==================== design 1
Fig. 1: design 1, clock distribution
Bar = 20 µm.
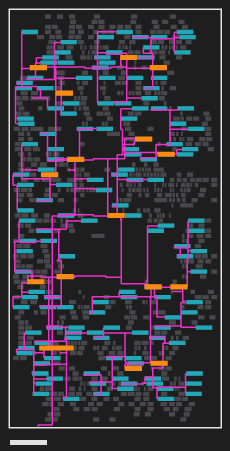
[src/rtl/hilo_div_ctrl_if.sv]
// Divider-side bus: operand/start from the controller, results/busy back from the divider.
`timescale 1ns/1ps
interface hilo_div_ctrl_if;
  logic        div_execute;
  logic [31:0] div_dividend;
  logic [31:0] div_divisor;
  logic [31:0] div_quotient;
  logic [31:0] div_remainder;
  logic        div_busy;

  modport master (
    output div_execute,
    output div_dividend,
    output div_divisor,
    input  div_quotient,
    input  div_remainder,
    input  div_busy
  );

  modport slave (
    input  div_execute,
    input  div_dividend,
    input  div_divisor,
    output div_quotient,
    output div_remainder,
    output div_busy
  );
endinterface

[src/rtl/hilo_div_ctrl.sv]
// HI/LO register unit and divide sequencer sitting between EX and an iterative divider.
// The timer is 7 bits, so both timeouts must be 127 or less.
`timescale 1ns/1ps
module hilo_div_ctrl #(
  parameter int unsigned START_TIMEOUT = 4,
  parameter int unsigned DONE_TIMEOUT  = 96
) (
  input  logic                    clk,
  input  logic                    reset,
  input  logic                    op_valid,
  input  logic [2:0]              op_code,
  input  logic [31:0]             rs_val,
  input  logic [31:0]             rt_val,
  output logic                    stall,
  output logic [31:0]             hi,
  output logic [31:0]             lo,
  hilo_div_ctrl_if.master         div,
  output logic                    timeout_err
);

  localparam logic [2:0] OpDiv  = 3'd1;
  localparam logic [2:0] OpMthi = 3'd2;
  localparam logic [2:0] OpMtlo = 3'd3;

  localparam logic [6:0] StartLast = 7'(START_TIMEOUT - 1);
  localparam logic [6:0] DoneLast  = 7'(DONE_TIMEOUT - 1);

  typedef enum logic [2:0] {
    StIdle,
    StIssue,
    StWaitStart,
    StWaitDone,
    StSettle,
    StAbort
  } state_e;

  state_e      state_q, state_d;
  logic [6:0]  timer_q, timer_d;
  logic [31:0] hi_q, hi_d;
  logic [31:0] lo_q, lo_d;
  logic [31:0] dividend_q, dividend_d;
  logic [31:0] divisor_q, divisor_d;
  logic        div_execute;

  // State, timer, HI/LO and latched operands.
  always_ff @(posedge clk or negedge reset) begin
    if (!reset) begin
      state_q    <= StIdle;
      timer_q    <= '0;
      hi_q       <= '0;
      lo_q       <= '0;
      dividend_q <= '0;
      divisor_q  <= '0;
    end else begin
      state_q    <= state_d;
      timer_q    <= timer_d;
      hi_q       <= hi_d;
      lo_q       <= lo_d;
      dividend_q <= dividend_d;
      divisor_q  <= divisor_d;
    end
  end

  // Op acceptance, divide sequencing and state-decoded outputs.
  always_comb begin
    state_d     = state_q;
    timer_d     = timer_q;
    hi_d        = hi_q;
    lo_d        = lo_q;
    dividend_d  = dividend_q;
    divisor_d   = divisor_q;
    div_execute = 1'b0;
    timeout_err = 1'b0;
    stall       = (state_q != StIdle);

    unique case (state_q)
      StIdle: begin
        timer_d = '0;
        if (op_valid) begin
          case (op_code)
            OpDiv: begin
              if (rt_val != '0) begin
                dividend_d = rs_val;
                divisor_d  = rt_val;
                state_d    = StIssue;
                stall      = 1'b1;
              end else begin
                // Divide by zero resolves in place without touching the divider.
                hi_d = rs_val;
                lo_d = '1;
              end
            end
            OpMthi:  hi_d = rs_val;
            OpMtlo:  lo_d = rs_val;
            default: ;
          endcase
        end
      end
      StIssue: begin
        div_execute = 1'b1;
        timer_d     = '0;
        state_d     = StWaitStart;
      end
      StWaitStart: begin
        if (div.div_busy) begin
          timer_d = '0;
          state_d = StWaitDone;
        end else if (timer_q == StartLast) begin
          state_d = StAbort;
        end else begin
          timer_d = timer_q + 7'd1;
        end
      end
      StWaitDone: begin
        if (!div.div_busy) begin
          state_d = StSettle;
        end else if (timer_q == DoneLast) begin
          state_d = StAbort;
        end else begin
          timer_d = timer_q + 7'd1;
        end
      end
      StSettle: begin
        // Divider results become valid one edge after busy falls.
        lo_d    = div.div_quotient;
        hi_d    = div.div_remainder;
        state_d = StIdle;
      end
      StAbort: begin
        timeout_err = 1'b1;
        state_d     = StIdle;
      end
      default: state_d = StIdle;
    endcase
  end

  assign hi               = hi_q;
  assign lo               = lo_q;
  assign div.div_execute  = div_execute;
  assign div.div_dividend = dividend_q;
  assign div.div_divisor  = divisor_q;

endmodule

[src/flat_wrapper.sv]
// flat-port wrapper written by rule: the top's interface ports become plain ports
module hilo_div_ctrl_flat 
#(
  parameter int unsigned START_TIMEOUT = 4,
  parameter int unsigned DONE_TIMEOUT  = 96
)
  (clk, reset, op_valid, op_code, rs_val, rt_val, stall, hi, lo, timeout_err, div_div_execute, div_div_dividend, div_div_divisor, div_div_quotient, div_div_remainder, div_div_busy);
  hilo_div_ctrl_if div_i ();
  input  logic clk;
  input  logic reset;
  input  logic op_valid;
  input  logic [2:0] op_code;
  input  logic [31:0] rs_val;
  input  logic [31:0] rt_val;
  output logic stall;
  output logic [31:0] hi;
  output logic [31:0] lo;
  output logic timeout_err;
  output wire logic [$bits(div_i.div_execute)-1:0] div_div_execute;
  output wire logic [$bits(div_i.div_dividend)-1:0] div_div_dividend;
  output wire logic [$bits(div_i.div_divisor)-1:0] div_div_divisor;
  input wire logic [$bits(div_i.div_quotient)-1:0] div_div_quotient;
  input wire logic [$bits(div_i.div_remainder)-1:0] div_div_remainder;
  input wire logic [$bits(div_i.div_busy)-1:0] div_div_busy;
  assign div_div_execute = div_i.div_execute;
  assign div_div_dividend = div_i.div_dividend;
  assign div_div_divisor = div_i.div_divisor;
  assign div_i.div_quotient = div_div_quotient;
  assign div_i.div_remainder = div_div_remainder;
  assign div_i.div_busy = div_div_busy;
  hilo_div_ctrl #(.START_TIMEOUT(START_TIMEOUT), .DONE_TIMEOUT(DONE_TIMEOUT)) u_core (.clk(clk), .reset(reset), .op_valid(op_valid), .op_code(op_code), .rs_val(rs_val), .rt_val(rt_val), .stall(stall), .hi(hi), .lo(lo), .div(div_i), .timeout_err(timeout_err));
endmodule
[config.mk]
export PLATFORM = sky130hd
export DESIGN_NAME = hilo_div_ctrl_flat
export DESIGN_NICKNAME = d
export VERILOG_FILES = /design/src/rtl/hilo_div_ctrl_if.sv /design/src/rtl/hilo_div_ctrl.sv /design/src/flat_wrapper.sv
export SDC_FILE = /design/constraint.sdc
export NUM_CORES = 1
export LEC_CHECK = 0
export CORE_ASPECT_RATIO = 2
export CORE_MARGIN = 1
export CORE_UTILIZATION = 25
export DETAILED_ROUTE_END_ITERATION = 6
export PLACE_DENSITY_LB_ADDON = 0.15
export REMOVE_ABC_BUFFERS = 1
export SYNTH_ARGS = -nofsm -noshare
export SYNTH_HDL_FRONTEND = slang
export SYNTH_SLANG_ARGS = --single-unit
[constraint.sdc]
create_clock -name clk -period 3.15 [get_ports clk]
set_input_delay 0.4725 -clock clk [delete_from_list [all_inputs] [get_ports clk]]
set_output_delay 0.4725 -clock clk [all_outputs]
set_load 0.01 [all_outputs]
==> run notes <==
The post-synthesis sequential element count is 138, and the overall die width is 112 µm. The number of remaining DRC errors was 10. The run gives 0.412 as the final core area utilization. The count of pins over their slew limit came out at 0. The logs give 287 for the tap cell instance count and 0.435 for the proportion of power drawn by combinational gates. Setup repair after global routing left no endpoint under its margin.

Counting the buffers created by CTS gives 17. With the number of standard cells after synthesis at 516, the fraction of area in clock buffers and inverters is 0.0572. The depth of the worst register-to-register path is 6. The sequential cell area share works out to 0.352.

The highest layer used for signal routing was met4. In the finished layout, the clock tree contains a buffer count of 22. The switching component of the power was reported as 2960 µW. The flow ran to the end, but the final reports show violations. Summing all multi-input logic gate instances after layout gives 0.00245 mm². The site row count is 80, and the clock group total power is 1960 µW.

Total power for the finished layout comes to 9030 µW. The checks that failed: DRC. In this run the number of H-tree levels came out at 4.
About Fig. 1:
flip-flops -> cyan  # count 138
clock wires -> magenta  # length 2240 µm
clock-net drivers -> orange  # count 17
routed clock nets = 18
flops lie = spread over the die

## cell families after synthesis
logic type	count (synthesis)	share of synthesized area
and+or+nand+nor	79	0.0607
xor gates and xnor gates	1	0.00144
AOI/OAI and AO/OA	156	0.163
DFF	138	0.568
buffers and inverters	45	0.0338
adders and majority gates	1	0.00206
muxes	96	0.171
## critical path: stages
cell	delay (ns)
clkdlybuf4s50_1	0.42
nor4_1	0.32
buf_4	0.18
and4_1	0.31
a21oi_4	0.12
nand3_1	0.12
nand2_1	0.06
clkdlybuf4s50_1	0.49

==================== design 2
**config.mk**
```make
export PLATFORM = sky130hd
export DESIGN_NAME = action_executor
export DESIGN_NICKNAME = d
export VERILOG_FILES = /design/src/rtl/action_pkg.sv /design/src/rtl/machine_map.sv /design/src/rtl/action_executor.sv
export SDC_FILE = /design/constraint.sdc
export NUM_CORES = 1
export LEC_CHECK = 0
export ABC_AREA = 1
export CAP_MARGIN = 15
export CORE_MARGIN = 3
export CORE_UTILIZATION = 45
export CTS_CLUSTER_SIZE = 14
export DETAILED_ROUTE_END_ITERATION = 6
export GPL_TIMING_DRIVEN = 0
export MAX_ROUTING_LAYER = met4
export PLACE_DENSITY_LB_ADDON = 0.15
export REMOVE_ABC_BUFFERS = 1
export SETUP_SLACK_MARGIN = 0.5
export SLEW_MARGIN = 20
export SYNTH_ARGS = -nofsm -noshare
export SYNTH_HDL_FRONTEND = slang
export SYNTH_HIERARCHICAL = 1
export SYNTH_SLANG_ARGS = --single-unit
```
**constraint.sdc**
```tcl
create_clock -name clk -period 2.5 [get_ports clk]
set_input_delay 0.5 -clock clk [delete_from_list [all_inputs] [get_ports clk]]
set_output_delay 0.5 -clock clk [all_outputs]
set_load 0.01 [all_outputs]
```
**src/rtl/action_pkg.sv**
```systemverilog
`default_nettype none
// ============================================================================
//  Module      : action_pkg
//  Description : Shared constants for the action executor: command and strobe
//                bit positions, FSM state encodings and the fixed table of
//                machine locations on the 8x8 grid.
//  Revision    : 1.0 - initial release
// ============================================================================
package action_pkg;

    // control_data bit positions {move, throw, interact, put, get}
    localparam int MOVE_B     = 4;
    localparam int THROW_B    = 3;
    localparam int INTERACT_B = 2;
    localparam int PUT_B      = 1;
    localparam int GET_B      = 0;

    // act_strobe bit positions {throw, interact, put, get}
    localparam int STB_THROW_B    = 3;
    localparam int STB_INTERACT_B = 2;
    localparam int STB_PUT_B      = 1;
    localparam int STB_GET_B      = 0;

    // FSM state encodings
    localparam int         STATE_W = 3;
    localparam logic [2:0] IDLE    = 3'd0;
    localparam logic [2:0] MOVE    = 3'd1;
    localparam logic [2:0] ARRIVED = 3'd2;
    localparam logic [2:0] ACT     = 3'd3;
    localparam logic [2:0] DONE    = 3'd4;

    // Machine location table; machine ID n lives at element n.
    // ID1 (0,4), ID2 (7,0), ID3 (5,2), ID4 (7,7). Every other ID is invalid.
    localparam int              MACH_COUNT = 4;
    localparam logic [4:1][2:0] MACH_X     = {3'd7, 3'd5, 3'd7, 3'd0};
    localparam logic [4:1][2:0] MACH_Y     = {3'd7, 3'd2, 3'd0, 3'd4};

endpackage
`default_nettype wire

```
**src/rtl/machine_map.sv**
```systemverilog
`default_nettype none
// ============================================================================
//  Module      : machine_map
//  Description : Combinational lookup of a machine ID into its grid location.
//  Ports       : target_machine - machine ID to look up
//                map_x, map_y   - location of the machine (0 when invalid)
//                map_valid      - ID is present in the machine table
//  Revision    : 1.0 - initial release
// ============================================================================
module machine_map
    import action_pkg::*;
#(
    parameter int COORD_W = 3
) (
    input  logic [7:0]         target_machine,
    output logic [COORD_W-1:0] map_x,
    output logic [COORD_W-1:0] map_y,
    output logic               map_valid
);

    always_comb begin
        map_x     = '0;
        map_y     = '0;
        map_valid = 1'b0;
        for (int i = 1; i <= MACH_COUNT; i++) begin
            if (target_machine == 8'(i)) begin
                map_x     = COORD_W'(MACH_X[i]);
                map_y     = COORD_W'(MACH_Y[i]);
                map_valid = 1'b1;
            end
        end
    end

endmodule
`default_nettype wire

```
**src/rtl/action_executor.sv**
```systemverilog
`default_nettype none
// ============================================================================
//  Module      : action_executor
//  Description : Command responder for the action controller. Walks the avatar
//                one cell per STEP_CYCLES toward the selected machine (x first,
//                then y), raises move_ready on arrival and emits exactly one
//                act_strobe pulse per held action command.
//  Ports       : clk, rst        - clock, synchronous active-high reset
//                control_data    - one-hot {move, throw, interact, put, get}
//                target_machine  - machine ID for move
//                move_ready      - avatar stands on the latched target
//                pos_x, pos_y    - current avatar position
//                act_strobe      - one-cycle {throw, interact, put, get} pulse
//                busy            - walking, acting or waiting for release
//                err             - one-cycle pulse on multi-hot command or
//                                  unknown machine ID
//  Revision    : 1.0 - initial release
// ============================================================================
module action_executor
    import action_pkg::*;
#(
    parameter int COORD_W     = 3,
    parameter int STEP_CYCLES = 4,
    parameter int HOME_X      = 0,
    parameter int HOME_Y      = 0
) (
    input  logic               clk,
    input  logic               rst,
    input  logic [4:0]         control_data,
    input  logic [7:0]         target_machine,
    output logic               move_ready,
    output logic [COORD_W-1:0] pos_x,
    output logic [COORD_W-1:0] pos_y,
    output logic [3:0]         act_strobe,
    output logic               busy,
    output logic               err
);

    localparam int                 CNT_W      = (STEP_CYCLES > 1) ? $clog2(STEP_CYCLES) : 1;
    localparam logic [CNT_W-1:0]   C_CNT_LAST = CNT_W'(STEP_CYCLES - 1);
    localparam logic [CNT_W-1:0]   C_CNT_ONE  = CNT_W'(1);
    localparam logic [COORD_W-1:0] C_ONE      = COORD_W'(1);

    logic [STATE_W-1:0] r_state, w_state_nxt;
    logic [COORD_W-1:0] r_pos_x, w_pos_x_nxt;
    logic [COORD_W-1:0] r_pos_y, w_pos_y_nxt;
    logic [COORD_W-1:0] r_tx, w_tx_nxt;
    logic [COORD_W-1:0] r_ty, w_ty_nxt;
    logic [7:0]         r_tid, w_tid_nxt;
    logic               r_tvalid, w_tvalid_nxt;
    logic [CNT_W-1:0]   r_cnt, w_cnt_nxt;
    logic [4:0]         r_code, w_code_nxt;
    logic               w_err_nxt;
    logic [3:0]         w_strobe_nxt;

    logic               r_move_ready;
    logic [3:0]         r_act_strobe;
    logic               r_busy;
    logic               r_err;

    logic [COORD_W-1:0] w_map_x;
    logic [COORD_W-1:0] w_map_y;
    logic               w_map_valid;

    logic w_none;
    logic w_multi;
    logic w_is_action;
    logic w_at_tgt;

    machine_map #(
        .COORD_W (COORD_W)
    ) u_machine_map (
        .target_machine (target_machine),
        .map_x          (w_map_x),
        .map_y          (w_map_y),
        .map_valid      (w_map_valid)
    );

    assign w_none      = (control_data == 5'd0);
    // x & (x-1) clears the lowest set bit; anything left means two or more bits
    assign w_multi     = |(control_data & (control_data - 5'd1));
    assign w_is_action = |control_data[THROW_B:GET_B];
    assign w_at_tgt    = r_tvalid && (r_pos_x == r_tx) && (r_pos_y == r_ty);

    // ------------------------------------------------------------------------
    // Next-state / datapath
    // ------------------------------------------------------------------------
    always_comb begin
        w_state_nxt  = r_state;
        w_pos_x_nxt  = r_pos_x;
        w_pos_y_nxt  = r_pos_y;
        w_tx_nxt     = r_tx;
        w_ty_nxt     = r_ty;
        w_tid_nxt    = r_tid;
        w_tvalid_nxt = r_tvalid;
        w_cnt_nxt    = r_cnt;
        w_code_nxt   = r_code;
        w_err_nxt    = 1'b0;

        if (w_multi) begin
            // Illegal command: flag it and hold everything; ACT still only
            // lasts a single cycle.
            w_err_nxt = 1'b1;
            if (r_state == ACT) begin
                w_state_nxt = DONE;
            end
        end else begin
            case (r_state)
                IDLE: begin
                    if (control_data[MOVE_B]) begin
                        if (w_map_valid) begin
                            w_tx_nxt     = w_map_x;
                            w_ty_nxt     = w_map_y;
                            w_tid_nxt    = target_machine;
                            w_tvalid_nxt = 1'b1;
                            w_cnt_nxt    = '0;
                            w_state_nxt  = MOVE;
                        end else begin
                            w_err_nxt = 1'b1;
                        end
                    end else if (control_data[THROW_B]) begin
                        w_code_nxt  = control_data;
                        w_state_nxt = ACT;
                    end
                end

                MOVE: begin
                    if (w_none) begin
                        w_state_nxt = IDLE;
                    end else if (control_data[THROW_B]) begin
                        w_code_nxt  = control_data;
                        w_state_nxt = ACT;
                    end else if (w_at_tgt) begin
                        w_cnt_nxt   = '0;
                        w_state_nxt = ARRIVED;
                    end else if (r_cnt == C_CNT_LAST) begin
                        w_cnt_nxt = '0;
                        if (r_pos_x != r_tx) begin
                            w_pos_x_nxt = (r_tx > r_pos_x) ? r_pos_x + C_ONE : r_pos_x - C_ONE;
                        end else begin
                            w_pos_y_nxt = (r_ty > r_pos_y) ? r_pos_y + C_ONE : r_pos_y - C_ONE;
                        end
                        // A changed ID only takes effect at a step boundary;
                        // this step still heads for the old target.
                        if (control_data[MOVE_B] && (target_machine != r_tid)) begin
                            if (w_map_valid) begin
                                w_tx_nxt  = w_map_x;
                                w_ty_nxt  = w_map_y;
                                w_tid_nxt = target_machine;
                            end else begin
                                w_err_nxt = 1'b1;
                            end
                        end
                    end else begin
                        w_cnt_nxt = r_cnt + C_CNT_ONE;
                    end
                end

                ARRIVED: begin
                    if (w_none) begin
                        w_state_nxt = IDLE;
                    end else if (control_data[MOVE_B]) begin
                        if (target_machine != r_tid) begin
                            if (w_map_valid) begin
                                w_tx_nxt    = w_map_x;
                                w_ty_nxt    = w_map_y;
                                w_tid_nxt   = target_machine;
                                w_cnt_nxt   = '0;
                                w_state_nxt = MOVE;
                            end else begin
                                w_err_nxt = 1'b1;
                            end
                        end
                    end else begin
                        w_code_nxt  = control_data;
                        w_state_nxt = ACT;
                    end
                end

                ACT: begin
                    w_state_nxt = DONE;
                end

                DONE: begin
                    // Hold here while the same code stays applied so a held
                    // command produces only one strobe.
                    if (control_data != r_code) begin
                        if (w_none || control_data[MOVE_B]) begin
                            w_state_nxt = IDLE;
                        end else if (w_is_action && w_at_tgt) begin
                            w_code_nxt  = control_data;
                            w_state_nxt = ACT;
                        end
                    end
                end

                default: begin
                    w_state_nxt = IDLE;
                end
            endcase
        end

        w_strobe_nxt = '0;
        if (w_state_nxt == ACT) begin
            w_strobe_nxt[STB_THROW_B]    = w_code_nxt[THROW_B];
            w_strobe_nxt[STB_INTERACT_B] = w_code_nxt[INTERACT_B];
            w_strobe_nxt[STB_PUT_B]      = w_code_nxt[PUT_B];
            w_strobe_nxt[STB_GET_B]      = w_code_nxt[GET_B];
        end
    end

    // ------------------------------------------------------------------------
    // State and registered outputs
    // ------------------------------------------------------------------------
    always_ff @(posedge clk) begin
        if (rst) begin
            r_state      <= IDLE;
            r_pos_x      <= COORD_W'(HOME_X);
            r_pos_y      <= COORD_W'(HOME_Y);
            r_tx         <= '0;
            r_ty         <= '0;
            r_tid        <= '0;
            r_tvalid     <= 1'b0;
            r_cnt        <= '0;
            r_code       <= '0;
            r_move_ready <= 1'b0;
            r_act_strobe <= '0;
            r_busy       <= 1'b0;
            r_err        <= 1'b0;
        end else begin
            r_state      <= w_state_nxt;
            r_pos_x      <= w_pos_x_nxt;
            r_pos_y      <= w_pos_y_nxt;
            r_tx         <= w_tx_nxt;
            r_ty         <= w_ty_nxt;
            r_tid        <= w_tid_nxt;
            r_tvalid     <= w_tvalid_nxt;
            r_cnt        <= w_cnt_nxt;
            r_code       <= w_code_nxt;
            r_move_ready <= (w_state_nxt == ARRIVED);
            r_act_strobe <= w_strobe_nxt;
            r_busy       <= (w_state_nxt == MOVE) || (w_state_nxt == ACT) || (w_state_nxt == DONE);
            r_err        <= w_err_nxt;
        end
    end

    assign move_ready = r_move_ready;
    assign pos_x      = r_pos_x;
    assign pos_y      = r_pos_y;
    assign act_strobe = r_act_strobe;
    assign busy       = r_busy;
    assign err        = r_err;

endmodule
`default_nettype wire

```
Fig. 2: design 2, register map, names as in the netlist
Bar = 20 µm. Other sequential cells in the stronger grey, the rest of the logic in the fainter grey.
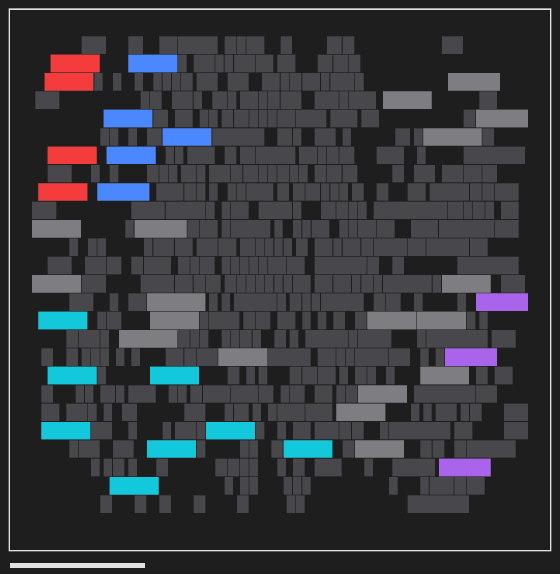
`act_strobe` -> red  # placed flops 4, where top left
`pos_x` -> purple  # placed flops 3
`r_code` -> blue  # placed flops 5, where top left
`r_tid` -> cyan  # placed flops 8
not coloured = 18

==> run notes <==
The routed design shows a via density per instance of 5.31. The highest clock rate is 484 MHz, and the final clock skew is 0.00610 ns. The flow ran to the end, and the final reports show no timing, DRC or antenna violations.

The first routing iteration left 189 violations. The run gives 0.00159 µW for the static leakage. The final layout report lists a clock buffer count of 6. TritonCTS built the clock tree. The first global-routing pass estimated 11200 µm of wire.

The clock period minus final worst setup slack works out to 2.07 ns. Sorting the synthesized cells by how often they occur yields nand2_1, nor2_1, inv_1, dfxtp_1, a21oi_1. The fraction of area in clock buffers and inverters works out to 0.0319.

In the final routing, the length of wire on met1 measures 3030 µm. Post-CTS timing repair inserted 16 buffers for setup. For the post-route antenna net violation count, the log shows 0. The congestion estimate from routability-driven global placement came to 0.971. Starting density of the core: 0.474.

The net count of the finished layout is 468. Part of the Yosys area used for sequential elements: 0.309. Setup repair after global routing could not meet its margin everywhere.

Timing analysis after detailed placement gives a worst setup slack of -0.323 ns. The synthesis area per yosys is 0.00246 mm², and the number of standard cells after synthesis is 380. The critical path in the final layout is reported with a setup slack of 0.433 ns. Highest-utilization routing layer at the global route stage: met2. At the pin with the least slew margin, the transition time is 0.685 ns. The synthesis warning total was 6.

The highest metal layer carrying signal wires in the routed design is met4.
Fig. 3: design 2, clock distribution
Bar = 20 µm.
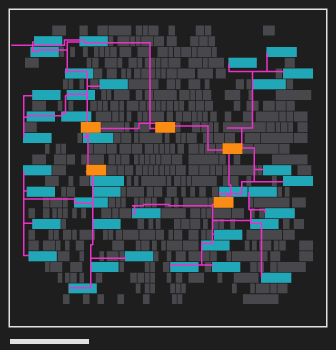
flip-flops -> cyan  # count 38
clock wires -> magenta  # length 493 µm
clock-net drivers -> orange  # count 5
routed clock nets = 6
flops lie = spread over the die

[where the power goes]
part	switching (µW)	total, µW	internal, µW	leakage (µW)
sequential	8.94	622	613	0.000313
combinational	177	275	97.7	0.00122
clock	211	530	319	0.0000573
total	397	1430	1030	0.00159
[path summary, 6_finish.rpt]
path | start | to | slack [ns] | depth (start not counted)
min | r_cnt[1] | r_cnt[1] | 0.46 | 2
min reg2reg | r_cnt[1] | r_cnt[1] | 0.46 | 2
max | target_machine[1] | busy | 0.43 | 17
max reg2reg | pos_x[1] | busy | 0.48 | 16

==================== design 3
Fig. 4: design 3, placement view
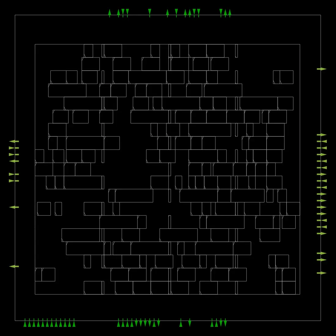
Fig. 5: design 3, close-up of the layout
Bar = 10 µm. Window x 19 to 44, y 32 to 57 µm. Cells in grey, sequential cells in the stronger grey; small squares are vias.
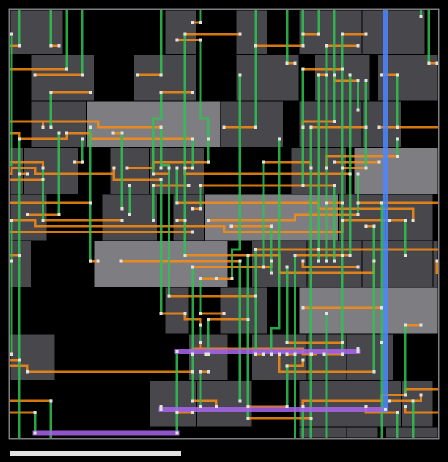
Fig. 6: design 3, clock distribution
Bar = 20 µm.
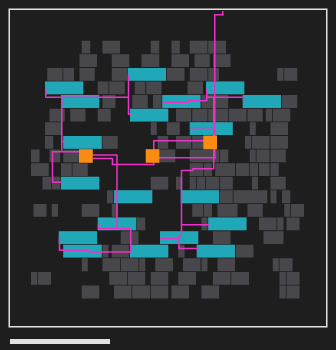
`config.mk`:
```
export PLATFORM = sky130hd
export DESIGN_NAME = bc_io_interrupt
export DESIGN_NICKNAME = d
export VERILOG_FILES = /design/src/rtl/bc_io_interrupt.sv
export SDC_FILE = /design/constraint.sdc
export NUM_CORES = 1
export LEC_CHECK = 0
export CAP_MARGIN = 30
export CORE_MARGIN = 4
export CORE_UTILIZATION = 30
export CTS_CLUSTER_SIZE = 30
export DETAILED_ROUTE_END_ITERATION = 10
export GPL_TIMING_DRIVEN = 0
export PLACE_DENSITY_LB_ADDON = 0.25
export SYNTH_ARGS = -nofsm -noshare
export SYNTH_HDL_FRONTEND = slang
export SYNTH_SLANG_ARGS = --single-unit
export TNS_END_PERCENT = 50
```
`constraint.sdc`:
```
create_clock -name clk -period 1.1 [get_ports clk]
set_clock_uncertainty 0.05 [all_clocks]
set_input_delay 0.165 -clock clk [delete_from_list [all_inputs] [get_ports clk]]
set_output_delay 0.165 -clock clk [all_outputs]
set_load 0.005 [all_outputs]
```
`src/rtl/bc_io_interrupt.sv`:
```
// Basic-computer I/O unit: INPR/OUTR, FGI/FGO, IEN/R and the RT0-RT2 interrupt sequencer.
// The interrupt FSM is built only when BC_INTERRUPT_EN is defined; otherwise R, int_busy and int_* read 0.
module bc_io_interrupt #(
   parameter int WIDTH    = 16,
   parameter int IO_WIDTH = 8
) (
   input  logic                clk,
   input  logic                rst,
   input  logic [WIDTH-1:0]    IR,
   input  logic                io_exec,
   input  logic                fetch_busy,
   input  logic                sc_t0,
   input  logic [IO_WIDTH-1:0] AC_LO,
   input  logic [IO_WIDTH-1:0] in_data,
   input  logic                in_valid,
   output logic                in_ready,
   output logic [IO_WIDTH-1:0] out_data,
   output logic                out_valid,
   input  logic                out_ready,
   output logic [IO_WIDTH-1:0] INPR,
   output logic                ac_ld_inpr,
   output logic                skip,
   output logic                FGI,
   output logic                FGO,
   output logic                IEN,
   output logic                R,
   output logic                int_busy,
   output logic                int_ar_clr,
   output logic                int_tr_ld_pc,
   output logic                int_mem_wr_tr,
   output logic                int_pc_clr,
   output logic                int_pc_inr,
   output logic                int_done
);

   logic                io_act;
   logic                do_inp, do_out, do_ski, do_sko, do_ion, do_iof;
   logic                in_fire, out_fire;
   logic [IO_WIDTH-1:0] outr;

   // An io_exec during the interrupt cycle is a controller fault and is dropped.
   assign io_act = io_exec & ~int_busy;

   always_comb begin
      do_inp = 1'b0;
      do_out = 1'b0;
      do_ski = 1'b0;
      do_sko = 1'b0;
      do_ion = 1'b0;
      do_iof = 1'b0;
      if (io_act) begin
         if (IR[11])      do_inp = 1'b1;
         else if (IR[10]) do_out = 1'b1;
         else if (IR[9])  do_ski = 1'b1;
         else if (IR[8])  do_sko = 1'b1;
         else if (IR[7])  do_ion = 1'b1;
         else if (IR[6])  do_iof = 1'b1;
      end
   end

   assign ac_ld_inpr = do_inp;
   assign skip       = (do_ski & FGI) | (do_sko & FGO);
   assign in_ready   = ~FGI & ~do_inp;
   assign in_fire    = in_valid & in_ready;
   assign out_valid  = ~FGO;
   assign out_fire   = out_valid & out_ready;
   assign out_data   = outr;

   always_ff @(posedge clk) begin
      if (rst) begin
         INPR <= '0;
         outr <= '0;
         FGI  <= 1'b0;
         FGO  <= 1'b1;
         IEN  <= 1'b0;
      end else begin
         if (in_fire) begin
            INPR <= in_data;
            FGI  <= 1'b1;
         end
         if (do_inp) FGI <= 1'b0;
         // OUT is applied after a completing handshake so the new character wins.
         if (out_fire) FGO <= 1'b1;
         if (do_out) begin
            outr <= AC_LO;
            FGO  <= 1'b0;
         end
         if (do_ion) IEN <= 1'b1;
         if (do_iof | int_done) IEN <= 1'b0;
      end
   end

   logic unused_ir;
   assign unused_ir = ^{IR[WIDTH-1:12], IR[5:0]};

`ifdef BC_INTERRUPT_EN
   typedef enum logic [2:0] {S_IDLE, S_PEND, S_RT0, S_RT1, S_RT2} state_t;

   state_t state, state_nxt;
   logic   r_set;

   always_ff @(posedge clk) begin
      if (rst) begin
         state <= S_IDLE;
         R     <= 1'b0;
      end else begin
         state <= state_nxt;
         if (r_set)              R <= 1'b1;
         else if (state == S_RT2) R <= 1'b0;
      end
   end

   always_comb begin
      state_nxt     = state;
      r_set         = 1'b0;
      int_busy      = 1'b0;
      int_ar_clr    = 1'b0;
      int_tr_ld_pc  = 1'b0;
      int_mem_wr_tr = 1'b0;
      int_pc_clr    = 1'b0;
      int_pc_inr    = 1'b0;
      int_done      = 1'b0;
      case (state)
         S_IDLE: begin
            if (IEN & (FGI | FGO) & ~fetch_busy) begin
               r_set     = 1'b1;
               state_nxt = S_PEND;
            end
         end
         // IOF here does not cancel: the request is already committed.
         S_PEND: if (sc_t0) state_nxt = S_RT0;
         S_RT0: begin
            int_busy     = 1'b1;
            int_ar_clr   = 1'b1;
            int_tr_ld_pc = 1'b1;
            state_nxt    = S_RT1;
         end
         S_RT1: begin
            int_busy      = 1'b1;
            int_mem_wr_tr = 1'b1;
            int_pc_clr    = 1'b1;
            state_nxt     = S_RT2;
         end
         S_RT2: begin
            int_busy   = 1'b1;
            int_pc_inr = 1'b1;
            int_done   = 1'b1;
            state_nxt  = S_IDLE;
         end
         default: state_nxt = S_IDLE;
      endcase
   end
`else
   assign R             = 1'b0;
   assign int_busy      = 1'b0;
   assign int_ar_clr    = 1'b0;
   assign int_tr_ld_pc  = 1'b0;
   assign int_mem_wr_tr = 1'b0;
   assign int_pc_clr    = 1'b0;
   assign int_pc_inr    = 1'b0;
   assign int_done      = 1'b0;

   logic unused_ctl;
   assign unused_ctl = fetch_busy ^ sc_t0;
`endif

endmodule

```
==> run notes <==
In this run the critical path is formed by nand2_1, o21ai_1, and2_1, buf_2. The logs give 7 for the number of failing setup endpoints in the final timing report and 19 for the number of sinks on the clock net. The critical path maximum fanout is 4.

For the part of the Yosys area used for sequential elements, the log shows 0.416. The die covers 0.00399 mm². The run gives -0.122 ns as the slack of the critical path. The slack of the worst reg-to-reg path is -0.01 ns. The worst setup path endpoint was skip. With the share of the final layout cell area in multi-input gates at 0.297, the count of cells resized by post-cts repair is 88.

For the worst reg-to-reg path, the startpoint reported by OpenROAD is FGI. For this run, the detailed router reports a per-instance via density of 4.55. Clock tree synthesis inserted a total of 3 buffers.

The group drawing the most power is registers. The worst-case IR drop observed on VDD is 0.899 mV. STA lists the endpoint of the worst register-to-register path as INPR[6].

The tools report the root buffer cell as clkbuf_4. The global-route track usage on met3 was 0.0373; the number of cells after detailed placement was 178. The synthesis warning total is 0, and the site row count is 19. The global-route wire length before repair was 3990 µm. The checks that failed: setup timing. The flow ran to the end, but the final reports show violations.

Timing would allow up to 818 MHz.
About Fig. 4:
Core Footprint: 0.00283 mm²
fraction of standard cell area that is sequential: 0.266
final cell utilization of the core: 0.541
Well Taps: 31

About Fig. 5:
M1 -> orange
M4 -> blue
M2 -> green
M3 -> purple
cells with their middle in the window = 42
netlist names of flops here include = `INPR` (4), `FGI` (1)
most frequent = nand4b_1 (5), o21ai_2 (5), clkdlybuf4s50_1 (5)
sequential cells in the window = 5

About Fig. 6:
flip-flops -> cyan  # count 19
clock wires -> magenta  # length 252 µm
clock-net drivers -> orange  # count 3
routed clock nets = 4
Worst-Skew Late Latency: 0.29 ns
proportion of power drawn by the clock network: 0.247
clock group power: 359 µW

-- cells in the mapped netlist, drive strengths merged --
| cell type | n |
|---|---|
| o21ai | 10 |
| conb | 1 |
| nor3 | 1 |
| buf | 11 |
| nand4b | 9 |
| nor2 | 10 |
| mux2i | 8 |
| inv | 2 |
| clkbuf | 3 |
| and2 | 3 |
| nand2 | 3 |
| dfxtp | 19 |
| a311o | 1 |
| nand3b | 1 |
| a21oi | 1 |
| nand2b | 9 |
| nor3b | 1 |
-- flip-flops by register name, indices dropped and copies added, names as in the netlist --
name and cells:
out_data 8, FGO 1, INPR 8, IEN 1
FGI 1

==================== design 4
`config.mk`:
```
export PLATFORM = sky130hd
export DESIGN_NAME = pong_ball
export DESIGN_NICKNAME = d
export VERILOG_FILES = /design/src/rtl/pong_pkg.sv /design/src/rtl/ball_step_timer.sv /design/src/rtl/pong_ball.sv
export SDC_FILE = /design/constraint.sdc
export NUM_CORES = 1
export LEC_CHECK = 0
export CAP_MARGIN = 20
export CELL_PAD_IN_SITES_DETAIL_PLACEMENT = 1
export CELL_PAD_IN_SITES_GLOBAL_PLACEMENT = 2
export CORE_ASPECT_RATIO = 2
export CORE_MARGIN = 2
export CORE_UTILIZATION = 31
export DETAILED_ROUTE_END_ITERATION = 7
export MAX_ROUTING_LAYER = met4
export PLACE_DENSITY_LB_ADDON = 0.2
export REMOVE_ABC_BUFFERS = 1
export SYNTH_ARGS = -nofsm -noshare
export SYNTH_HDL_FRONTEND = slang
export SYNTH_SLANG_ARGS = --single-unit
```
`constraint.sdc`:
```
create_clock -name clk -period 4.6 [get_ports clk]
set_clock_uncertainty 0.15 [all_clocks]
set_input_delay 0.92 -clock clk [delete_from_list [all_inputs] [get_ports clk]]
set_output_delay 0.92 -clock clk [all_outputs]
set_load 0.01 [all_outputs]
```
`src/rtl/pong_pkg.sv`:
```
// Shared constants and types for the Pong ball engine.
package pong_pkg;

  localparam logic [3:0] FIELD_MAX = 4'd15;
  localparam logic [3:0] CENTER_X  = 4'd7;
  localparam logic [3:0] CENTER_Y  = 4'd7;

  typedef enum logic {
    POS = 1'b0,
    NEG = 1'b1
  } dir_t;

  // Magnitude of a signed 5-bit speed, saturated to 15 (-16 maps to 15).
  function automatic logic [3:0] speed_mag(input logic [4:0] speed);
    logic [4:0] a;
    a = speed[4] ? (~speed + 5'd1) : speed;
    return a[4] ? 4'd15 : a[3:0];
  endfunction

endpackage

```
`src/rtl/ball_step_timer.sv`:
```
// Step-rate timer: converts the signed speed (and optional hit bonus level)
// into a one-cycle step pulse every (16 - |speed| - level) * PERIOD_SCALE clocks.
module ball_step_timer
  import pong_pkg::*;
#(
  parameter int PERIOD_SCALE = 16
) (
  input  logic       clk,
  input  logic       reset,
  input  logic [4:0] speed,
  input  logic [1:0] level,
  output logic       step
);

  localparam int CW = 16;

  logic [3:0]    mag;
  logic [4:0]    base_units;
  logic [4:0]    bonus;
  logic [4:0]    units;
  logic [CW-1:0] period;
  logic [CW-1:0] cnt;
  logic [CW-1:0] cnt_eff;
  logic          primed;

  // An unprimed counter (after reset or while frozen) behaves as if loaded
  // with the current period, so leaving speed 0 always starts a full period.
  always_comb begin
    mag        = speed_mag(speed);
    base_units = 5'd16 - {1'b0, mag};
    bonus      = {3'b000, level};
    units      = (base_units > bonus) ? (base_units - bonus) : 5'd1;
    period     = CW'(units) * CW'(PERIOD_SCALE);
    cnt_eff    = primed ? cnt : period;
    step       = primed && (cnt == '0) && (speed != '0);
  end

  always_ff @(posedge clk or posedge reset) begin
    if (reset) begin
      cnt    <= '0;
      primed <= 1'b0;
    end else if (speed == '0) begin
      primed <= 1'b0;
    end else begin
      primed <= 1'b1;
      cnt    <= (cnt_eff == '0) ? (period - CW'(1)) : (cnt_eff - CW'(1));
    end
  end

endmodule

```
`src/rtl/pong_ball.sv`:
```
// Pong ball engine: position/direction registers, wall and paddle bounces, out flags.
// Optional feature macro BALL_ACCEL_EN: paddle hits shorten the step period.
module pong_ball
  import pong_pkg::*;
#(
  parameter int PERIOD_SCALE = 16
) (
  input  logic              clk,
  input  logic              reset,
  input  logic signed [4:0] speed,
  input  logic [15:0]       lpaddle,
  input  logic [15:0]       rpaddle,
  output logic [3:0]        x,
  output logic [3:0]        y,
  output logic              out_left,
  output logic              out_right
);

  dir_t       dx, dy, ndx, ndy;
  logic [3:0] nx, ny;
  logic       miss_l, miss_r;
  logic       step, advance;
  logic [1:0] level;

  ball_step_timer #(.PERIOD_SCALE(PERIOD_SCALE)) u_timer (
    .clk   (clk),
    .reset (reset),
    .speed (speed),
    .level (level),
    .step  (step)
  );

  assign advance = step && !(out_left || out_right);

  // Vertical move first: the paddle lookup uses the row the ball lands on.
  always_comb begin
    ndy    = dy;
    ndx    = dx;
    miss_l = 1'b0;
    miss_r = 1'b0;
    if (dy == POS && y == FIELD_MAX) begin
      ny  = FIELD_MAX - 4'd1;
      ndy = NEG;
    end else if (dy == NEG && y == 4'd0) begin
      ny  = 4'd1;
      ndy = POS;
    end else begin
      ny = (dy == POS) ? (y + 4'd1) : (y - 4'd1);
    end

    if (dx == NEG && x == 4'd1) begin
      if (lpaddle[ny]) begin
        nx  = 4'd2;
        ndx = POS;
      end else begin
        nx     = 4'd0;
        miss_l = 1'b1;
      end
    end else if (dx == POS && x == FIELD_MAX - 4'd1) begin
      if (rpaddle[ny]) begin
        nx  = FIELD_MAX - 4'd2;
        ndx = NEG;
      end else begin
        nx     = FIELD_MAX;
        miss_r = 1'b1;
      end
    end else begin
      nx = (dx == POS) ? (x + 4'd1) : (x - 4'd1);
    end
  end

  always_ff @(posedge clk or posedge reset) begin
    if (reset) begin
      x         <= CENTER_X;
      y         <= CENTER_Y;
      dx        <= POS;
      dy        <= POS;
      out_left  <= 1'b0;
      out_right <= 1'b0;
    end else if (advance) begin
      x         <= nx;
      y         <= ny;
      dx        <= ndx;
      dy        <= ndy;
      out_left  <= miss_l;
      out_right <= miss_r;
    end
  end

`ifdef BALL_ACCEL_EN
  logic [3:0] hits;
  logic       hit;

  assign hit = advance &&
               ((dx == NEG && x == 4'd1 && lpaddle[ny]) ||
                (dx == POS && x == FIELD_MAX - 4'd1 && rpaddle[ny]));

  always_ff @(posedge clk or posedge reset) begin
    if (reset) begin
      hits <= 4'd0;
    end else if (hit && hits != 4'd15) begin
      hits <= hits + 4'd1;
    end
  end

  assign level = hits[3:2];
`else
  assign level = 2'd0;
`endif

endmodule

```
Fig. 7: design 4, clock distribution
Bar = 20 µm.
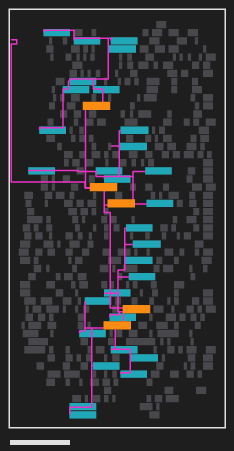
flip-flops -> cyan  # count 29
clock-net drivers -> orange  # count 5
clock wires -> magenta  # length 492 µm
routed clock nets = 6
Worst-Skew Late Latency: 0.28 ns
proportion of power drawn by the clock network: 0.190

Fig. 8: design 4, register map, names as in the netlist
Bar = 20 µm. Other sequential cells in the stronger grey, the rest of the logic in the fainter grey.
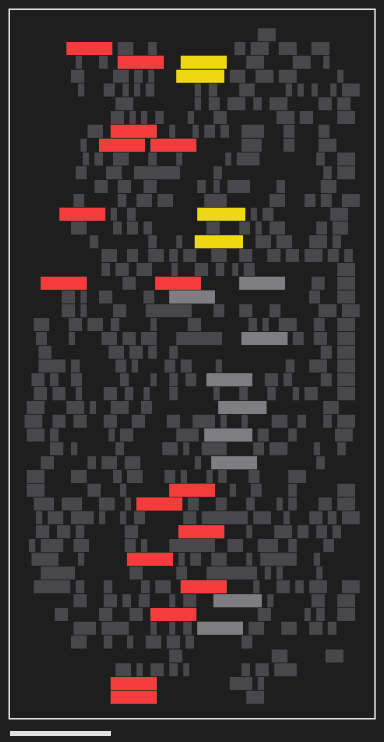
`x` -> yellow  # placed flops 4, where top middle
`u_timer.cnt` -> red  # placed flops 16
not coloured = 9

==> run notes <==
The post-route antenna net violation count came out at 0. For the total count of hold-check failures in the final report, the log shows 0. Per the area breakdown, the dominant cell category is combinational gates.

Number of global-route vias before repair: 3433. In this design, the largest share of critical-path delay is due to AND-OR/OR-AND gates. The largest fanout on the critical path is 7. Ranked by flip-flop count, first place goes to u_timer.cnt. The number of ordinary and repair buffers in the finished layout is 72. The logs give 4.41 ns for the worst endpoint data arrival time and 8270 µm for the HPWL after detailed placement. The share of total power in sequential cells is 0.265, and the share of the final layout cell area in multi-input gates is 0.526. The post-detailed-route via-to-cell ratio was 6.09; the number of flops mapped to enable cells by yosys was 0.

Entering global routing, the biggest net connects 28 pins. The clock tree has to reach 29 sinks. The final critical-path share of the clock period was 0.950; the synthesis warning total was 0. Across all layers, the routed design uses 3174 vias.

The tools report the critical path launch point type as an input port. Counting the fill cells in the layout gives 1105. The report puts the cell count of the worst reg-to-reg path at 9. The flow ran to the end, and the final reports show no timing, DRC or antenna violations.
Fig. 9: design 4, cell sizes after repair
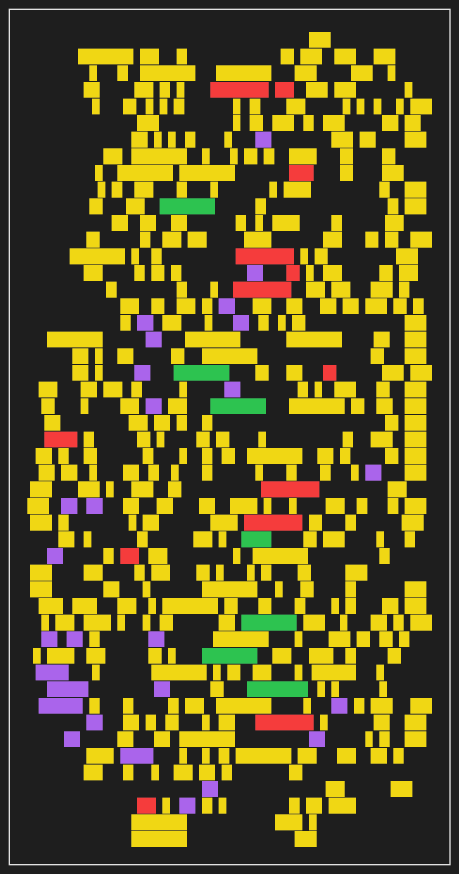
x1 and smaller -> yellow  # cells 372, share 89%
x2 -> red  # cells 13, share 3.1%
x6 and larger -> green  # cells 7, share 1.7%
x3 and x4 -> purple  # cells 27, share 6.4%

-- through the flow --
stage	util	area [µm²]	power [µW]
2_1_floorplan	-	2740	1040
3_3_place_gp	0.393	3520	1360
3_5_place_dp	0.396	3550	1370
4_1_cts	0.412	3690	1700
5_1_grt	0.413	3700	1840
6_report	0.413	3700	1690
-- routing by layer --
metal	global-route usage	wire length, µm	part of all wire
met1	0.210	3560	0.35
met2	0.423	5880	0.57
met3	0.0152	278	0.027
met4	0.123	556	0.054
met5	-	0	0
-- what timing repair did --
action / CTS / global route
setup buffers: 0 / 0
setup endpoints to repair: 0 / 6
resized: 0 / 1

==================== design 5
Fig. 10: design 5, cell sizes after repair
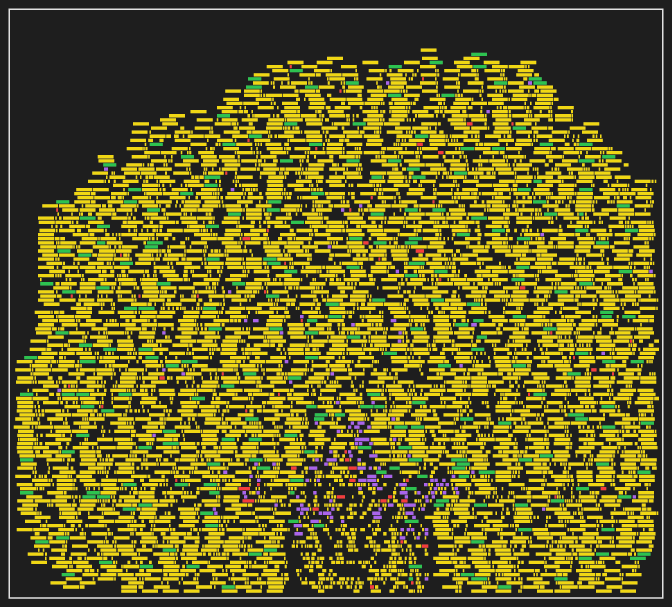
Fig. 11: design 5, register map, names as in the netlist
Bar = 100 µm. Other cells in grey.
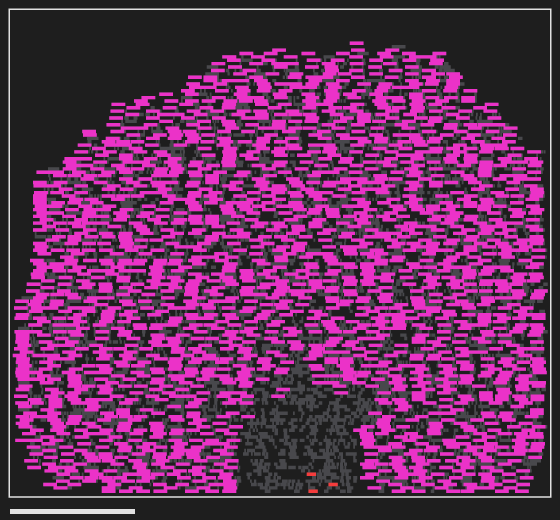
==> src/rtl/exec_unit_pkg.sv <==
// exec_unit_pkg -- shared definitions for the execution unit and the CPU.
//   Opcode encoding, instruction field positions and field widths.
//   No ports; imported with "import exec_unit_pkg::*;".
package exec_unit_pkg;

   // Instruction field positions within the 16-bit instruction word
   localparam int OPC_MSB   = 15;
   localparam int OPC_LSB   = 11;
   localparam int RX_MSB    = 10;
   localparam int RX_LSB    = 8;
   localparam int RY_MSB    = 7;
   localparam int RY_LSB    = 5;
   localparam int IMM_MSB   = 7;
   localparam int IMM_LSB   = 0;

   // Field widths
   localparam int OPC_W     = OPC_MSB - OPC_LSB + 1;
   localparam int REG_IDX_W = RX_MSB - RX_LSB + 1;
   localparam int IMM_W     = IMM_MSB - IMM_LSB + 1;
   localparam int FLAG_W    = 3;   // {N,Z,C}

   typedef enum logic [OPC_W-1:0] {
      OP_ADD   = 5'b00001,
      OP_ADC   = 5'b00010,
      OP_SUB   = 5'b00011,
      OP_AND   = 5'b00100,
      OP_OR    = 5'b00101,
      OP_XOR   = 5'b00110,
      OP_CMP   = 5'b00111,
      OP_MOV   = 5'b01000,
      OP_STR   = 5'b10000,
      OP_LOAD  = 5'b10001,
      OP_RSTR  = 5'b10010,
      OP_RLOAD = 5'b10011,
      OP_JMP   = 5'b10100,
      OP_JC    = 5'b10101,
      OP_JZ    = 5'b10110,
      OP_JN    = 5'b10111,
      OP_INC   = 5'b11000,
      OP_DEC   = 5'b11001,
      OP_SHR   = 5'b11010,
      OP_SHL   = 5'b11011,
      OP_SET   = 5'b11111
   } opcode_e;

endpackage

==> src/rtl/exec_dmem.sv <==
// exec_dmem -- data memory, 2^ADDR_SIZE x WORD_SIZE.
//   Synchronous write on rising clk, asynchronous (combinational) read.
//   Contents are never cleared; a read of the address being written in the
//   same cycle returns the old contents.
// Ports:
//   clk    in   rising-edge clock
//   we     in   write enable
//   waddr  in   write address
//   wdata  in   write data
//   raddr  in   read address
//   rdata  out  read data (same cycle)
module exec_dmem #(
   parameter int WORD_SIZE = 8,
   parameter int ADDR_SIZE = 8
) (
   input  logic                 clk,
   input  logic                 we,
   input  logic [ADDR_SIZE-1:0] waddr,
   input  logic [WORD_SIZE-1:0] wdata,
   input  logic [ADDR_SIZE-1:0] raddr,
   output logic [WORD_SIZE-1:0] rdata
);

   logic [WORD_SIZE-1:0] mem [2**ADDR_SIZE];

   always_ff @(posedge clk) begin
      if (we) mem[waddr] <= wdata;
   end

   assign rdata = mem[raddr];

endmodule

==> src/rtl/exec_unit.sv <==
// exec_unit -- single-cycle execute stage: decode, ALU, flag register,
//   branch resolution and data memory access.
// Ports:
//   clk        in   rising-edge clock
//   rst        in   synchronous active-high reset (clears flags only)
//   inst       in   current instruction
//   rx_val     in   register-file value of Rx
//   ry_val     in   register-file value of Ry
//   idx_rx     out  Rx index, inst[10:8]
//   idx_ry     out  Ry index, inst[7:5]
//   reg_wdata  out  register write data (0 when no write)
//   reg_widx   out  register write index (0 when no write)
//   reg_we     out  register write enable
//   br_taken   out  jump taken this cycle
//   br_target  out  jump target (imm)
//   flags      out  {N,Z,C} flag register
//   illegal    out  undefined opcode
module exec_unit
   import exec_unit_pkg::*;
#(
   parameter int WORD_SIZE = 8,
   parameter int ADDR_SIZE = 8,
   parameter int INST_SIZE = 16
) (
   input  logic                 clk,
   input  logic                 rst,
   input  logic [INST_SIZE-1:0] inst,
   input  logic [WORD_SIZE-1:0] rx_val,
   input  logic [WORD_SIZE-1:0] ry_val,
   output logic [REG_IDX_W-1:0] idx_rx,
   output logic [REG_IDX_W-1:0] idx_ry,
   output logic [WORD_SIZE-1:0] reg_wdata,
   output logic [REG_IDX_W-1:0] reg_widx,
   output logic                 reg_we,
   output logic                 br_taken,
   output logic [IMM_W-1:0]     br_target,
   output logic [FLAG_W-1:0]    flags,
   output logic                 illegal
);

   localparam int EXT_W = WORD_SIZE + 1;

   logic [OPC_W-1:0]     opc;
   logic [IMM_W-1:0]     imm;

   // ext carries the ALU result in its low WORD_SIZE bits and the carry,
   // borrow or shifted-out bit in its MSB, so C is always ext[WORD_SIZE].
   logic [EXT_W-1:0]     ext;
   logic                 flag_upd;
   logic                 src_alu;
   logic                 wr_en;
   logic [WORD_SIZE-1:0] wr_val;

   logic                 mem_we;
   logic [ADDR_SIZE-1:0] mem_waddr;
   logic [WORD_SIZE-1:0] mem_wdata;
   logic [ADDR_SIZE-1:0] mem_raddr;
   logic [WORD_SIZE-1:0] mem_rdata;

   assign opc       = inst[OPC_MSB:OPC_LSB];
   assign imm       = inst[IMM_MSB:IMM_LSB];
   assign idx_rx    = inst[RX_MSB:RX_LSB];
   assign idx_ry    = inst[RY_MSB:RY_LSB];
   assign br_target = imm;

   always_comb begin
      ext       = '0;
      flag_upd  = 1'b0;
      src_alu   = 1'b0;
      wr_en     = 1'b0;
      wr_val    = '0;
      mem_we    = 1'b0;
      mem_waddr = '0;
      mem_wdata = '0;
      mem_raddr = '0;
      br_taken  = 1'b0;
      illegal   = 1'b0;

      case (opc)
         OP_ADD: begin
            ext = {1'b0, rx_val} + {1'b0, ry_val};
            flag_upd = 1'b1; src_alu = 1'b1;
         end
         OP_ADC: begin
            ext = {1'b0, rx_val} + {1'b0, ry_val} + EXT_W'(flags[0]);
            flag_upd = 1'b1; src_alu = 1'b1;
         end
         OP_SUB: begin
            ext = {1'b0, rx_val} - {1'b0, ry_val};
            flag_upd = 1'b1; src_alu = 1'b1;
         end
         OP_AND: begin
            ext = {1'b0, rx_val & ry_val};
            flag_upd = 1'b1; src_alu = 1'b1;
         end
         OP_OR: begin
            ext = {1'b0, rx_val | ry_val};
            flag_upd = 1'b1; src_alu = 1'b1;
         end
         OP_XOR: begin
            ext = {1'b0, rx_val ^ ry_val};
            flag_upd = 1'b1; src_alu = 1'b1;
         end
         OP_CMP: begin
            // Same subtraction as SUB, flags only
            ext = {1'b0, rx_val} - {1'b0, ry_val};
            flag_upd = 1'b1;
         end
         OP_MOV: begin
            ext = {1'b0, ry_val};
            src_alu = 1'b1;
         end
         OP_INC: begin
            ext = {1'b0, rx_val} + EXT_W'(1);
            flag_upd = 1'b1; src_alu = 1'b1;
         end
         OP_DEC: begin
            // 0 - 1 wraps the extended word, setting the borrow bit
            ext = {1'b0, rx_val} - EXT_W'(1);
            flag_upd = 1'b1; src_alu = 1'b1;
         end
         OP_SHR: begin
            ext = {rx_val[0], 1'b0, rx_val[WORD_SIZE-1:1]};
            flag_upd = 1'b1; src_alu = 1'b1;
         end
         OP_SHL: begin
            ext = {rx_val, 1'b0};
            flag_upd = 1'b1; src_alu = 1'b1;
         end
         OP_SET: begin
            wr_en  = 1'b1;
            wr_val = WORD_SIZE'(imm);
         end
         OP_LOAD: begin
            mem_raddr = ADDR_SIZE'(imm);
            wr_en     = 1'b1;
            wr_val    = mem_rdata;
         end
         OP_RLOAD: begin
            mem_raddr = ADDR_SIZE'(ry_val);
            wr_en     = 1'b1;
            wr_val    = mem_rdata;
         end
         OP_STR: begin
            mem_we    = 1'b1;
            mem_waddr = ADDR_SIZE'(imm);
            mem_wdata = rx_val;
         end
         OP_RSTR: begin
            mem_we    = 1'b1;
            mem_waddr = ADDR_SIZE'(rx_val);
            mem_wdata = ry_val;
         end
         OP_JMP:  br_taken = 1'b1;
         OP_JC:   br_taken = flags[0];
         OP_JZ:   br_taken = flags[1];
         OP_JN:   br_taken = flags[2];
         default: illegal  = 1'b1;
      endcase

      if (src_alu) begin
         wr_en  = 1'b1;
         wr_val = ext[WORD_SIZE-1:0];
      end
   end

   assign reg_we    = wr_en;
   assign reg_wdata = wr_en ? wr_val : '0;
   assign reg_widx  = wr_en ? idx_rx : '0;

   // Flag register boundary: {N,Z,C} from the extended ALU word
   always_ff @(posedge clk) begin
      if (rst) begin
         flags <= '0;
      end else if (flag_upd) begin
         flags <= {ext[WORD_SIZE-1], (ext[WORD_SIZE-1:0] == '0), ext[WORD_SIZE]};
      end
   end

   // Memory contents survive reset; only the write is blocked while rst=1
   exec_dmem #(
      .WORD_SIZE (WORD_SIZE),
      .ADDR_SIZE (ADDR_SIZE)
   ) u_dmem (
      .clk   (clk),
      .we    (mem_we & ~rst),
      .waddr (mem_waddr),
      .wdata (mem_wdata),
      .raddr (mem_raddr),
      .rdata (mem_rdata)
   );

endmodule

==> config.mk <==
export PLATFORM = sky130hd
export DESIGN_NAME = exec_unit
export DESIGN_NICKNAME = d
export VERILOG_FILES = /design/src/rtl/exec_unit_pkg.sv /design/src/rtl/exec_dmem.sv /design/src/rtl/exec_unit.sv
export SDC_FILE = /design/constraint.sdc
export NUM_CORES = 2
export LEC_CHECK = 0
export CELL_PAD_IN_SITES_DETAIL_PLACEMENT = 0
export CELL_PAD_IN_SITES_GLOBAL_PLACEMENT = 1
export CORE_ASPECT_RATIO = 0.9
export CORE_MARGIN = 1.5
export CORE_UTILIZATION = 50
export DETAILED_ROUTE_END_ITERATION = 12
export DONT_BUFFER_PORTS = 1
export PLACE_DENSITY = 0.77
export SLEW_MARGIN = 0
export SYNTH_ARGS = -nofsm -noshare
export SYNTH_HDL_FRONTEND = slang
export SYNTH_SLANG_ARGS = --single-unit
==> constraint.sdc <==
create_clock -name clk -period 19.3 [get_ports clk]
set_input_delay 2.895 -clock clk [delete_from_list [all_inputs] [get_ports clk]]
set_output_delay 2.895 -clock clk [all_outputs]
set_load 0.01 [all_outputs]
==> run notes <==
The run gives 0.0616 mm² for the combined flip-flop and latch cell area. By instance count, the leading cell after synthesis is edfxtp_1. The final critical-path share of the clock period is 0.572.

Sequential power for this build is 4850 µW. The violation tally recorded at the end of detailed-routing iteration 0 is 8038. In this run, post-CTS hold repair placed 0 buffers.

Routability-driven placement finished with a final weighted congestion of 0.935. The site row count was 141. Counting instances, the worst hold path has a depth of 2. The synthesis run shows the most used standard cells to be edfxtp_1, nand2_1, nand3_1, nor2_1.

Remaining global-route overflow: 0. STA classifies the critical path startpoint as an input port. STA classifies the critical path endpoint as an output pin. The library cell used most frequently in the layout, excluding fill and tap cells, is edfxtp_1. The required time of the critical path was 16.41 ns.

The run finished with clean final reports. The final timing report lists a hold violation count of 0. The internal power of the cells totals 7040 µW.
About Fig. 10:
x6 and larger -> green  # cells 244, share 4.0%
x1 and smaller -> yellow  # cells 5706, share 93%
x3 and x4 -> purple  # cells 134, share 2.2%
x2 -> red  # cells 61, share 0.99%

About Fig. 11:
`u_dmem.mem` -> magenta  # placed flops 2048, where spread over the die
`flags` -> red  # placed flops 3

## metal layers
layer  track usage  share of wire  vias to the layer above  wire length (µm)
met1         0.422           0.39                    27200             99800
met4         0.140          0.051                        4             13300
met3        0.0791           0.12                      636             31300
met2         0.449           0.44                     3557            114000
met5             0       0.000097                        -                25
li1              -              -                    22800                 -
## per-stage QoR
stage / cells / instance area, µm²
after global placement: 8003 / 84900
after floorplan: 6088 / 83100
after detailed placement: 8003 / 84900
after CTS: 8361 / 91100
final: 8365 / 91100
after global routing: 8361 / 91100
## state kept, by name (all words and copies together) (netlist names)
signal and cells:
u_dmem.mem 2048, flags 3

==================== design 6
$ cat src/rtl/cal_port_issuer.sv
// cal_port_issuer
// ---------------
// Request issuer for one calculator port. It accepts whole host operations
// through a valid/ready handshake and allocates the lowest free 2-bit tag.
// Each operation is sent as a two-beat request: {cmd, tag, op_a}, then
// {0, 0, op_b}. The block tracks the tags in flight and returns each matched
// calculator response to the host as a one-cycle strobe.
//
// Ports
//   clk, reset                 rising-edge clock, synchronous active-high reset
//   op_valid/op_ready          host operation handshake
//   op_cmd, op_a, op_b         operation command and operands
//   op_tag                     tag allocated to the op accepted this cycle
//   req_cmd/req_tag/req_data   registered request beats to the calculator
//   out_resp/out_tag/out_data  calculator response inputs
//   rsp_valid/rsp_tag/rsp_resp/rsp_data  registered response strobe to host
//   outstanding_cnt            number of tags in flight
//   err_spurious               sticky flag: response for a tag not in flight
module cal_port_issuer #(
    parameter int MAX_OUTSTANDING = 4
) (
    input  logic        clk,
    input  logic        reset,
    input  logic        op_valid,
    output logic        op_ready,
    input  logic [3:0]  op_cmd,
    input  logic [31:0] op_a,
    input  logic [31:0] op_b,
    output logic [1:0]  op_tag,
    output logic [3:0]  req_cmd,
    output logic [1:0]  req_tag,
    output logic [31:0] req_data,
    input  logic [1:0]  out_resp,
    input  logic [1:0]  out_tag,
    input  logic [31:0] out_data,
    output logic        rsp_valid,
    output logic [1:0]  rsp_tag,
    output logic [1:0]  rsp_resp,
    output logic [31:0] rsp_data,
    output logic [2:0]  outstanding_cnt,
    output logic        err_spurious
);

    typedef enum logic [1:0] {IDLE, OP1, OP2} state_t;

    // Only tags below MAX_OUTSTANDING may ever be allocated.
    localparam logic [3:0] TAG_MASK = 4'((1 << MAX_OUTSTANDING) - 1);

    function automatic logic [2:0] popcount4(input logic [3:0] v);
        return 3'(v[0]) + 3'(v[1]) + 3'(v[2]) + 3'(v[3]);
    endfunction

    state_t      state, state_d;
    logic [3:0]  busy, busy_d;
    logic [31:0] b_hold, b_hold_d;     // op_b held for the second beat
    logic [3:0]  req_cmd_d;
    logic [1:0]  req_tag_d;
    logic [31:0] req_data_d;

    logic [3:0]  free_mask;
    logic [1:0]  alloc_tag;
    logic        accept;
    logic        alloc_en;
    logic        rsp_hit;
    logic        rsp_stray;

    assign free_mask = ~busy & TAG_MASK;

    // Lowest-numbered free tag; scanning downward leaves the smallest index.
    always_comb begin
        alloc_tag = '0;
        for (int i = 3; i >= 0; i--) begin
            if (free_mask[i]) alloc_tag = 2'(i);
        end
    end

    assign op_ready  = !reset && (state != OP1) && (|free_mask);
    assign op_tag    = alloc_tag;
    assign accept    = op_valid && op_ready;
    // A no-op still takes the two request cycles but holds no tag.
    assign alloc_en  = accept && (op_cmd != 4'd0);
    assign rsp_hit   = (out_resp != 2'd0) && busy[out_tag];
    assign rsp_stray = (out_resp != 2'd0) && !busy[out_tag];

    // NOTE: every signal written here gets a default first, so no path can
    // leave one unassigned and infer a latch.
    always_comb begin
        state_d    = state;
        b_hold_d   = b_hold;
        req_cmd_d  = '0;
        req_tag_d  = '0;
        req_data_d = '0;
        busy_d     = busy;

        case (state)
            IDLE: if (accept) state_d = OP1;
            OP1: begin
                state_d    = OP2;
                req_data_d = b_hold;
            end
            OP2: state_d = accept ? OP1 : IDLE;
            default: state_d = IDLE;
        endcase

        // accept is never true in OP1, so this cannot clash with the OP2 beat.
        if (accept) begin
            req_cmd_d  = op_cmd;
            req_tag_d  = alloc_en ? alloc_tag : 2'd0;
            req_data_d = op_a;
            b_hold_d   = op_b;
        end

        // Retire and allocate touch different bits: alloc_tag comes from the
        // pre-edge mask, where the retiring tag is still marked busy.
        if (rsp_hit)  busy_d[out_tag]   = 1'b0;
        if (alloc_en) busy_d[alloc_tag] = 1'b1;
    end

    // NOTE: sequential state uses non-blocking assignments so every register
    // samples pre-edge values, independent of statement order.
    always_ff @(posedge clk) begin
        if (reset) begin
            state           <= IDLE;
            busy            <= '0;
            b_hold          <= '0;
            req_cmd         <= '0;
            req_tag         <= '0;
            req_data        <= '0;
            rsp_valid       <= 1'b0;
            rsp_tag         <= '0;
            rsp_resp        <= '0;
            rsp_data        <= '0;
            outstanding_cnt <= '0;
            err_spurious    <= 1'b0;
        end else begin
            state           <= state_d;
            busy            <= busy_d;
            b_hold          <= b_hold_d;
            req_cmd         <= req_cmd_d;
            req_tag         <= req_tag_d;
            req_data        <= req_data_d;
            rsp_valid       <= rsp_hit;
            rsp_tag         <= rsp_hit ? out_tag  : 2'd0;
            rsp_resp        <= rsp_hit ? out_resp : 2'd0;
            rsp_data        <= rsp_hit ? out_data : 32'd0;
            outstanding_cnt <= popcount4(busy_d);
            if (rsp_stray) err_spurious <= 1'b1;
        end
    end

endmodule

$ cat config.mk
export PLATFORM = sky130hd
export DESIGN_NAME = cal_port_issuer
export DESIGN_NICKNAME = d
export VERILOG_FILES = /design/src/rtl/cal_port_issuer.sv
export SDC_FILE = /design/constraint.sdc
export NUM_CORES = 1
export LEC_CHECK = 0
export ABC_AREA = 1
export CORE_AREA = 2 2 102 104
export DETAILED_ROUTE_END_ITERATION = 12
export DIE_AREA = 0 0 104 106
export GPL_TIMING_DRIVEN = 1
export PLACE_DENSITY_LB_ADDON = 0.15
export SLEW_MARGIN = 20
export SYNTH_ARGS = -nofsm -noshare
export SYNTH_HDL_FRONTEND = slang
export SYNTH_SLANG_ARGS = --single-unit
$ cat constraint.sdc
create_clock -name clk -period 3.15 [get_ports clk]
set_clock_uncertainty 0.2 [all_clocks]
set_input_delay 0.4725 -clock clk [delete_from_list [all_inputs] [get_ports clk]]
set_output_delay 0.4725 -clock clk [all_outputs]
set_load 0.01 [all_outputs]
Fig. 12: design 6, cell sizes after repair
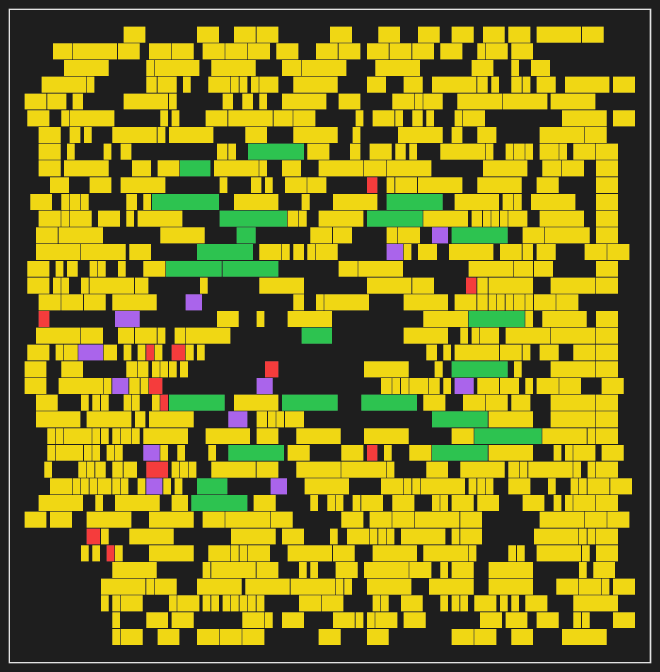
x6 and larger -> green  # cells 23, share 3.6%
x3 and x4 -> purple  # cells 12, share 1.9%
x1 and smaller -> yellow  # cells 584, share 93%
x2 -> red  # cells 12, share 1.9%
non-clock buffer instance count of the final layout: 193
worst setup slack after layout: 0.609 ns
post-route cell area: 0.00640 mm²

==> run notes <==
Highest layer used for signal routing: met4. The full die area was 0.0110 mm²; the worst endpoint data arrival time was 1.87 ns. For the starting density of the core, the log shows 0.387.

The tools report the beginning of the worst hold path as reset. The count of maximum capacitance violations is 0, and the combined flip-flop and latch cell area is 0.00234 mm². The class occupying the most area after layout is reported as flip-flops and latches. The share of synthesized cell area in and-or and or-and compound cells is 0.121. The gate-level netlist out of Yosys references 22 unique cell types.

The flow ran to the end, and the final reports show no timing, DRC or antenna violations. Of all power groups, the one with the highest power is clock. In this run, power in combinational logic comes to 341 µW.

The tap cell instance count came out at 136. For the overall global routing resource usage, the log shows 0.184. The final critical-path share of the clock period works out to 0.807.

The run gives 3320 as the number of global-route vias before repair. The area fraction of the dominant cell type after synthesis is 0.606. For this run, design rule violations remaining after detail routing come to 0. For the global-route wire length before repair, the log shows 16100 µm. After clock tree synthesis, the clock-pin slew on the worst setup and hold paths is 0.06 ns. The tools report the number of top-level pins as 189.

Ranked by instance count, the synthesized netlist is headed by dfxtp_1, nand2_1, inv_1, nor2_1, a21oi_1. The number of clock buffers inserted by TritonCTS was 17. The worst setup path endpoint was op_ready.
[how the worst min path moves through the flow]
stage / end / slack (ns) / cells after the start
global route: outstanding_cnt[1] / 0.12 / 2
CTS: outstanding_cnt[1] / 0.1 / 2
global placement: state[0] / 0.22 / 1
finish: outstanding_cnt[1] / 0.11 / 2
floorplan: state[0] / 0.21 / 1
detailed placement: state[0] / 0.23 / 1
[critical path: stages, from the launching register on]
cell             delay (ns)
dfxtp_1                0.38
nand2_2                0.12
nor2_1                 0.05
nor2_2                 0.22
clkdlybuf4s50_1        0.60

==================== design 7
Fig. 13: design 7, placement view
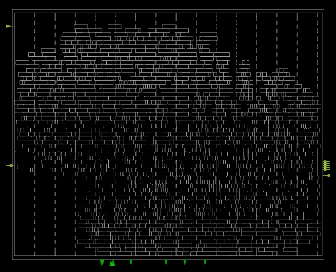
Fig. 14: design 7, clock distribution
Bar = 50 µm.
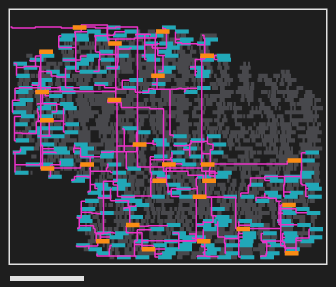
Fig. 15: design 7, signal metal coverage by tile
21 x 17 tiles, from dark blue (low) to red (high), scaled to the fullest tile. Values are wire area over tile area, all layers added.
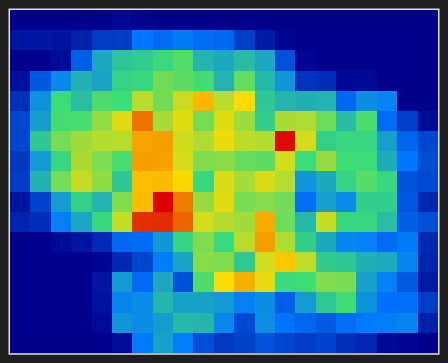
File: src/rtl/calc_stack_engine_pkg.sv
// Shared types for the push-button calculator: op codes, error codes,
// FSM states and the operator helpers used by the engine and its ALU.
package calc_pkg;

  typedef enum logic [2:0] {
    OP_NONE = 3'd0,
    OP_ADD  = 3'd1,
    OP_SUB  = 3'd2,
    OP_MUL  = 3'd3,
    OP_DIV  = 3'd4
  } op_e;

  typedef enum logic [1:0] {
    ERR_NONE      = 2'd0,
    ERR_OVERFLOW  = 2'd1,
    ERR_DIV0      = 2'd2,
    ERR_MALFORMED = 2'd3
  } err_e;

  typedef enum logic [1:0] {
    IDLE,
    REDUCE_OP,
    REDUCE_ALL,
    RESULT
  } state_e;

  // add/sub bind loosest, mul/div tightest
  function automatic logic prec(input op_e op);
    return (op == OP_MUL) || (op == OP_DIV);
  endfunction

  // op button walks 1->2->3->4->1; an empty slot starts at add
  function automatic op_e next_op(input op_e op);
    case (op)
      OP_ADD:  return OP_SUB;
      OP_SUB:  return OP_MUL;
      OP_MUL:  return OP_DIV;
      default: return OP_ADD;
    endcase
  endfunction

endpackage

File: src/rtl/calc_stack_engine_if.sv
// Button/display bundle between the board inputs and the calculator engine.
interface calc_stack_engine_if #(
  parameter int DATA_W = 8
);
  logic              num_btn;
  logic              op_btn;
  logic              enter_btn;
  logic [DATA_W-1:0] ans;
  logic              result_valid;
  logic              busy;
  logic [1:0]        err;

  modport master (
    output num_btn, op_btn, enter_btn,
    input  ans, result_valid, busy, err
  );

  modport slave (
    input  num_btn, op_btn, enter_btn,
    output ans, result_valid, busy, err
  );
endinterface

File: src/rtl/calc_stack_engine_alu.sv
// Combinational ALU: a is second-from-top, b is top of the number stack.
module calc_alu
  import calc_pkg::*;
#(
  parameter int DATA_W = 8
) (
  input  logic [DATA_W-1:0] a,
  input  logic [DATA_W-1:0] b,
  input  op_e               op,
  output logic [DATA_W-1:0] y,
  output logic              div0
);

  // all results wrap mod 2^DATA_W; divide by zero saturates to all-ones
  always_comb begin
    y    = '0;
    div0 = 1'b0;
    case (op)
      OP_ADD: y = a + b;
      OP_SUB: y = a - b;
      OP_MUL: y = DATA_W'(a * b);
      OP_DIV: begin
        if (b == '0) begin
          y    = '1;
          div0 = 1'b1;
        end else begin
          y = a / b;
        end
      end
      default: y = '0;
    endcase
  end

endmodule

File: src/rtl/calc_stack_engine.sv
// Push-button integer calculator with operator precedence, evaluated on a
// number stack and an operator stack one reduction per clock.
module calc_stack_engine
  import calc_pkg::*;
#(
  parameter int DATA_W  = 8,
  parameter int DEPTH   = 16,
  parameter int HOLDOFF = 100000000
) (
  input logic                 clk,
  input logic                 reset,
  calc_stack_engine_if.slave  bus
);

  localparam int CNT_W = $clog2(HOLDOFF + 1);
  localparam int SP_W  = $clog2(DEPTH + 1);
  localparam int IDX_W = $clog2(DEPTH);

  state_e            state_q, state_d;
  logic [CNT_W-1:0]  holdoff_cnt_q, holdoff_cnt_d;
  logic [DATA_W-1:0] cur_num_q, cur_num_d;
  logic              num_active_q, num_active_d;
  op_e               pending_op_q, pending_op_d;
  logic              result_held_q, result_held_d;
  err_e              err_q, err_d;
  logic [DATA_W-1:0] ans_q, ans_d;
  logic              result_valid_q, result_valid_d;
  logic              busy_q, busy_d;
  logic [DATA_W-1:0] num_stk_q [DEPTH];
  logic [DATA_W-1:0] num_stk_d [DEPTH];
  logic [SP_W-1:0]   num_sp_q, num_sp_d;
  op_e               op_stk_q [DEPTH];
  op_e               op_stk_d [DEPTH];
  logic [SP_W-1:0]   op_sp_q, op_sp_d;

  logic              hold_ready;
  logic              accept;
  logic              do_reduce;
  logic [IDX_W-1:0]  num_top_idx, num_sec_idx, op_top_idx;
  logic [DATA_W-1:0] num_top, num_sec;
  op_e               op_top;
  logic [DATA_W-1:0] alu_y;
  logic              alu_div0;

  assign hold_ready  = (holdoff_cnt_q == CNT_W'(HOLDOFF));
  assign accept      = hold_ready && (state_q == IDLE) &&
                       (!bus.num_btn || !bus.op_btn || !bus.enter_btn);
  assign num_top_idx = IDX_W'(num_sp_q - SP_W'(1));
  assign num_sec_idx = IDX_W'(num_sp_q - SP_W'(2));
  assign op_top_idx  = IDX_W'(op_sp_q - SP_W'(1));
  assign num_top     = num_stk_q[num_top_idx];
  assign num_sec     = num_stk_q[num_sec_idx];
  assign op_top      = op_stk_q[op_top_idx];

  calc_alu #(.DATA_W(DATA_W)) u_alu (
    .a    (num_sec),
    .b    (num_top),
    .op   (op_top),
    .y    (alu_y),
    .div0 (alu_div0)
  );

  // next-state: button events in IDLE, reductions in the reduce states
  always_comb begin
    state_d        = state_q;
    cur_num_d      = cur_num_q;
    num_active_d   = num_active_q;
    pending_op_d   = pending_op_q;
    result_held_d  = result_held_q;
    err_d          = err_q;
    ans_d          = ans_q;
    result_valid_d = 1'b0;
    num_stk_d      = num_stk_q;
    num_sp_d       = num_sp_q;
    op_stk_d       = op_stk_q;
    op_sp_d        = op_sp_q;
    do_reduce      = 1'b0;

    if (accept)          holdoff_cnt_d = '0;
    else if (hold_ready) holdoff_cnt_d = holdoff_cnt_q;
    else                 holdoff_cnt_d = holdoff_cnt_q + CNT_W'(1);

    case (state_q)
      IDLE: begin
        if (accept) begin
          if (!bus.num_btn) begin
            if (result_held_q || (num_sp_q == '0 && op_sp_q == '0)) err_d = ERR_NONE;
            if (result_held_q) begin
              num_sp_d      = '0;
              op_sp_d       = '0;
              result_held_d = 1'b0;
              pending_op_d  = OP_NONE;
              cur_num_d     = DATA_W'(1);
              num_active_d  = 1'b1;
              ans_d         = DATA_W'(1);
            end else if (pending_op_q != OP_NONE) begin
              state_d = REDUCE_OP;
            end else begin
              cur_num_d    = cur_num_q + DATA_W'(1);
              num_active_d = 1'b1;
              ans_d        = cur_num_q + DATA_W'(1);
            end
          end else if (!bus.op_btn) begin
            if (num_active_q) begin
              if (num_sp_q == SP_W'(DEPTH)) begin
                if (err_d == ERR_NONE) err_d = ERR_OVERFLOW;
              end else begin
                num_stk_d[IDX_W'(num_sp_q)] = cur_num_q;
                num_sp_d = num_sp_q + SP_W'(1);
              end
              num_active_d = 1'b0;
            end
            result_held_d = 1'b0;
            pending_op_d  = next_op(pending_op_q);
            ans_d         = DATA_W'(next_op(pending_op_q));
          end else begin
            if (pending_op_q != OP_NONE && !num_active_q) begin
              if (err_d == ERR_NONE) err_d = ERR_MALFORMED;
            end else begin
              if (num_active_q) begin
                if (num_sp_q == SP_W'(DEPTH)) begin
                  if (err_d == ERR_NONE) err_d = ERR_OVERFLOW;
                end else begin
                  num_stk_d[IDX_W'(num_sp_q)] = cur_num_q;
                  num_sp_d = num_sp_q + SP_W'(1);
                end
                num_active_d = 1'b0;
              end
              state_d = REDUCE_ALL;
            end
          end
        end
      end

      REDUCE_OP: begin
        if (op_sp_q != '0 && prec(op_top) >= prec(pending_op_q)) begin
          do_reduce = 1'b1;
        end else begin
          if (op_sp_q == SP_W'(DEPTH)) begin
            if (err_d == ERR_NONE) err_d = ERR_OVERFLOW;
          end else begin
            op_stk_d[IDX_W'(op_sp_q)] = pending_op_q;
            op_sp_d = op_sp_q + SP_W'(1);
          end
          pending_op_d = OP_NONE;
          cur_num_d    = DATA_W'(1);
          num_active_d = 1'b1;
          ans_d        = DATA_W'(1);
          state_d      = IDLE;
        end
      end

      // the result is registered on leaving REDUCE_ALL; RESULT is the one
      // cycle the pulse is visible and presses are still locked out
      REDUCE_ALL: begin
        if (op_sp_q != '0) begin
          do_reduce = 1'b1;
        end else if (num_sp_q == '0) begin
          if (err_d == ERR_NONE) err_d = ERR_MALFORMED;
          state_d = IDLE;
        end else begin
          ans_d          = num_top;
          result_valid_d = 1'b1;
          result_held_d  = 1'b1;
          num_stk_d[0]   = num_top;
          num_sp_d       = SP_W'(1);
          state_d        = RESULT;
        end
      end

      RESULT:  state_d = IDLE;
      default: state_d = IDLE;
    endcase

    if (do_reduce) begin
      if (num_sp_q < SP_W'(2)) begin
        if (err_d == ERR_NONE) err_d = ERR_MALFORMED;
        num_sp_d      = '0;
        op_sp_d       = '0;
        pending_op_d  = OP_NONE;
        num_active_d  = 1'b0;
        result_held_d = 1'b0;
        state_d       = IDLE;
      end else begin
        num_stk_d[num_sec_idx] = alu_y;
        num_sp_d = num_sp_q - SP_W'(1);
        op_sp_d  = op_sp_q - SP_W'(1);
        if (alu_div0 && err_d == ERR_NONE) err_d = ERR_DIV0;
      end
    end

    busy_d = (state_d == REDUCE_OP) || (state_d == REDUCE_ALL);
  end

  // state and registered outputs; reset aborts any reduction in flight
  always_ff @(posedge clk or posedge reset) begin
    if (reset) begin
      state_q        <= IDLE;
      holdoff_cnt_q  <= '0;
      cur_num_q      <= '0;
      num_active_q   <= 1'b0;
      pending_op_q   <= OP_NONE;
      result_held_q  <= 1'b0;
      err_q          <= ERR_NONE;
      ans_q          <= '0;
      result_valid_q <= 1'b0;
      busy_q         <= 1'b0;
      num_sp_q       <= '0;
      op_sp_q        <= '0;
      for (int unsigned i = 0; i < DEPTH; i++) begin
        num_stk_q[i] <= '0;
        op_stk_q[i]  <= OP_NONE;
      end
    end else begin
      state_q        <= state_d;
      holdoff_cnt_q  <= holdoff_cnt_d;
      cur_num_q      <= cur_num_d;
      num_active_q   <= num_active_d;
      pending_op_q   <= pending_op_d;
      result_held_q  <= result_held_d;
      err_q          <= err_d;
      ans_q          <= ans_d;
      result_valid_q <= result_valid_d;
      busy_q         <= busy_d;
      num_sp_q       <= num_sp_d;
      op_sp_q        <= op_sp_d;
      num_stk_q      <= num_stk_d;
      op_stk_q       <= op_stk_d;
    end
  end

  assign bus.ans          = ans_q;
  assign bus.result_valid = result_valid_q;
  assign bus.busy         = busy_q;
  assign bus.err          = err_q;

endmodule

File: src/flat_wrapper.sv
// flat-port wrapper written by rule: the top's interface ports become plain ports
module calc_stack_engine_flat import calc_pkg::*;
#(
  parameter int DATA_W  = 8,
  parameter int DEPTH   = 16,
  parameter int HOLDOFF = 100000000
)
  (clk, reset, bus_num_btn, bus_op_btn, bus_enter_btn, bus_ans, bus_result_valid, bus_busy, bus_err);
  calc_stack_engine_if #(.DATA_W(DATA_W)) bus_i ();
  input logic clk;
  input logic reset;
  input wire logic [$bits(bus_i.num_btn)-1:0] bus_num_btn;
  input wire logic [$bits(bus_i.op_btn)-1:0] bus_op_btn;
  input wire logic [$bits(bus_i.enter_btn)-1:0] bus_enter_btn;
  output wire logic [$bits(bus_i.ans)-1:0] bus_ans;
  output wire logic [$bits(bus_i.result_valid)-1:0] bus_result_valid;
  output wire logic [$bits(bus_i.busy)-1:0] bus_busy;
  output wire logic [$bits(bus_i.err)-1:0] bus_err;
  assign bus_i.num_btn = bus_num_btn;
  assign bus_i.op_btn = bus_op_btn;
  assign bus_i.enter_btn = bus_enter_btn;
  assign bus_ans = bus_i.ans;
  assign bus_result_valid = bus_i.result_valid;
  assign bus_busy = bus_i.busy;
  assign bus_err = bus_i.err;
  calc_stack_engine #(.DATA_W(DATA_W), .DEPTH(DEPTH), .HOLDOFF(HOLDOFF)) u_core (.clk(clk), .reset(reset), .bus(bus_i));
endmodule
File: config.mk
export PLATFORM = sky130hd
export DESIGN_NAME = calc_stack_engine_flat
export DESIGN_NICKNAME = d
export VERILOG_FILES = /design/src/rtl/calc_stack_engine_pkg.sv /design/src/rtl/calc_stack_engine_if.sv /design/src/rtl/calc_stack_engine_alu.sv /design/src/rtl/calc_stack_engine.sv /design/src/flat_wrapper.sv
export SDC_FILE = /design/constraint.sdc
export NUM_CORES = 1
export LEC_CHECK = 0
export CORE_ASPECT_RATIO = 0.8
export CORE_UTILIZATION = 50
export DETAILED_ROUTE_END_ITERATION = 6
export PLACE_DENSITY = 0.77
export SETUP_SLACK_MARGIN = 0.2
export SLEW_MARGIN = 40
export SYNTH_ARGS = -nofsm -noshare
export SYNTH_HDL_FRONTEND = slang
export SYNTH_SLANG_ARGS = --single-unit
File: constraint.sdc
create_clock -name clk -period 18.8 [get_ports clk]
set_input_delay 2.82 -clock clk [delete_from_list [all_inputs] [get_ports clk]]
set_output_delay 2.82 -clock clk [all_outputs]
set_load 0.005 [all_outputs]
==> run notes <==
The flow ran to the end, and the final reports show no timing, DRC or antenna violations. The data-path buffer share of cell area in the final layout was 0.0163. For the total cell area at the placement stage, the log shows 0.0183 mm². The number of clock buffers inserted by TritonCTS was 25. The critical path start-end classification was reg2reg. The highest-utilization routing layer at the global route stage was met2.

The global-route wire length before repair is 81800 µm. Per the CTS log, the root buffer master is clkbuf_16. Endpoints failing hold in the final report were tallied at 0. The area fraction of the dominant cell type after synthesis is 0.337.

The combined flip-flop and latch cell area was 0.00602 mm². The tools report the worst reg2reg path startpoint as u_core.num_sp_q[0]. The run gives 0 for the synthesis warning total.

The number of nets produced by synthesis came out at 1901. At the end of the flow, the number of nets in the layout was 1856. The count of pins over their slew limit is 0. The congestion estimate from routability-driven global placement came to 0.986.

The design has 240 sequential cells. In this run the top signal layer used is met4. In this run, placement finished with an instance count of 2199.

The run gives 0.434 as the met2 usage. The synthesized netlist was found by Yosys to have 1799 cells. The layout inverter count without the clock tree works out to 70. The met1 global-route usage came out at 0.430. Number of standard cells after synthesis: 1799.
Notes on Fig. 13 above:
fill cell instance count of the final layout: 3076
Core Footprint: 0.0350 mm²
fraction of standard cell area that is sequential: 0.314
number of standard cells in the final layout excluding fillers: 2244

Notes on Fig. 14 above:
flip-flops -> cyan  # count 240
clock wires -> magenta  # length 3380 µm
clock-net drivers -> orange  # count 25
routed clock nets = 26
flops lie = spread over the die
Worst-Skew Late Latency: 0.56 ns
final setup skew: 0.0123 ns

Notes on Fig. 15 above:
densest ninth of the die = middle
fullest tile = 0.75
mean over tiles = 0.25
nearly empty tiles = 20%

==> registers in the layout, indices dropped and copies added, names as in the netlist <==
| signal | count |
|---|---|
| u_core.num_stk_q | 128 |
| u_core.num_active_q | 1 |
| u_core.num_sp_q | 5 |
| u_core.op_sp_q | 5 |
| u_core.result_held_q | 1 |
| u_core.cur_num_q | 8 |
| u_core.bus.ans | 8 |
| u_core.op_stk_q | 48 |
| u_core.holdoff_cnt_q | 27 |
| u_core.pending_op_q | 3 |
| u_core.bus.busy | 1 |
| u_core.bus.result_valid | 1 |
| u_core.bus.err | 2 |
| u_core.state_q | 2 |

==================== design 8
Fig. 16: design 8, placement view
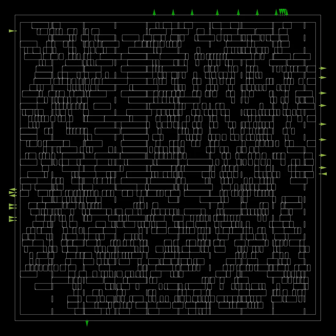
Fig. 17: design 8, register map, names as in the netlist
Bar = 50 µm. Other sequential cells in the stronger grey, the rest of the logic in the fainter grey.
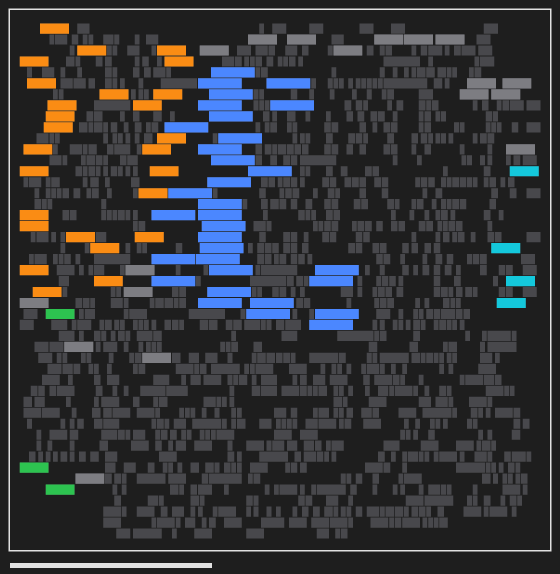
Fig. 18: design 8, signal metal coverage by tile
27 x 27 tiles, from dark blue (low) to red (high), scaled to the fullest tile. Values are wire area over tile area, all layers added.
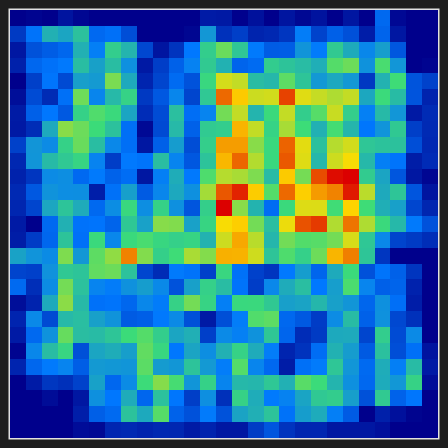
`config.mk`:
```
export PLATFORM = sky130hd
export DESIGN_NAME = seg7_scroll_ctrl_flat
export DESIGN_NICKNAME = d
export VERILOG_FILES = /design/src/rtl/seg7_scroll_ctrl_if.sv /design/src/rtl/seg7_scroll_ctrl.sv /design/src/flat_wrapper.sv
export SDC_FILE = /design/constraint.sdc
export NUM_CORES = 1
export LEC_CHECK = 0
export ABC_AREA = 1
export CAP_MARGIN = 10
export CORE_MARGIN = 2
export CORE_UTILIZATION = 45
export DETAILED_ROUTE_END_ITERATION = 10
export GPL_TIMING_DRIVEN = 0
export PLACE_DENSITY = 0.58
export SYNTH_ARGS = -nofsm -noshare
export SYNTH_HDL_FRONTEND = slang
export SYNTH_SLANG_ARGS = --single-unit
```
`constraint.sdc`:
```
create_clock -name CLK -period 27.9 [get_ports CLK]
set_clock_uncertainty 0.2 [all_clocks]
set_input_delay 6.975 -clock CLK [delete_from_list [all_inputs] [get_ports CLK]]
set_output_delay 6.975 -clock CLK [all_outputs]
set_load 0.01 [all_outputs]
```
`src/rtl/seg7_scroll_ctrl_if.sv`:
```
// Write port of the scroll controller message buffer.
// Carries one nibble per accepted valid/ready transfer.
interface seg7_scroll_ctrl_if;
  logic       IN_WR_VALID;
  logic [3:0] IN_WR_DATA;
  logic       OUT_WR_READY;

  modport master (
    output IN_WR_VALID,
    output IN_WR_DATA,
    input  OUT_WR_READY
  );

  modport slave (
    input  IN_WR_VALID,
    input  IN_WR_DATA,
    output OUT_WR_READY
  );
endinterface

```
`src/rtl/seg7_scroll_ctrl.sv`:
```
// Scroll sequencer feeding the segment7 digit inputs D1..D4.
// Buffers a nibble message and rotates it across the digits.
module seg7_scroll_ctrl #(
  parameter int TICK_DIV = 50000000,
  parameter int DEPTH    = 8
) (
  input  logic       CLK,
  input  logic       IN_RST,
  seg7_scroll_ctrl_if.slave wr,
  input  logic       IN_START,
  input  logic       IN_STOP,
  input  logic       IN_FLUSH,
  output logic [3:0] D1,
  output logic [3:0] D2,
  output logic [3:0] D3,
  output logic [3:0] D4,
  output logic       OUT_BUSY,
  output logic       OUT_WRAP
);

  localparam int CW = $clog2(DEPTH + 1);
  localparam int PW = $clog2(DEPTH);
  localparam int TW = $clog2(TICK_DIV);
  localparam int IW = CW + 1;

  typedef enum logic {IDLE, RUN} state_t;

  state_t        state, state_n;
  logic [CW-1:0] count, count_n;
  logic [PW-1:0] pos, pos_n;
  logic [TW-1:0] tick;
  logic [3:0]    mem [DEPTH];

  logic          wr_fire;
  logic [CW-1:0] wr_idx;
  logic [CW-1:0] pos_inc;
  logic          tick_hit;
  logic          load, adv;
  logic [CW-1:0] eff_cnt;
  logic [PW-1:0] base;
  logic [IW-1:0] idx;
  logic [3:0]    win [4];

  assign wr.OUT_WR_READY = (state == IDLE) && (count < CW'(DEPTH));
  assign OUT_BUSY = (state == RUN);

  assign wr_fire  = wr.IN_WR_VALID && wr.OUT_WR_READY;
  assign wr_idx   = IN_FLUSH ? '0 : count;
  assign tick_hit = (tick == TW'(TICK_DIV - 1));
  assign pos_inc  = CW'(pos) + CW'(1);
  assign pos_n    = (pos_inc >= count) ? '0 : PW'(pos_inc);

  always_comb begin
    state_n = state;
    count_n = count;
    load    = 1'b0;
    adv     = 1'b0;
    unique case (state)
      IDLE: begin
        if (IN_FLUSH) count_n = '0;
        if (wr_fire)  count_n = wr_idx + CW'(1);
        if (!IN_FLUSH && IN_START && count_n != '0) begin
          state_n = RUN;
          load    = 1'b1;
        end
      end
      RUN: begin
        if (IN_STOP)       state_n = IDLE;
        else if (tick_hit) adv = 1'b1;
      end
    endcase
  end

  // Window read folds in a same-cycle write so START+write sees it.
  always_comb begin
    eff_cnt = load ? count_n : count;
    base    = load ? '0 : pos_n;
    idx     = '0;
    for (int k = 0; k < 4; k++) begin
      idx = IW'(base) + IW'(k);
      for (int j = 0; j < 3; j++)
        if (idx >= IW'(eff_cnt)) idx = idx - IW'(eff_cnt);
      win[k] = (wr_fire && idx == IW'(wr_idx))
             ? wr.IN_WR_DATA : mem[idx[PW-1:0]];
    end
  end

  always_ff @(posedge CLK) begin
    if (!IN_RST && wr_fire)
      mem[wr_idx[PW-1:0]] <= wr.IN_WR_DATA;
  end

  always_ff @(posedge CLK) begin
    if (IN_RST) begin
      state    <= IDLE;
      count    <= '0;
      pos      <= '0;
      tick     <= '0;
      D1       <= '0;
      D2       <= '0;
      D3       <= '0;
      D4       <= '0;
      OUT_WRAP <= 1'b0;
    end else begin
      state    <= state_n;
      count    <= count_n;
      OUT_WRAP <= adv && (pos_n == '0);
      if (load) begin
        pos  <= '0;
        tick <= '0;
      end else if (state == RUN && !IN_STOP) begin
        if (adv) begin
          tick <= '0;
          pos  <= pos_n;
        end else begin
          tick <= tick + TW'(1);
        end
      end
      if (load || adv) begin
        D1 <= win[0];
        D2 <= win[1];
        D3 <= win[2];
        D4 <= win[3];
      end
    end
  end

endmodule

```
`src/flat_wrapper.sv`:
```
// flat-port wrapper written by rule: the top's interface ports become plain ports
module seg7_scroll_ctrl_flat 
#(
  parameter int TICK_DIV = 50000000,
  parameter int DEPTH    = 8
)
  (CLK, IN_RST, IN_START, IN_STOP, IN_FLUSH, D1, D2, D3, D4, OUT_BUSY, OUT_WRAP, wr_IN_WR_VALID, wr_IN_WR_DATA, wr_OUT_WR_READY);
  seg7_scroll_ctrl_if wr_i ();
  input  logic CLK;
  input  logic IN_RST;
  input  logic IN_START;
  input  logic IN_STOP;
  input  logic IN_FLUSH;
  output logic [3:0] D1;
  output logic [3:0] D2;
  output logic [3:0] D3;
  output logic [3:0] D4;
  output logic OUT_BUSY;
  output logic OUT_WRAP;
  input wire logic [$bits(wr_i.IN_WR_VALID)-1:0] wr_IN_WR_VALID;
  input wire logic [$bits(wr_i.IN_WR_DATA)-1:0] wr_IN_WR_DATA;
  output wire logic [$bits(wr_i.OUT_WR_READY)-1:0] wr_OUT_WR_READY;
  assign wr_i.IN_WR_VALID = wr_IN_WR_VALID;
  assign wr_i.IN_WR_DATA = wr_IN_WR_DATA;
  assign wr_OUT_WR_READY = wr_i.OUT_WR_READY;
  seg7_scroll_ctrl #(.TICK_DIV(TICK_DIV), .DEPTH(DEPTH)) u_core (.CLK(CLK), .IN_RST(IN_RST), .wr(wr_i), .IN_START(IN_START), .IN_STOP(IN_STOP), .IN_FLUSH(IN_FLUSH), .D1(D1), .D2(D2), .D3(D3), .D4(D4), .OUT_BUSY(OUT_BUSY), .OUT_WRAP(OUT_WRAP));
endmodule
```
==> run notes <==
The flow ran to the end, and the final reports show no timing, DRC or antenna violations. Looking at the clock tree report, the root buffer type is clkbuf_16. The count of nets left with antenna violations once routing finished came out at 0. The clock net in this run drives a total of 83 sinks.

OpenSTA, run right after detailed placement, puts the worst setup slack at 13.11 ns. Cell family contributing the most delay on the critical path: AND-OR/OR-AND gates. The largest part of the power goes to combinational cells. In this design, the critical path's most frequently occurring cell is nand2_1. The number of warnings reported in the stage logs is 31. The synthesis report lists the Yosys warning total as 0.

Dividing the synthesized area by the synthesized cell count gives 6.78 µm². With the proportion of synthesized area in mux cells at 0.00297, the count of pins over their slew limit is 0. The most critical min-delay path falls under reg2reg. The number of ordinary and repair buffers in the finished layout came out at 48. In this run the power spent charging and discharging nets is 633 µW. The internal power component came out at 483 µW.

The prevailing post-synth register cell is dfxtp_1. Yosys attributes the largest share of cell area to dfxtp_1, edfxtp_1, nand2_1. The number of nets produced by synthesis is 1195.

Proportion of synthesized flip-flops having asynchronous set or reset: 0. The number of flops mapped to enable cells by yosys is 32. The tools report the global-route wire length before repair as 35000 µm.
## Picture notes: Fig. 16
final cell utilization of the core: 0.512
number of standard cells in the final layout excluding fillers: 1384

## Picture notes: Fig. 17
`u_core.tick` -> orange  # placed flops 26
`u_core.mem` -> blue  # placed flops 32
`u_core.pos` -> green  # placed flops 3
`u_core.D3` -> cyan  # placed flops 4, where right middle
not coloured = 18
Sequential cell area: 0.00198 mm²
power in sequential cells: 132 µW
fraction of standard cell area that is sequential: 0.234

## Picture notes: Fig. 18
densest ninth of the die = middle
nearly empty tiles = 8.5%
fullest tile = 0.60
mean over tiles = 0.19
tiles over half the peak = 17%

## worst paths after layout
| kind | start | cells after the start | end |
|---|---|---|---|
| setup / recovery | IN_FLUSH | 42 | u_core.D3[3] |
| hold / removal | u_core.pos[1] | 2 | u_core.pos[1] |
| setup reg to reg | u_core.pos[0] | 43 | u_core.D3[3] |
| hold reg to reg | u_core.pos[1] | 2 | u_core.pos[1] |
## routing by layer
| layer | part of all wire | global-route usage |
|---|---|---|
| met4 | 0.024 | 0.0822 |
| met3 | 0.051 | 0.0302 |
| met1 | 0.47 | 0.348 |
| met2 | 0.45 | 0.399 |
| met5 | 0 | 0 |

==================== design 9
Fig. 19: design 9, placement view
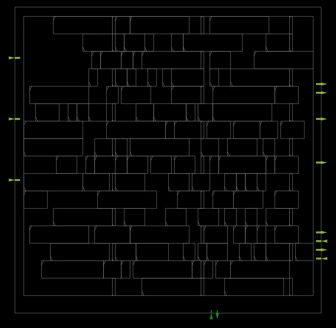
Fig. 20: design 9, close-up of the layout
Bar = 10 µm. Window x 11 to 36, y 21 to 46 µm. Cells in grey, sequential cells in the stronger grey; small squares are vias.
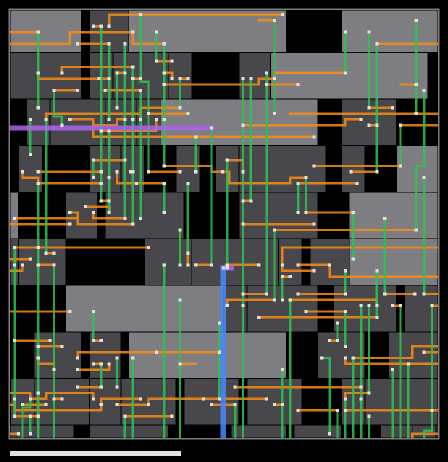
### src/rtl/qdec_4bit.sv
// qdec_4bit: quadrature decoder with input synchronizers, a run-length glitch
// filter, an init phase that adopts the first accepted level silently, and a
// wrapping 4-bit position counter with a sticky illegal-transition flag.
module qdec_4bit #(
  parameter int SYNC_STAGES = 2,  // 2..3
  parameter int FILT_LEN    = 3   // 1..15
) (
  input  logic       clk,
  input  logic       rst,      // asynchronous, active-low
  input  logic       en,
  input  logic       clr,
  input  logic       a_in,
  input  logic       b_in,
  output logic       step,
  output logic       up_down,
  output logic [3:0] count,
  output logic       err
);

  // Successor of a phase in the forward (up) direction: 00->10->11->01->00.
  function automatic logic [1:0] fwd_next(input logic [1:0] s);
    case (s)
      2'b00:   return 2'b10;
      2'b10:   return 2'b11;
      2'b11:   return 2'b01;
      default: return 2'b00;
    endcase
  endfunction

  // ---------------------------------------------------------------------------
  // Input synchronizers
  // ---------------------------------------------------------------------------
  logic [SYNC_STAGES-1:0] r_a_sync;
  logic [SYNC_STAGES-1:0] r_b_sync;
  logic [1:0]             w_pair;

  // Shift a_in/b_in through SYNC_STAGES flops each before any other use.
  // NOTE: state is updated with <= so every flop samples pre-edge values;
  // blocking assignments here would collapse the chain into a single stage.
  always_ff @(posedge clk or negedge rst) begin
    if (!rst) begin
      r_a_sync <= '0;
      r_b_sync <= '0;
    end else begin
      r_a_sync <= {r_a_sync[SYNC_STAGES-2:0], a_in};
      r_b_sync <= {r_b_sync[SYNC_STAGES-2:0], b_in};
    end
  end

  assign w_pair = {r_a_sync[SYNC_STAGES-1], r_b_sync[SYNC_STAGES-1]};

  // ---------------------------------------------------------------------------
  // Warm-up: the chain outputs reset zeros, not real input, for SYNC_STAGES
  // edges after release. Filtering those zeros during init would adopt a
  // false 00 and then flag a held 11 as an illegal jump.
  // ---------------------------------------------------------------------------
  logic [1:0] r_warm;
  logic       w_warm_done;

  assign w_warm_done = (r_warm == 2'(SYNC_STAGES));

  // Count edges since reset release until the synchronizer holds live data.
  always_ff @(posedge clk or negedge rst) begin
    if (!rst) begin
      r_warm <= '0;
    end else if (!w_warm_done) begin
      r_warm <= r_warm + 2'd1;
    end
  end

  // ---------------------------------------------------------------------------
  // Glitch filter and accepted state
  // ---------------------------------------------------------------------------
  logic [1:0] r_acc;        // accepted {A,B}
  logic [1:0] r_cand;       // value of the current run
  logic [3:0] r_run;        // length of the current run, 0 = no run
  logic       r_init_pend;  // first acceptance still to come
  logic       w_differs;
  logic [3:0] w_run_nxt;
  logic       w_accept;

  // Run-length of the synchronized pair differing from the accepted state.
  // While init is pending nothing is accepted yet, so any level counts.
  // NOTE: every always_comb output gets a default first so no path can leave
  // it unassigned and infer a latch.
  always_comb begin
    w_differs = r_init_pend || (w_pair != r_acc);
    w_run_nxt = 4'd0;
    if (w_warm_done && w_differs) begin
      if ((r_run != 4'd0) && (w_pair == r_cand)) begin
        w_run_nxt = r_run + 4'd1;
      end else begin
        w_run_nxt = 4'd1;
      end
    end
    w_accept = (w_run_nxt == 4'(FILT_LEN));
  end

  logic       r_evt;   // an accepted non-init change awaits decoding
  logic [1:0] r_prev;  // accepted state before that change

  // Track the run, commit the accepted state and flag the change for decode.
  always_ff @(posedge clk or negedge rst) begin
    if (!rst) begin
      r_cand      <= '0;
      r_run       <= '0;
      r_acc       <= '0;
      r_init_pend <= 1'b1;
      r_evt       <= 1'b0;
      r_prev      <= '0;
    end else begin
      r_cand <= w_pair;
      r_run  <= w_accept ? 4'd0 : w_run_nxt;
      r_evt  <= w_accept && !r_init_pend;
      r_prev <= r_acc;
      if (w_accept) begin
        r_acc       <= w_pair;
        r_init_pend <= 1'b0;
      end
    end
  end

  // ---------------------------------------------------------------------------
  // Transition decode and outputs (one edge after the accepted-state update)
  // ---------------------------------------------------------------------------
  logic w_fwd;
  logic w_rev;
  logic w_illegal;
  logic w_step_ok;
  logic w_err_set;

  // Classify the last accepted change and gate it with en.
  always_comb begin
    w_fwd     = (r_acc == fwd_next(r_prev));
    w_rev     = (r_prev == fwd_next(r_acc));
    w_illegal = ((r_prev ^ r_acc) == 2'b11);
    w_step_ok = r_evt && en && (w_fwd || w_rev);
    w_err_set = r_evt && en && w_illegal;
  end

  // Register step/direction; clr overrides counting and error capture only.
  always_ff @(posedge clk or negedge rst) begin
    if (!rst) begin
      step    <= 1'b0;
      up_down <= 1'b1;
      count   <= '0;
      err     <= 1'b0;
    end else begin
      step <= w_step_ok;
      if (w_step_ok) begin
        up_down <= w_fwd;
      end
      if (clr) begin
        count <= '0;
        err   <= 1'b0;
      end else begin
        if (w_step_ok) begin
          count <= w_fwd ? count + 4'd1 : count - 4'd1;
        end
        if (w_err_set) begin
          err <= 1'b1;
        end
      end
    end
  end

endmodule

### config.mk
export PLATFORM = sky130hd
export DESIGN_NAME = qdec_4bit
export DESIGN_NICKNAME = d
export VERILOG_FILES = /design/src/rtl/qdec_4bit.sv
export SDC_FILE = /design/constraint.sdc
export NUM_CORES = 1
export LEC_CHECK = 0
export CAP_MARGIN = 20
export CORE_UTILIZATION = 55
export CTS_BUF_LIST = sky130_fd_sc_hd__clkbuf_8
export CTS_CLUSTER_DIAMETER = 150
export CTS_CLUSTER_SIZE = 16
export DETAILED_ROUTE_END_ITERATION = 8
export GPL_ROUTABILITY_DRIVEN = 0
export PLACE_DENSITY = 0.77
export SYNTH_ARGS = -nofsm -noshare
export SYNTH_HDL_FRONTEND = slang
export SYNTH_SLANG_ARGS = --single-unit
### constraint.sdc
create_clock -name clk -period 2.7 [get_ports clk]
set_input_delay 0.81 -clock clk [delete_from_list [all_inputs] [get_ports clk]]
set_output_delay 0.81 -clock clk [all_outputs]
set_load 0.005 [all_outputs]
==> run notes <==
The run finished with clean final reports. The vertical extent of the die was 47.7 µm; the number of buffers between clock root and the deepest sink was 2. The transition time recorded at the tightest slew-check pin is 0.343 ns. The most common logic cells in the final layout are dfrtp_1, clkdlybuf4s50_1, nor2_1.

The timing report shows that the slowest cell on the worst path is dfrtp_1. For this design the static power due to leakage is 0.000581 µW. The run gives 725 as the number of global-route vias before repair.

The dominant kind of combinational cell is simple AND/OR/NAND/NOR gates. The number of cells on the worst hold path came out at 0. The leading cell type by number of instances after synthesis was dfrtp_1. The number of buffers and inverters on the critical path is 1, and the number of nets produced by synthesis is 112.

The tools report the final clock skew as 0.00323 ns. The tightest hold margin was 0.357 ns. Per the synth log, the flip-flop and latch total comes to 25.

The critical path ends at count[3]. Each instance of the synthesized netlist takes up on average 11.5 µm². For the part of the Yosys area used for sequential elements, the log shows 0.547. The remaining global-route overflow was 0.
Notes on Fig. 19 above:
number of standard cells in the final layout excluding fillers: 144
Core Footprint: 0.00196 mm²

Notes on Fig. 20 above:
M1 -> orange
M4 -> blue
M3 -> purple
M2 -> green
netlist names of flops here include = `r_run` (2), `r_warm` (2)
most frequent = dfrtp_1 (7), nor2_1 (6)
cells with their middle in the window = 49
sequential cells in the window = 8

flip-flops by register name (all words and copies together), names as in the netlist:
name	count
up_down	1
r_init_pend	1
step	1
count	4
r_acc	2
r_b_sync	2
r_prev	2
r_run	4
r_a_sync	2
err	1
r_cand	2
r_evt	1
r_warm	2
layer usage:
metal | vias to the layer above | track usage | routed length [µm]
met5 | - | 0 | 0
li1 | 377 | - | -
met3 | 2 | 0.0491 | 59
met4 | 0 | 0.0944 | 17
met1 | 338 | 0.200 | 767
met2 | 13 | 0.332 | 894

==================== design 10
==> src/rtl/m_load_ext.sv <==
// M-stage load-return unit: issues one bus read per accepted load, then aligns and
// extends the returned word; flags misaligned loads (adel) and response timeouts (bus_err).
module m_load_ext #(
    parameter int TIMEOUT = 16,
    parameter int CNT_W   = 5
) (
    input  logic        clk,
    input  logic        reset,
    input  logic        ld_req,
    input  logic [31:0] Addr,
    input  logic [2:0]  DMOp,
    input  logic        flush,
    input  logic [31:0] bus_rdata,
    input  logic        bus_rvalid,
    output logic        bus_req,
    output logic [31:0] bus_addr,
    output logic        stall,
    output logic        done,
    output logic [31:0] DataOut,
    output logic        adel,
    output logic        bus_err
);
    typedef enum logic [1:0] {IDLE, REQ, WAIT, DRAIN} state_t;
    localparam logic [CNT_W-1:0] CNT_LAST = CNT_W'(TIMEOUT - 1);

    state_t           state, state_nxt;
    logic [1:0]       off;
    logic [2:0]       op;
    logic [CNT_W-1:0] cnt;
    logic             misal, take, accept, reject, timeout;
    logic [7:0]       bsel;
    logic [15:0]      hsel;
    logic [31:0]      ext;

    always_comb begin
        case (DMOp)
            3'd0:       misal = (Addr[1:0] != 2'b00);
            3'd1, 3'd3: misal = Addr[0];
            3'd2, 3'd4: misal = 1'b0;
            default:    misal = 1'b1;
        endcase
    end

    // In the done cycle M still holds the load that just completed, so ld_req is ignored.
    assign take    = ld_req && !flush && !done && (state == IDLE);
    assign accept  = take && !misal;
    assign reject  = take && misal;
    assign timeout = (cnt == CNT_LAST);

    always_comb begin
        case (off)
            2'd0:    bsel = bus_rdata[7:0];
            2'd1:    bsel = bus_rdata[15:8];
            2'd2:    bsel = bus_rdata[23:16];
            default: bsel = bus_rdata[31:24];
        endcase
        hsel = off[1] ? bus_rdata[31:16] : bus_rdata[15:0];
        case (op)
            3'd0:    ext = bus_rdata;
            3'd1:    ext = {{16{hsel[15]}}, hsel};
            3'd2:    ext = {{24{bsel[7]}}, bsel};
            3'd3:    ext = {16'h0000, hsel};
            3'd4:    ext = {24'h000000, bsel};
            default: ext = 32'h0;
        endcase
    end

    always_ff @(posedge clk) begin
        if (reset) state <= IDLE;
        else       state <= state_nxt;
    end

    always_comb begin
        state_nxt = state;
        case (state)
            IDLE:  if (accept) state_nxt = REQ;
            REQ:   state_nxt = flush ? IDLE : WAIT;
            WAIT: begin
                // A flushed response is dropped; only drain if it is still in flight.
                if (flush)           state_nxt = bus_rvalid ? IDLE : DRAIN;
                else if (bus_rvalid) state_nxt = IDLE;
                else if (timeout)    state_nxt = DRAIN;
            end
            DRAIN: if (bus_rvalid || timeout) state_nxt = IDLE;
            default: state_nxt = IDLE;
        endcase
    end

    always_comb begin
        bus_req = (state == REQ) && !flush;
        stall   = (state == REQ) || (state == WAIT) || accept;
    end

    always_ff @(posedge clk) begin
        if (reset) begin
            done     <= 1'b0;
            adel     <= 1'b0;
            bus_err  <= 1'b0;
            DataOut  <= 32'h0;
            bus_addr <= 32'h0;
            off      <= 2'b00;
            op       <= 3'd0;
            cnt      <= '0;
        end else begin
            done    <= 1'b0;
            adel    <= reject;
            bus_err <= 1'b0;
            if (accept) begin
                off      <= Addr[1:0];
                op       <= DMOp;
                bus_addr <= {Addr[31:2], 2'b00};
            end
            case (state)
                REQ: cnt <= '0;
                WAIT: begin
                    if (flush) begin
                        cnt <= '0;
                    end else if (bus_rvalid) begin
                        DataOut <= ext;
                        done    <= 1'b1;
                    end else if (timeout) begin
                        DataOut <= 32'h0;
                        bus_err <= 1'b1;
                        cnt     <= '0;
                    end else begin
                        cnt <= cnt + 1'b1;
                    end
                end
                DRAIN: cnt <= cnt + 1'b1;
                default: ;
            endcase
        end
    end
endmodule
==> config.mk <==
export PLATFORM = sky130hd
export DESIGN_NAME = m_load_ext
export DESIGN_NICKNAME = d
export VERILOG_FILES = /design/src/rtl/m_load_ext.sv
export SDC_FILE = /design/constraint.sdc
export NUM_CORES = 1
export LEC_CHECK = 0
export ABC_AREA = 0
export CAP_MARGIN = 20
export CORE_MARGIN = 4
export CORE_UTILIZATION = 40
export DETAILED_ROUTE_END_ITERATION = 7
export PLACE_DENSITY_LB_ADDON = 0.1
export SYNTH_ARGS = -nofsm -noshare
export SYNTH_HDL_FRONTEND = slang
export SYNTH_SLANG_ARGS = --single-unit
==> constraint.sdc <==
create_clock -name clk -period 2 [get_ports clk]
set_input_delay 0.4 -clock clk [delete_from_list [all_inputs] [get_ports clk]]
set_output_delay 0.4 -clock clk [all_outputs]
set_load 0.005 [all_outputs]
Fig. 21: design 10, cell sizes after repair
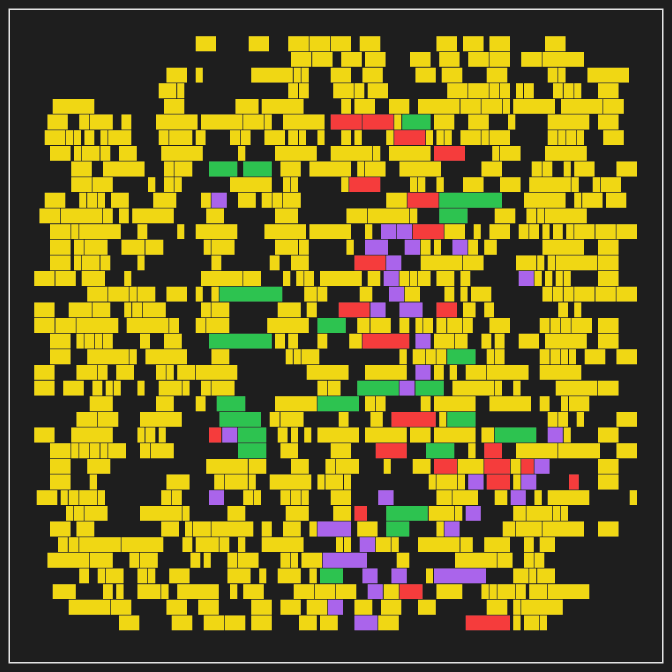
x2 -> red  # cells 23, share 3.4%
x3 and x4 -> purple  # cells 34, share 5.0%
x6 and larger -> green  # cells 22, share 3.2%
x1 and smaller -> yellow  # cells 602, share 88%

Fig. 22: design 10, placement view
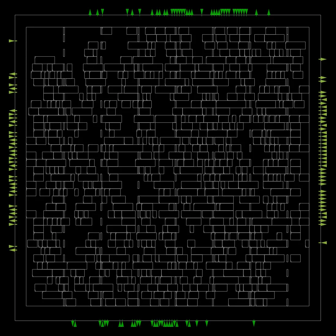
number of standard cells in the final layout excluding fillers: 821
final cell utilization of the core: 0.584
fill cell instance count of the final layout: 1002
Well Taps: 140
Flops: 77

Fig. 23: design 10, signal metal coverage by tile
23 x 23 tiles, from dark blue (low) to red (high), scaled to the fullest tile. Values are wire area over tile area, all layers added.
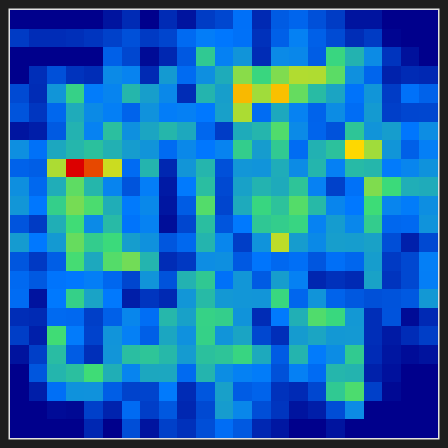
densest ninth of the die = left middle
tiles over half the peak = 6.4%
nearly empty tiles = 8.5%
fullest tile = 0.66

==> run notes <==
The root buffer cell was clkbuf_8. The tool warning count for the run is 33. The tools report the clock share of power as 0.362. Once layout is done, the placed cells without fillers occupy 0.00633 mm². The proportion of synthesized flip-flops having asynchronous set or reset works out to 0. According to the report, the first pass of detailed routing completed in 4 iterations. Ranked by flip-flop count, first place goes to DataOut. The pin count of the biggest net entering global routing was 105.

Slowest library cell on the worst path: dfxtp_2. The clock reaches the later pin of the worst-skew pair after 0.35 ns. The worst setup path endpoint was state[0]. From left edge to right edge, the die measures 113 µm. Counting instances, the worst hold path has a depth of 2. The tools report the area taken by multi-input logic gates as 0.00247 mm². The synthesis stat section lists a flop and latch total of 77.

STA puts the critical path data required time at 2.23 ns. The run finished with clean final reports. The mapped cell area was 0.00444 mm². For the worst reg-to-reg path, the startpoint reported by OpenROAD is cnt[0]. Setup total negative slack on the finished layout was measured at 0 ns.

In the post-route report, total wirelength is listed as 13200 µm. According to the floorplan report, the die height is 113 µm. The largest registers in the layout are DataOut (32), bus_addr (30), cnt (5).

The beginning of the worst hold path is flush. The post-route antenna net violation count came out at 0.
## worst reg2reg max path, delay by kind of cell, from the launching register on
kind                       cells  cell delay, ns
adders and majority gates      2            0.40
AOI/OAI and AO/OA              2            0.33
DFF                            1            0.34
buffers and inverters          1            0.05
and+or+nand+nor                2            0.43
muxes                          1            0.28
## cell type report
type,count,share of cell area
multi-input cells,366,0.391
repair buffers,172,0.267
flip-flops and latches,77,0.244
inverters,50,0.0296
well taps,140,0.0277
clock buffers,13,0.0267
clock inverters,3,0.0142

==================== design 11
Fig. 24: design 11, clock distribution
Bar = 20 µm.
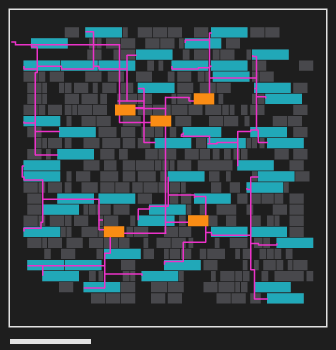
Fig. 25: design 11, signal metal coverage by tile
16 x 16 tiles, from dark blue (low) to red (high), scaled to the fullest tile. Values are wire area over tile area, all layers added.
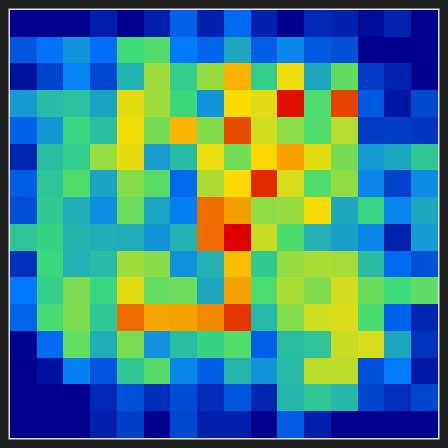
### config.mk
export PLATFORM = sky130hd
export DESIGN_NAME = shift_seq
export DESIGN_NICKNAME = d
export VERILOG_FILES = /design/src/rtl/shift_seq.sv
export SDC_FILE = /design/constraint.sdc
export NUM_CORES = 1
export LEC_CHECK = 0
export CAP_MARGIN = 30
export CORE_MARGIN = 3
export CORE_UTILIZATION = 55
export DETAILED_ROUTE_END_ITERATION = 16
export PLACE_DENSITY_LB_ADDON = 0.15
export SYNTH_ARGS = -nofsm -noshare
export SYNTH_HDL_FRONTEND = slang
export SYNTH_SLANG_ARGS = --single-unit
### constraint.sdc
create_clock -name clk -period 3.6 [get_ports clk]
set_input_delay 0.72 -clock clk [delete_from_list [all_inputs] [get_ports clk]]
set_output_delay 0.72 -clock clk [all_outputs]
set_load 0.01 [all_outputs]
### src/rtl/shift_seq.sv
// Multi-cycle shift/rotate unit: one bit position per clock, with a carry flag
// that persists between operations so rotate-through-carry can chain across words.
module shift_seq #(
    parameter int Width = 16,
    localparam int AW = $clog2(Width) + 1
) (
    input  logic             clk,
    input  logic             rst_n,
    input  logic             start,
    input  logic [Width-1:0] A,
    input  logic [2:0]       F,
    input  logic [AW-1:0]    Amt,
    input  logic             c_load,
    input  logic             c_in,
    output logic             busy,
    output logic             done,
    output logic [Width-1:0] Out,
    output logic             C,
    output logic             Z,
    output logic             N,
    output logic             P
);

    typedef enum logic [1:0] {IDLE, SHIFT, DONE} state_t;

    state_t           state_reg;
    logic [Width-1:0] w_reg;
    logic             wc_reg;
    logic [AW-1:0]    cnt_reg;
    logic [2:0]       f_reg;
    logic             busy_reg;
    logic             done_reg;
    logic [Width-1:0] out_reg;
    logic             c_reg;
    logic             z_reg;
    logic             n_reg;
    logic             p_reg;

    logic [Width-1:0] step_w;
    logic             step_c;
    logic             commit_en;
    logic [Width-1:0] commit_w;
    logic             commit_c;
    logic             carry_start;

    // One step of the latched function applied to {wc_reg, w_reg}.
    always_comb begin
        step_w = w_reg;
        step_c = wc_reg;
        case (f_reg)
            3'b000, 3'b010: begin
                step_c = w_reg[Width-1];
                step_w = {w_reg[Width-2:0], 1'b0};
            end
            3'b001: begin
                step_c = w_reg[0];
                step_w = {1'b0, w_reg[Width-1:1]};
            end
            3'b011: begin
                step_c = w_reg[0];
                step_w = {w_reg[Width-1], w_reg[Width-1:1]};
            end
            3'b100: begin
                step_c = w_reg[Width-1];
                step_w = {w_reg[Width-2:0], w_reg[Width-1]};
            end
            3'b101: begin
                step_c = w_reg[0];
                step_w = {w_reg[0], w_reg[Width-1:1]};
            end
            3'b110: begin
                step_c = w_reg[Width-1];
                step_w = {w_reg[Width-2:0], wc_reg};
            end
            default: begin
                step_c = w_reg[0];
                step_w = {wc_reg, w_reg[Width-1:1]};
            end
        endcase
    end

    // A zero-length operation commits straight from the operands.
    always_comb begin
        carry_start = c_load ? c_in : c_reg;
        commit_en   = 1'b0;
        commit_w    = step_w;
        commit_c    = step_c;
        if (state_reg == SHIFT) begin
            commit_en = (cnt_reg == AW'(1));
        end else if (start && (Amt == '0)) begin
            commit_en = 1'b1;
            commit_w  = A;
            commit_c  = carry_start;
        end
    end

    always_ff @(posedge clk or negedge rst_n) begin
        if (!rst_n) begin
            state_reg <= IDLE;
            w_reg     <= '0;
            wc_reg    <= 1'b0;
            cnt_reg   <= '0;
            f_reg     <= '0;
            busy_reg  <= 1'b0;
            done_reg  <= 1'b0;
            out_reg   <= '0;
            c_reg     <= 1'b0;
            z_reg     <= 1'b1;
            n_reg     <= 1'b0;
            p_reg     <= 1'b1;
        end else begin
            done_reg <= 1'b0;
            case (state_reg)
                SHIFT: begin
                    w_reg   <= step_w;
                    wc_reg  <= step_c;
                    cnt_reg <= cnt_reg - AW'(1);
                    if (commit_en) begin
                        state_reg <= DONE;
                        busy_reg  <= 1'b0;
                        done_reg  <= 1'b1;
                    end
                end
                default: begin
                    state_reg <= IDLE;
                    if (start) begin
                        w_reg   <= A;
                        f_reg   <= F;
                        cnt_reg <= Amt;
                        wc_reg  <= carry_start;
                        if (Amt == '0) begin
                            state_reg <= DONE;
                            done_reg  <= 1'b1;
                        end else begin
                            state_reg <= SHIFT;
                            busy_reg  <= 1'b1;
                        end
                    end else if (c_load) begin
                        c_reg <= c_in;
                    end
                end
            endcase
            if (commit_en) begin
                out_reg <= commit_w;
                c_reg   <= commit_c;
                z_reg   <= ~|commit_w;
                n_reg   <= commit_w[Width-1];
                p_reg   <= ~^commit_w;
            end
        end
    end

    assign busy = busy_reg;
    assign done = done_reg;
    assign Out  = out_reg;
    assign C    = c_reg;
    assign Z    = z_reg;
    assign N    = n_reg;
    assign P    = p_reg;

endmodule

==> run notes <==
The flow ran to the end, and the final reports show no timing, DRC or antenna violations. The run gives 8 for the number of clock buffers in the layout. The script extracted a net switching power of 1190 µW. The count of TritonRoute iterations in the first routing pass came out at 4. For the post-route antenna net violation count, the log shows 0. Yosys attributes the largest share of cell area to dfrtp_1, mux2i_1, mux2_2.

The run gives 5 as the number of clock buffers inserted by TritonCTS. The signal on the critical path passes through clkdlybuf4s50_1, or4_4, or4b_4, mux2i_1, ha_1, xor2_1, xnor2_1, xnor2_1, o21ai_0. Per the timing report, the achievable frequency comes out to 309 MHz. The number of nets at the end of the flow came out at 361. With the met2 usage at 0.349, the area overhead of the layout relative to synthesis is 23.1%. The static leakage came out at 0.00155 µW. The run gives 0.409 for the area fraction of the dominant cell type after synthesis. The critical path in the final layout is reported with a setup slack of 0.368 ns. The overall die width was 77.6 µm; the mapped cell area was 0.00282 mm².

The prevailing post-synth register cell is dfrtp_1. According to the hold report, the worst path is of the in2async type. Per the GRT log, the top usage layer is met2. The area taken by multi-input logic gates was 0.00151 mm²; the combined flip-flop and latch cell area was 0.00120 mm².
Notes on Fig. 24 above:
clock wires -> magenta  # length 578 µm
clock-net drivers -> orange  # count 5
flip-flops -> cyan  # count 48
flops lie = spread over the die
routed clock nets = 6
clock group power: 332 µW
final setup skew: 0.00457 ns
Worst-Skew Late Latency: 0.30 ns
proportion of power drawn by the clock network: 0.109

Notes on Fig. 25 above:
fullest tile = 0.42
tiles over half the peak = 34%
mean over tiles = 0.16
densest ninth of the die = middle
routed vias: 2208
WL final: 6110 µm
Routed wire per std cell: 15.7 µm
global-route usage over all layers: 0.222

-- path summary, 6_finish.rpt --
path,from,end,slack (ns),cells after the start
max reg2reg,f_reg[0],P,1.16,7
min reg2reg,busy,busy,0.49,2
max,Amt[1],P,0.37,9
min,rst_n,cnt_reg[4],0.41,1
max in group asynchronous,rst_n,Out[5],2.65,2
min in group clk,busy,busy,0.49,2
-- worst max-delay path: cells and delay by family --
kind	cells	cell delay [ns]
and+or+nand+nor	2	1.21
muxes	1	0.24
AOI/OAI and AO/OA	1	0.15
buffers and inverters	1	0.42
xor gates and xnor gates	3	0.44
adders and majority gates	1	0.27


==> layout pictures side by side <==
Placement view.
shot_01.png
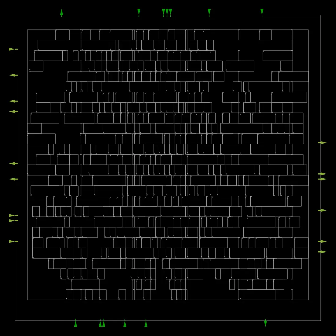
shot_02.png
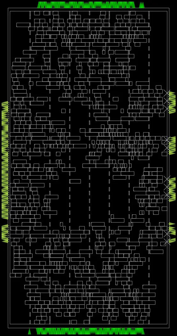
shot_03.png
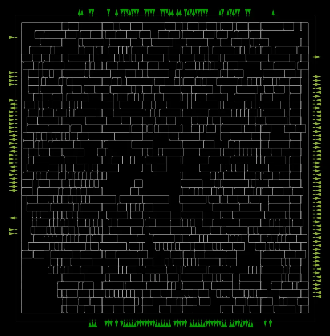
shot_04.png
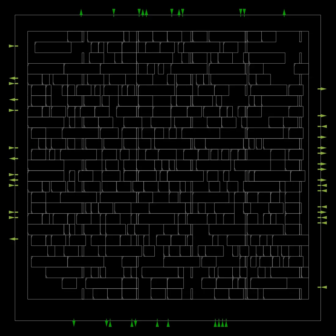
shot_05.png
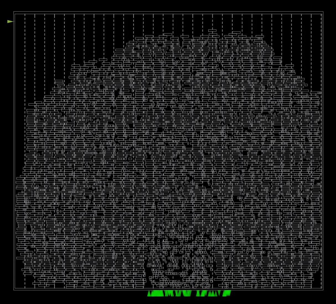
shot_06.png
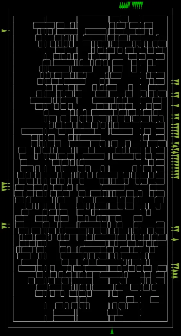
shot_03.png -> design 6
shot_01.png -> design 2
shot_05.png -> design 5
shot_06.png -> design 4
shot_04.png -> design 11
shot_02.png -> design 1
The one with the fewest cells is shot_04.png.
The one with the most sequential cells is shot_05.png.


## Gallery

Cell sizes after repair.
picture 1
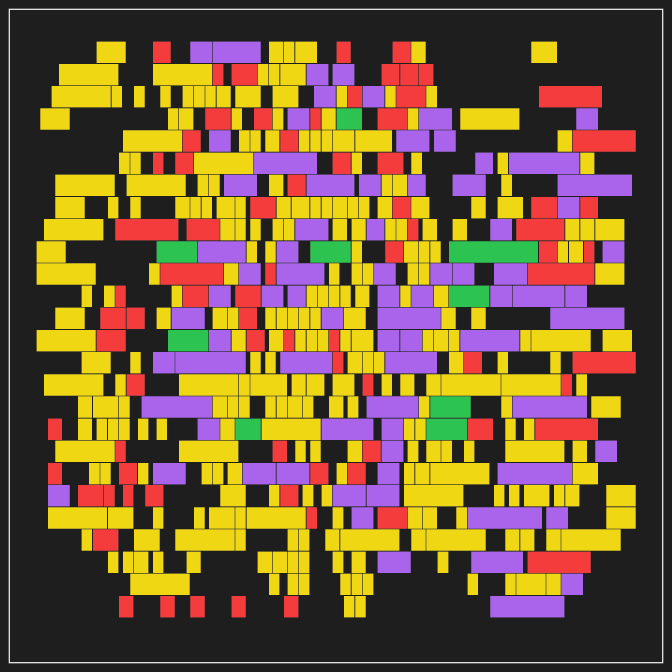
picture 2
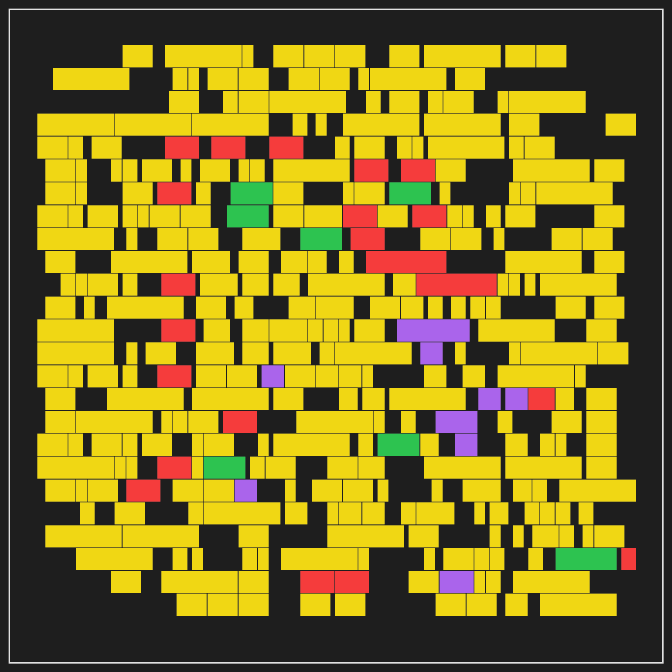
picture 3
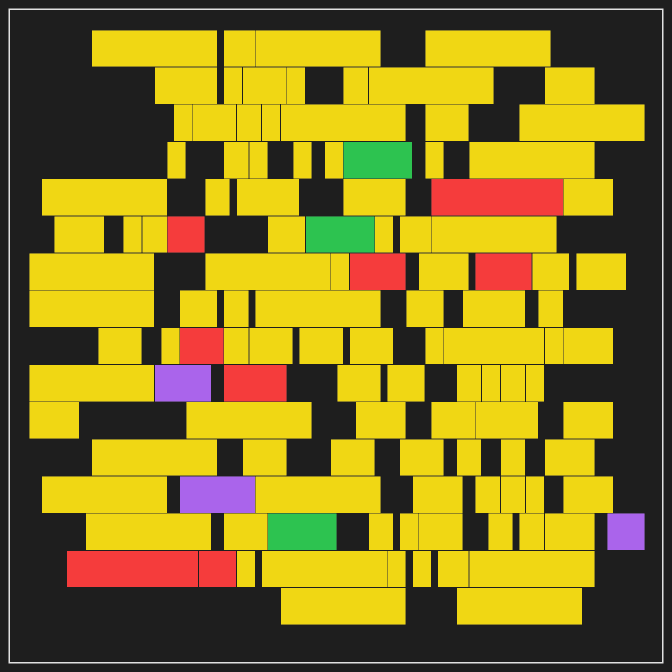
picture 4
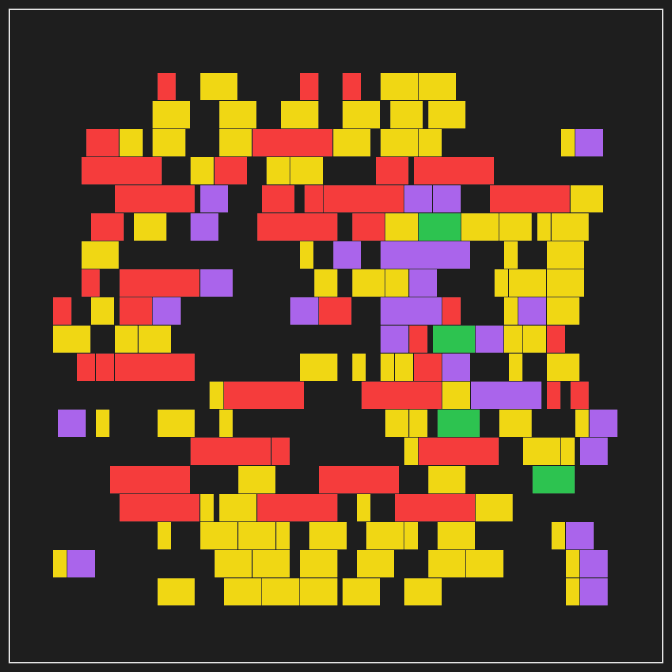
picture 5
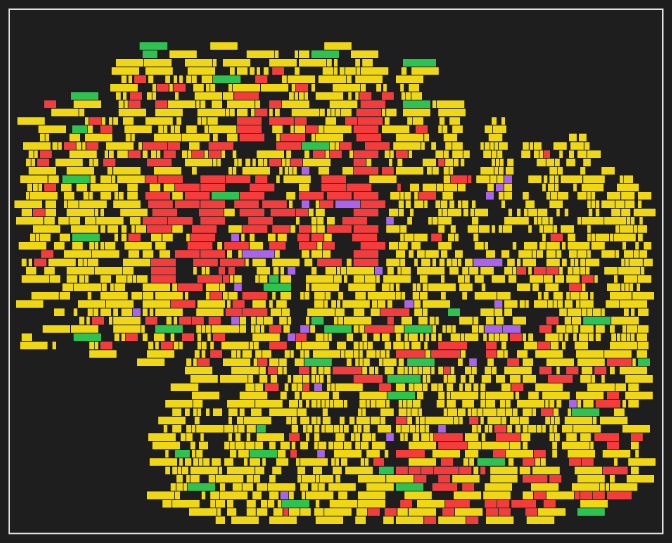
picture 6
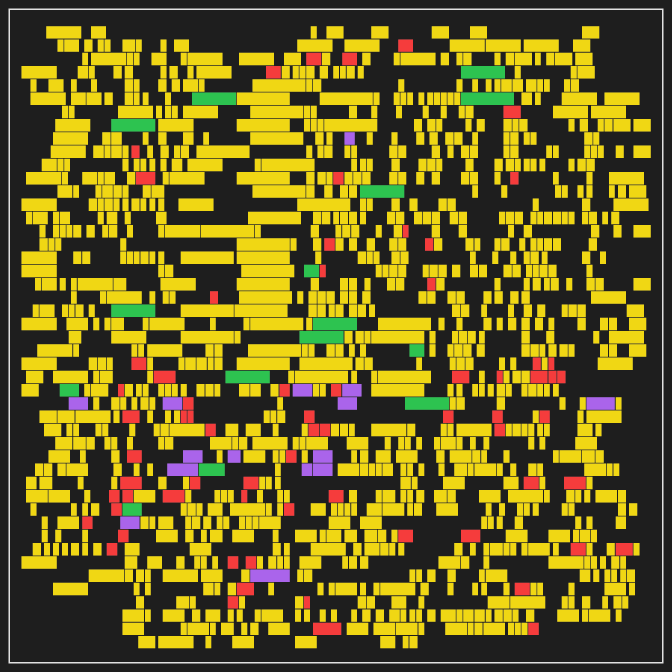
- design 2 = picture 1
- design 3 = picture 4
- design 9 = picture 3
- design 11 = picture 2
- design 8 = picture 6
- design 7 = picture 5
Of these, fewest cells: picture 3

Key to picture 5:
x6 and larger -> green  # cells 36, share 2.0%
x2 -> red  # cells 245, share 14%
x1 and smaller -> yellow  # cells 1463, share 83%
x3 and x4 -> purple  # cells 28, share 1.6%

Power figures rest on the tool's default switching activity, not on a simulated workload.
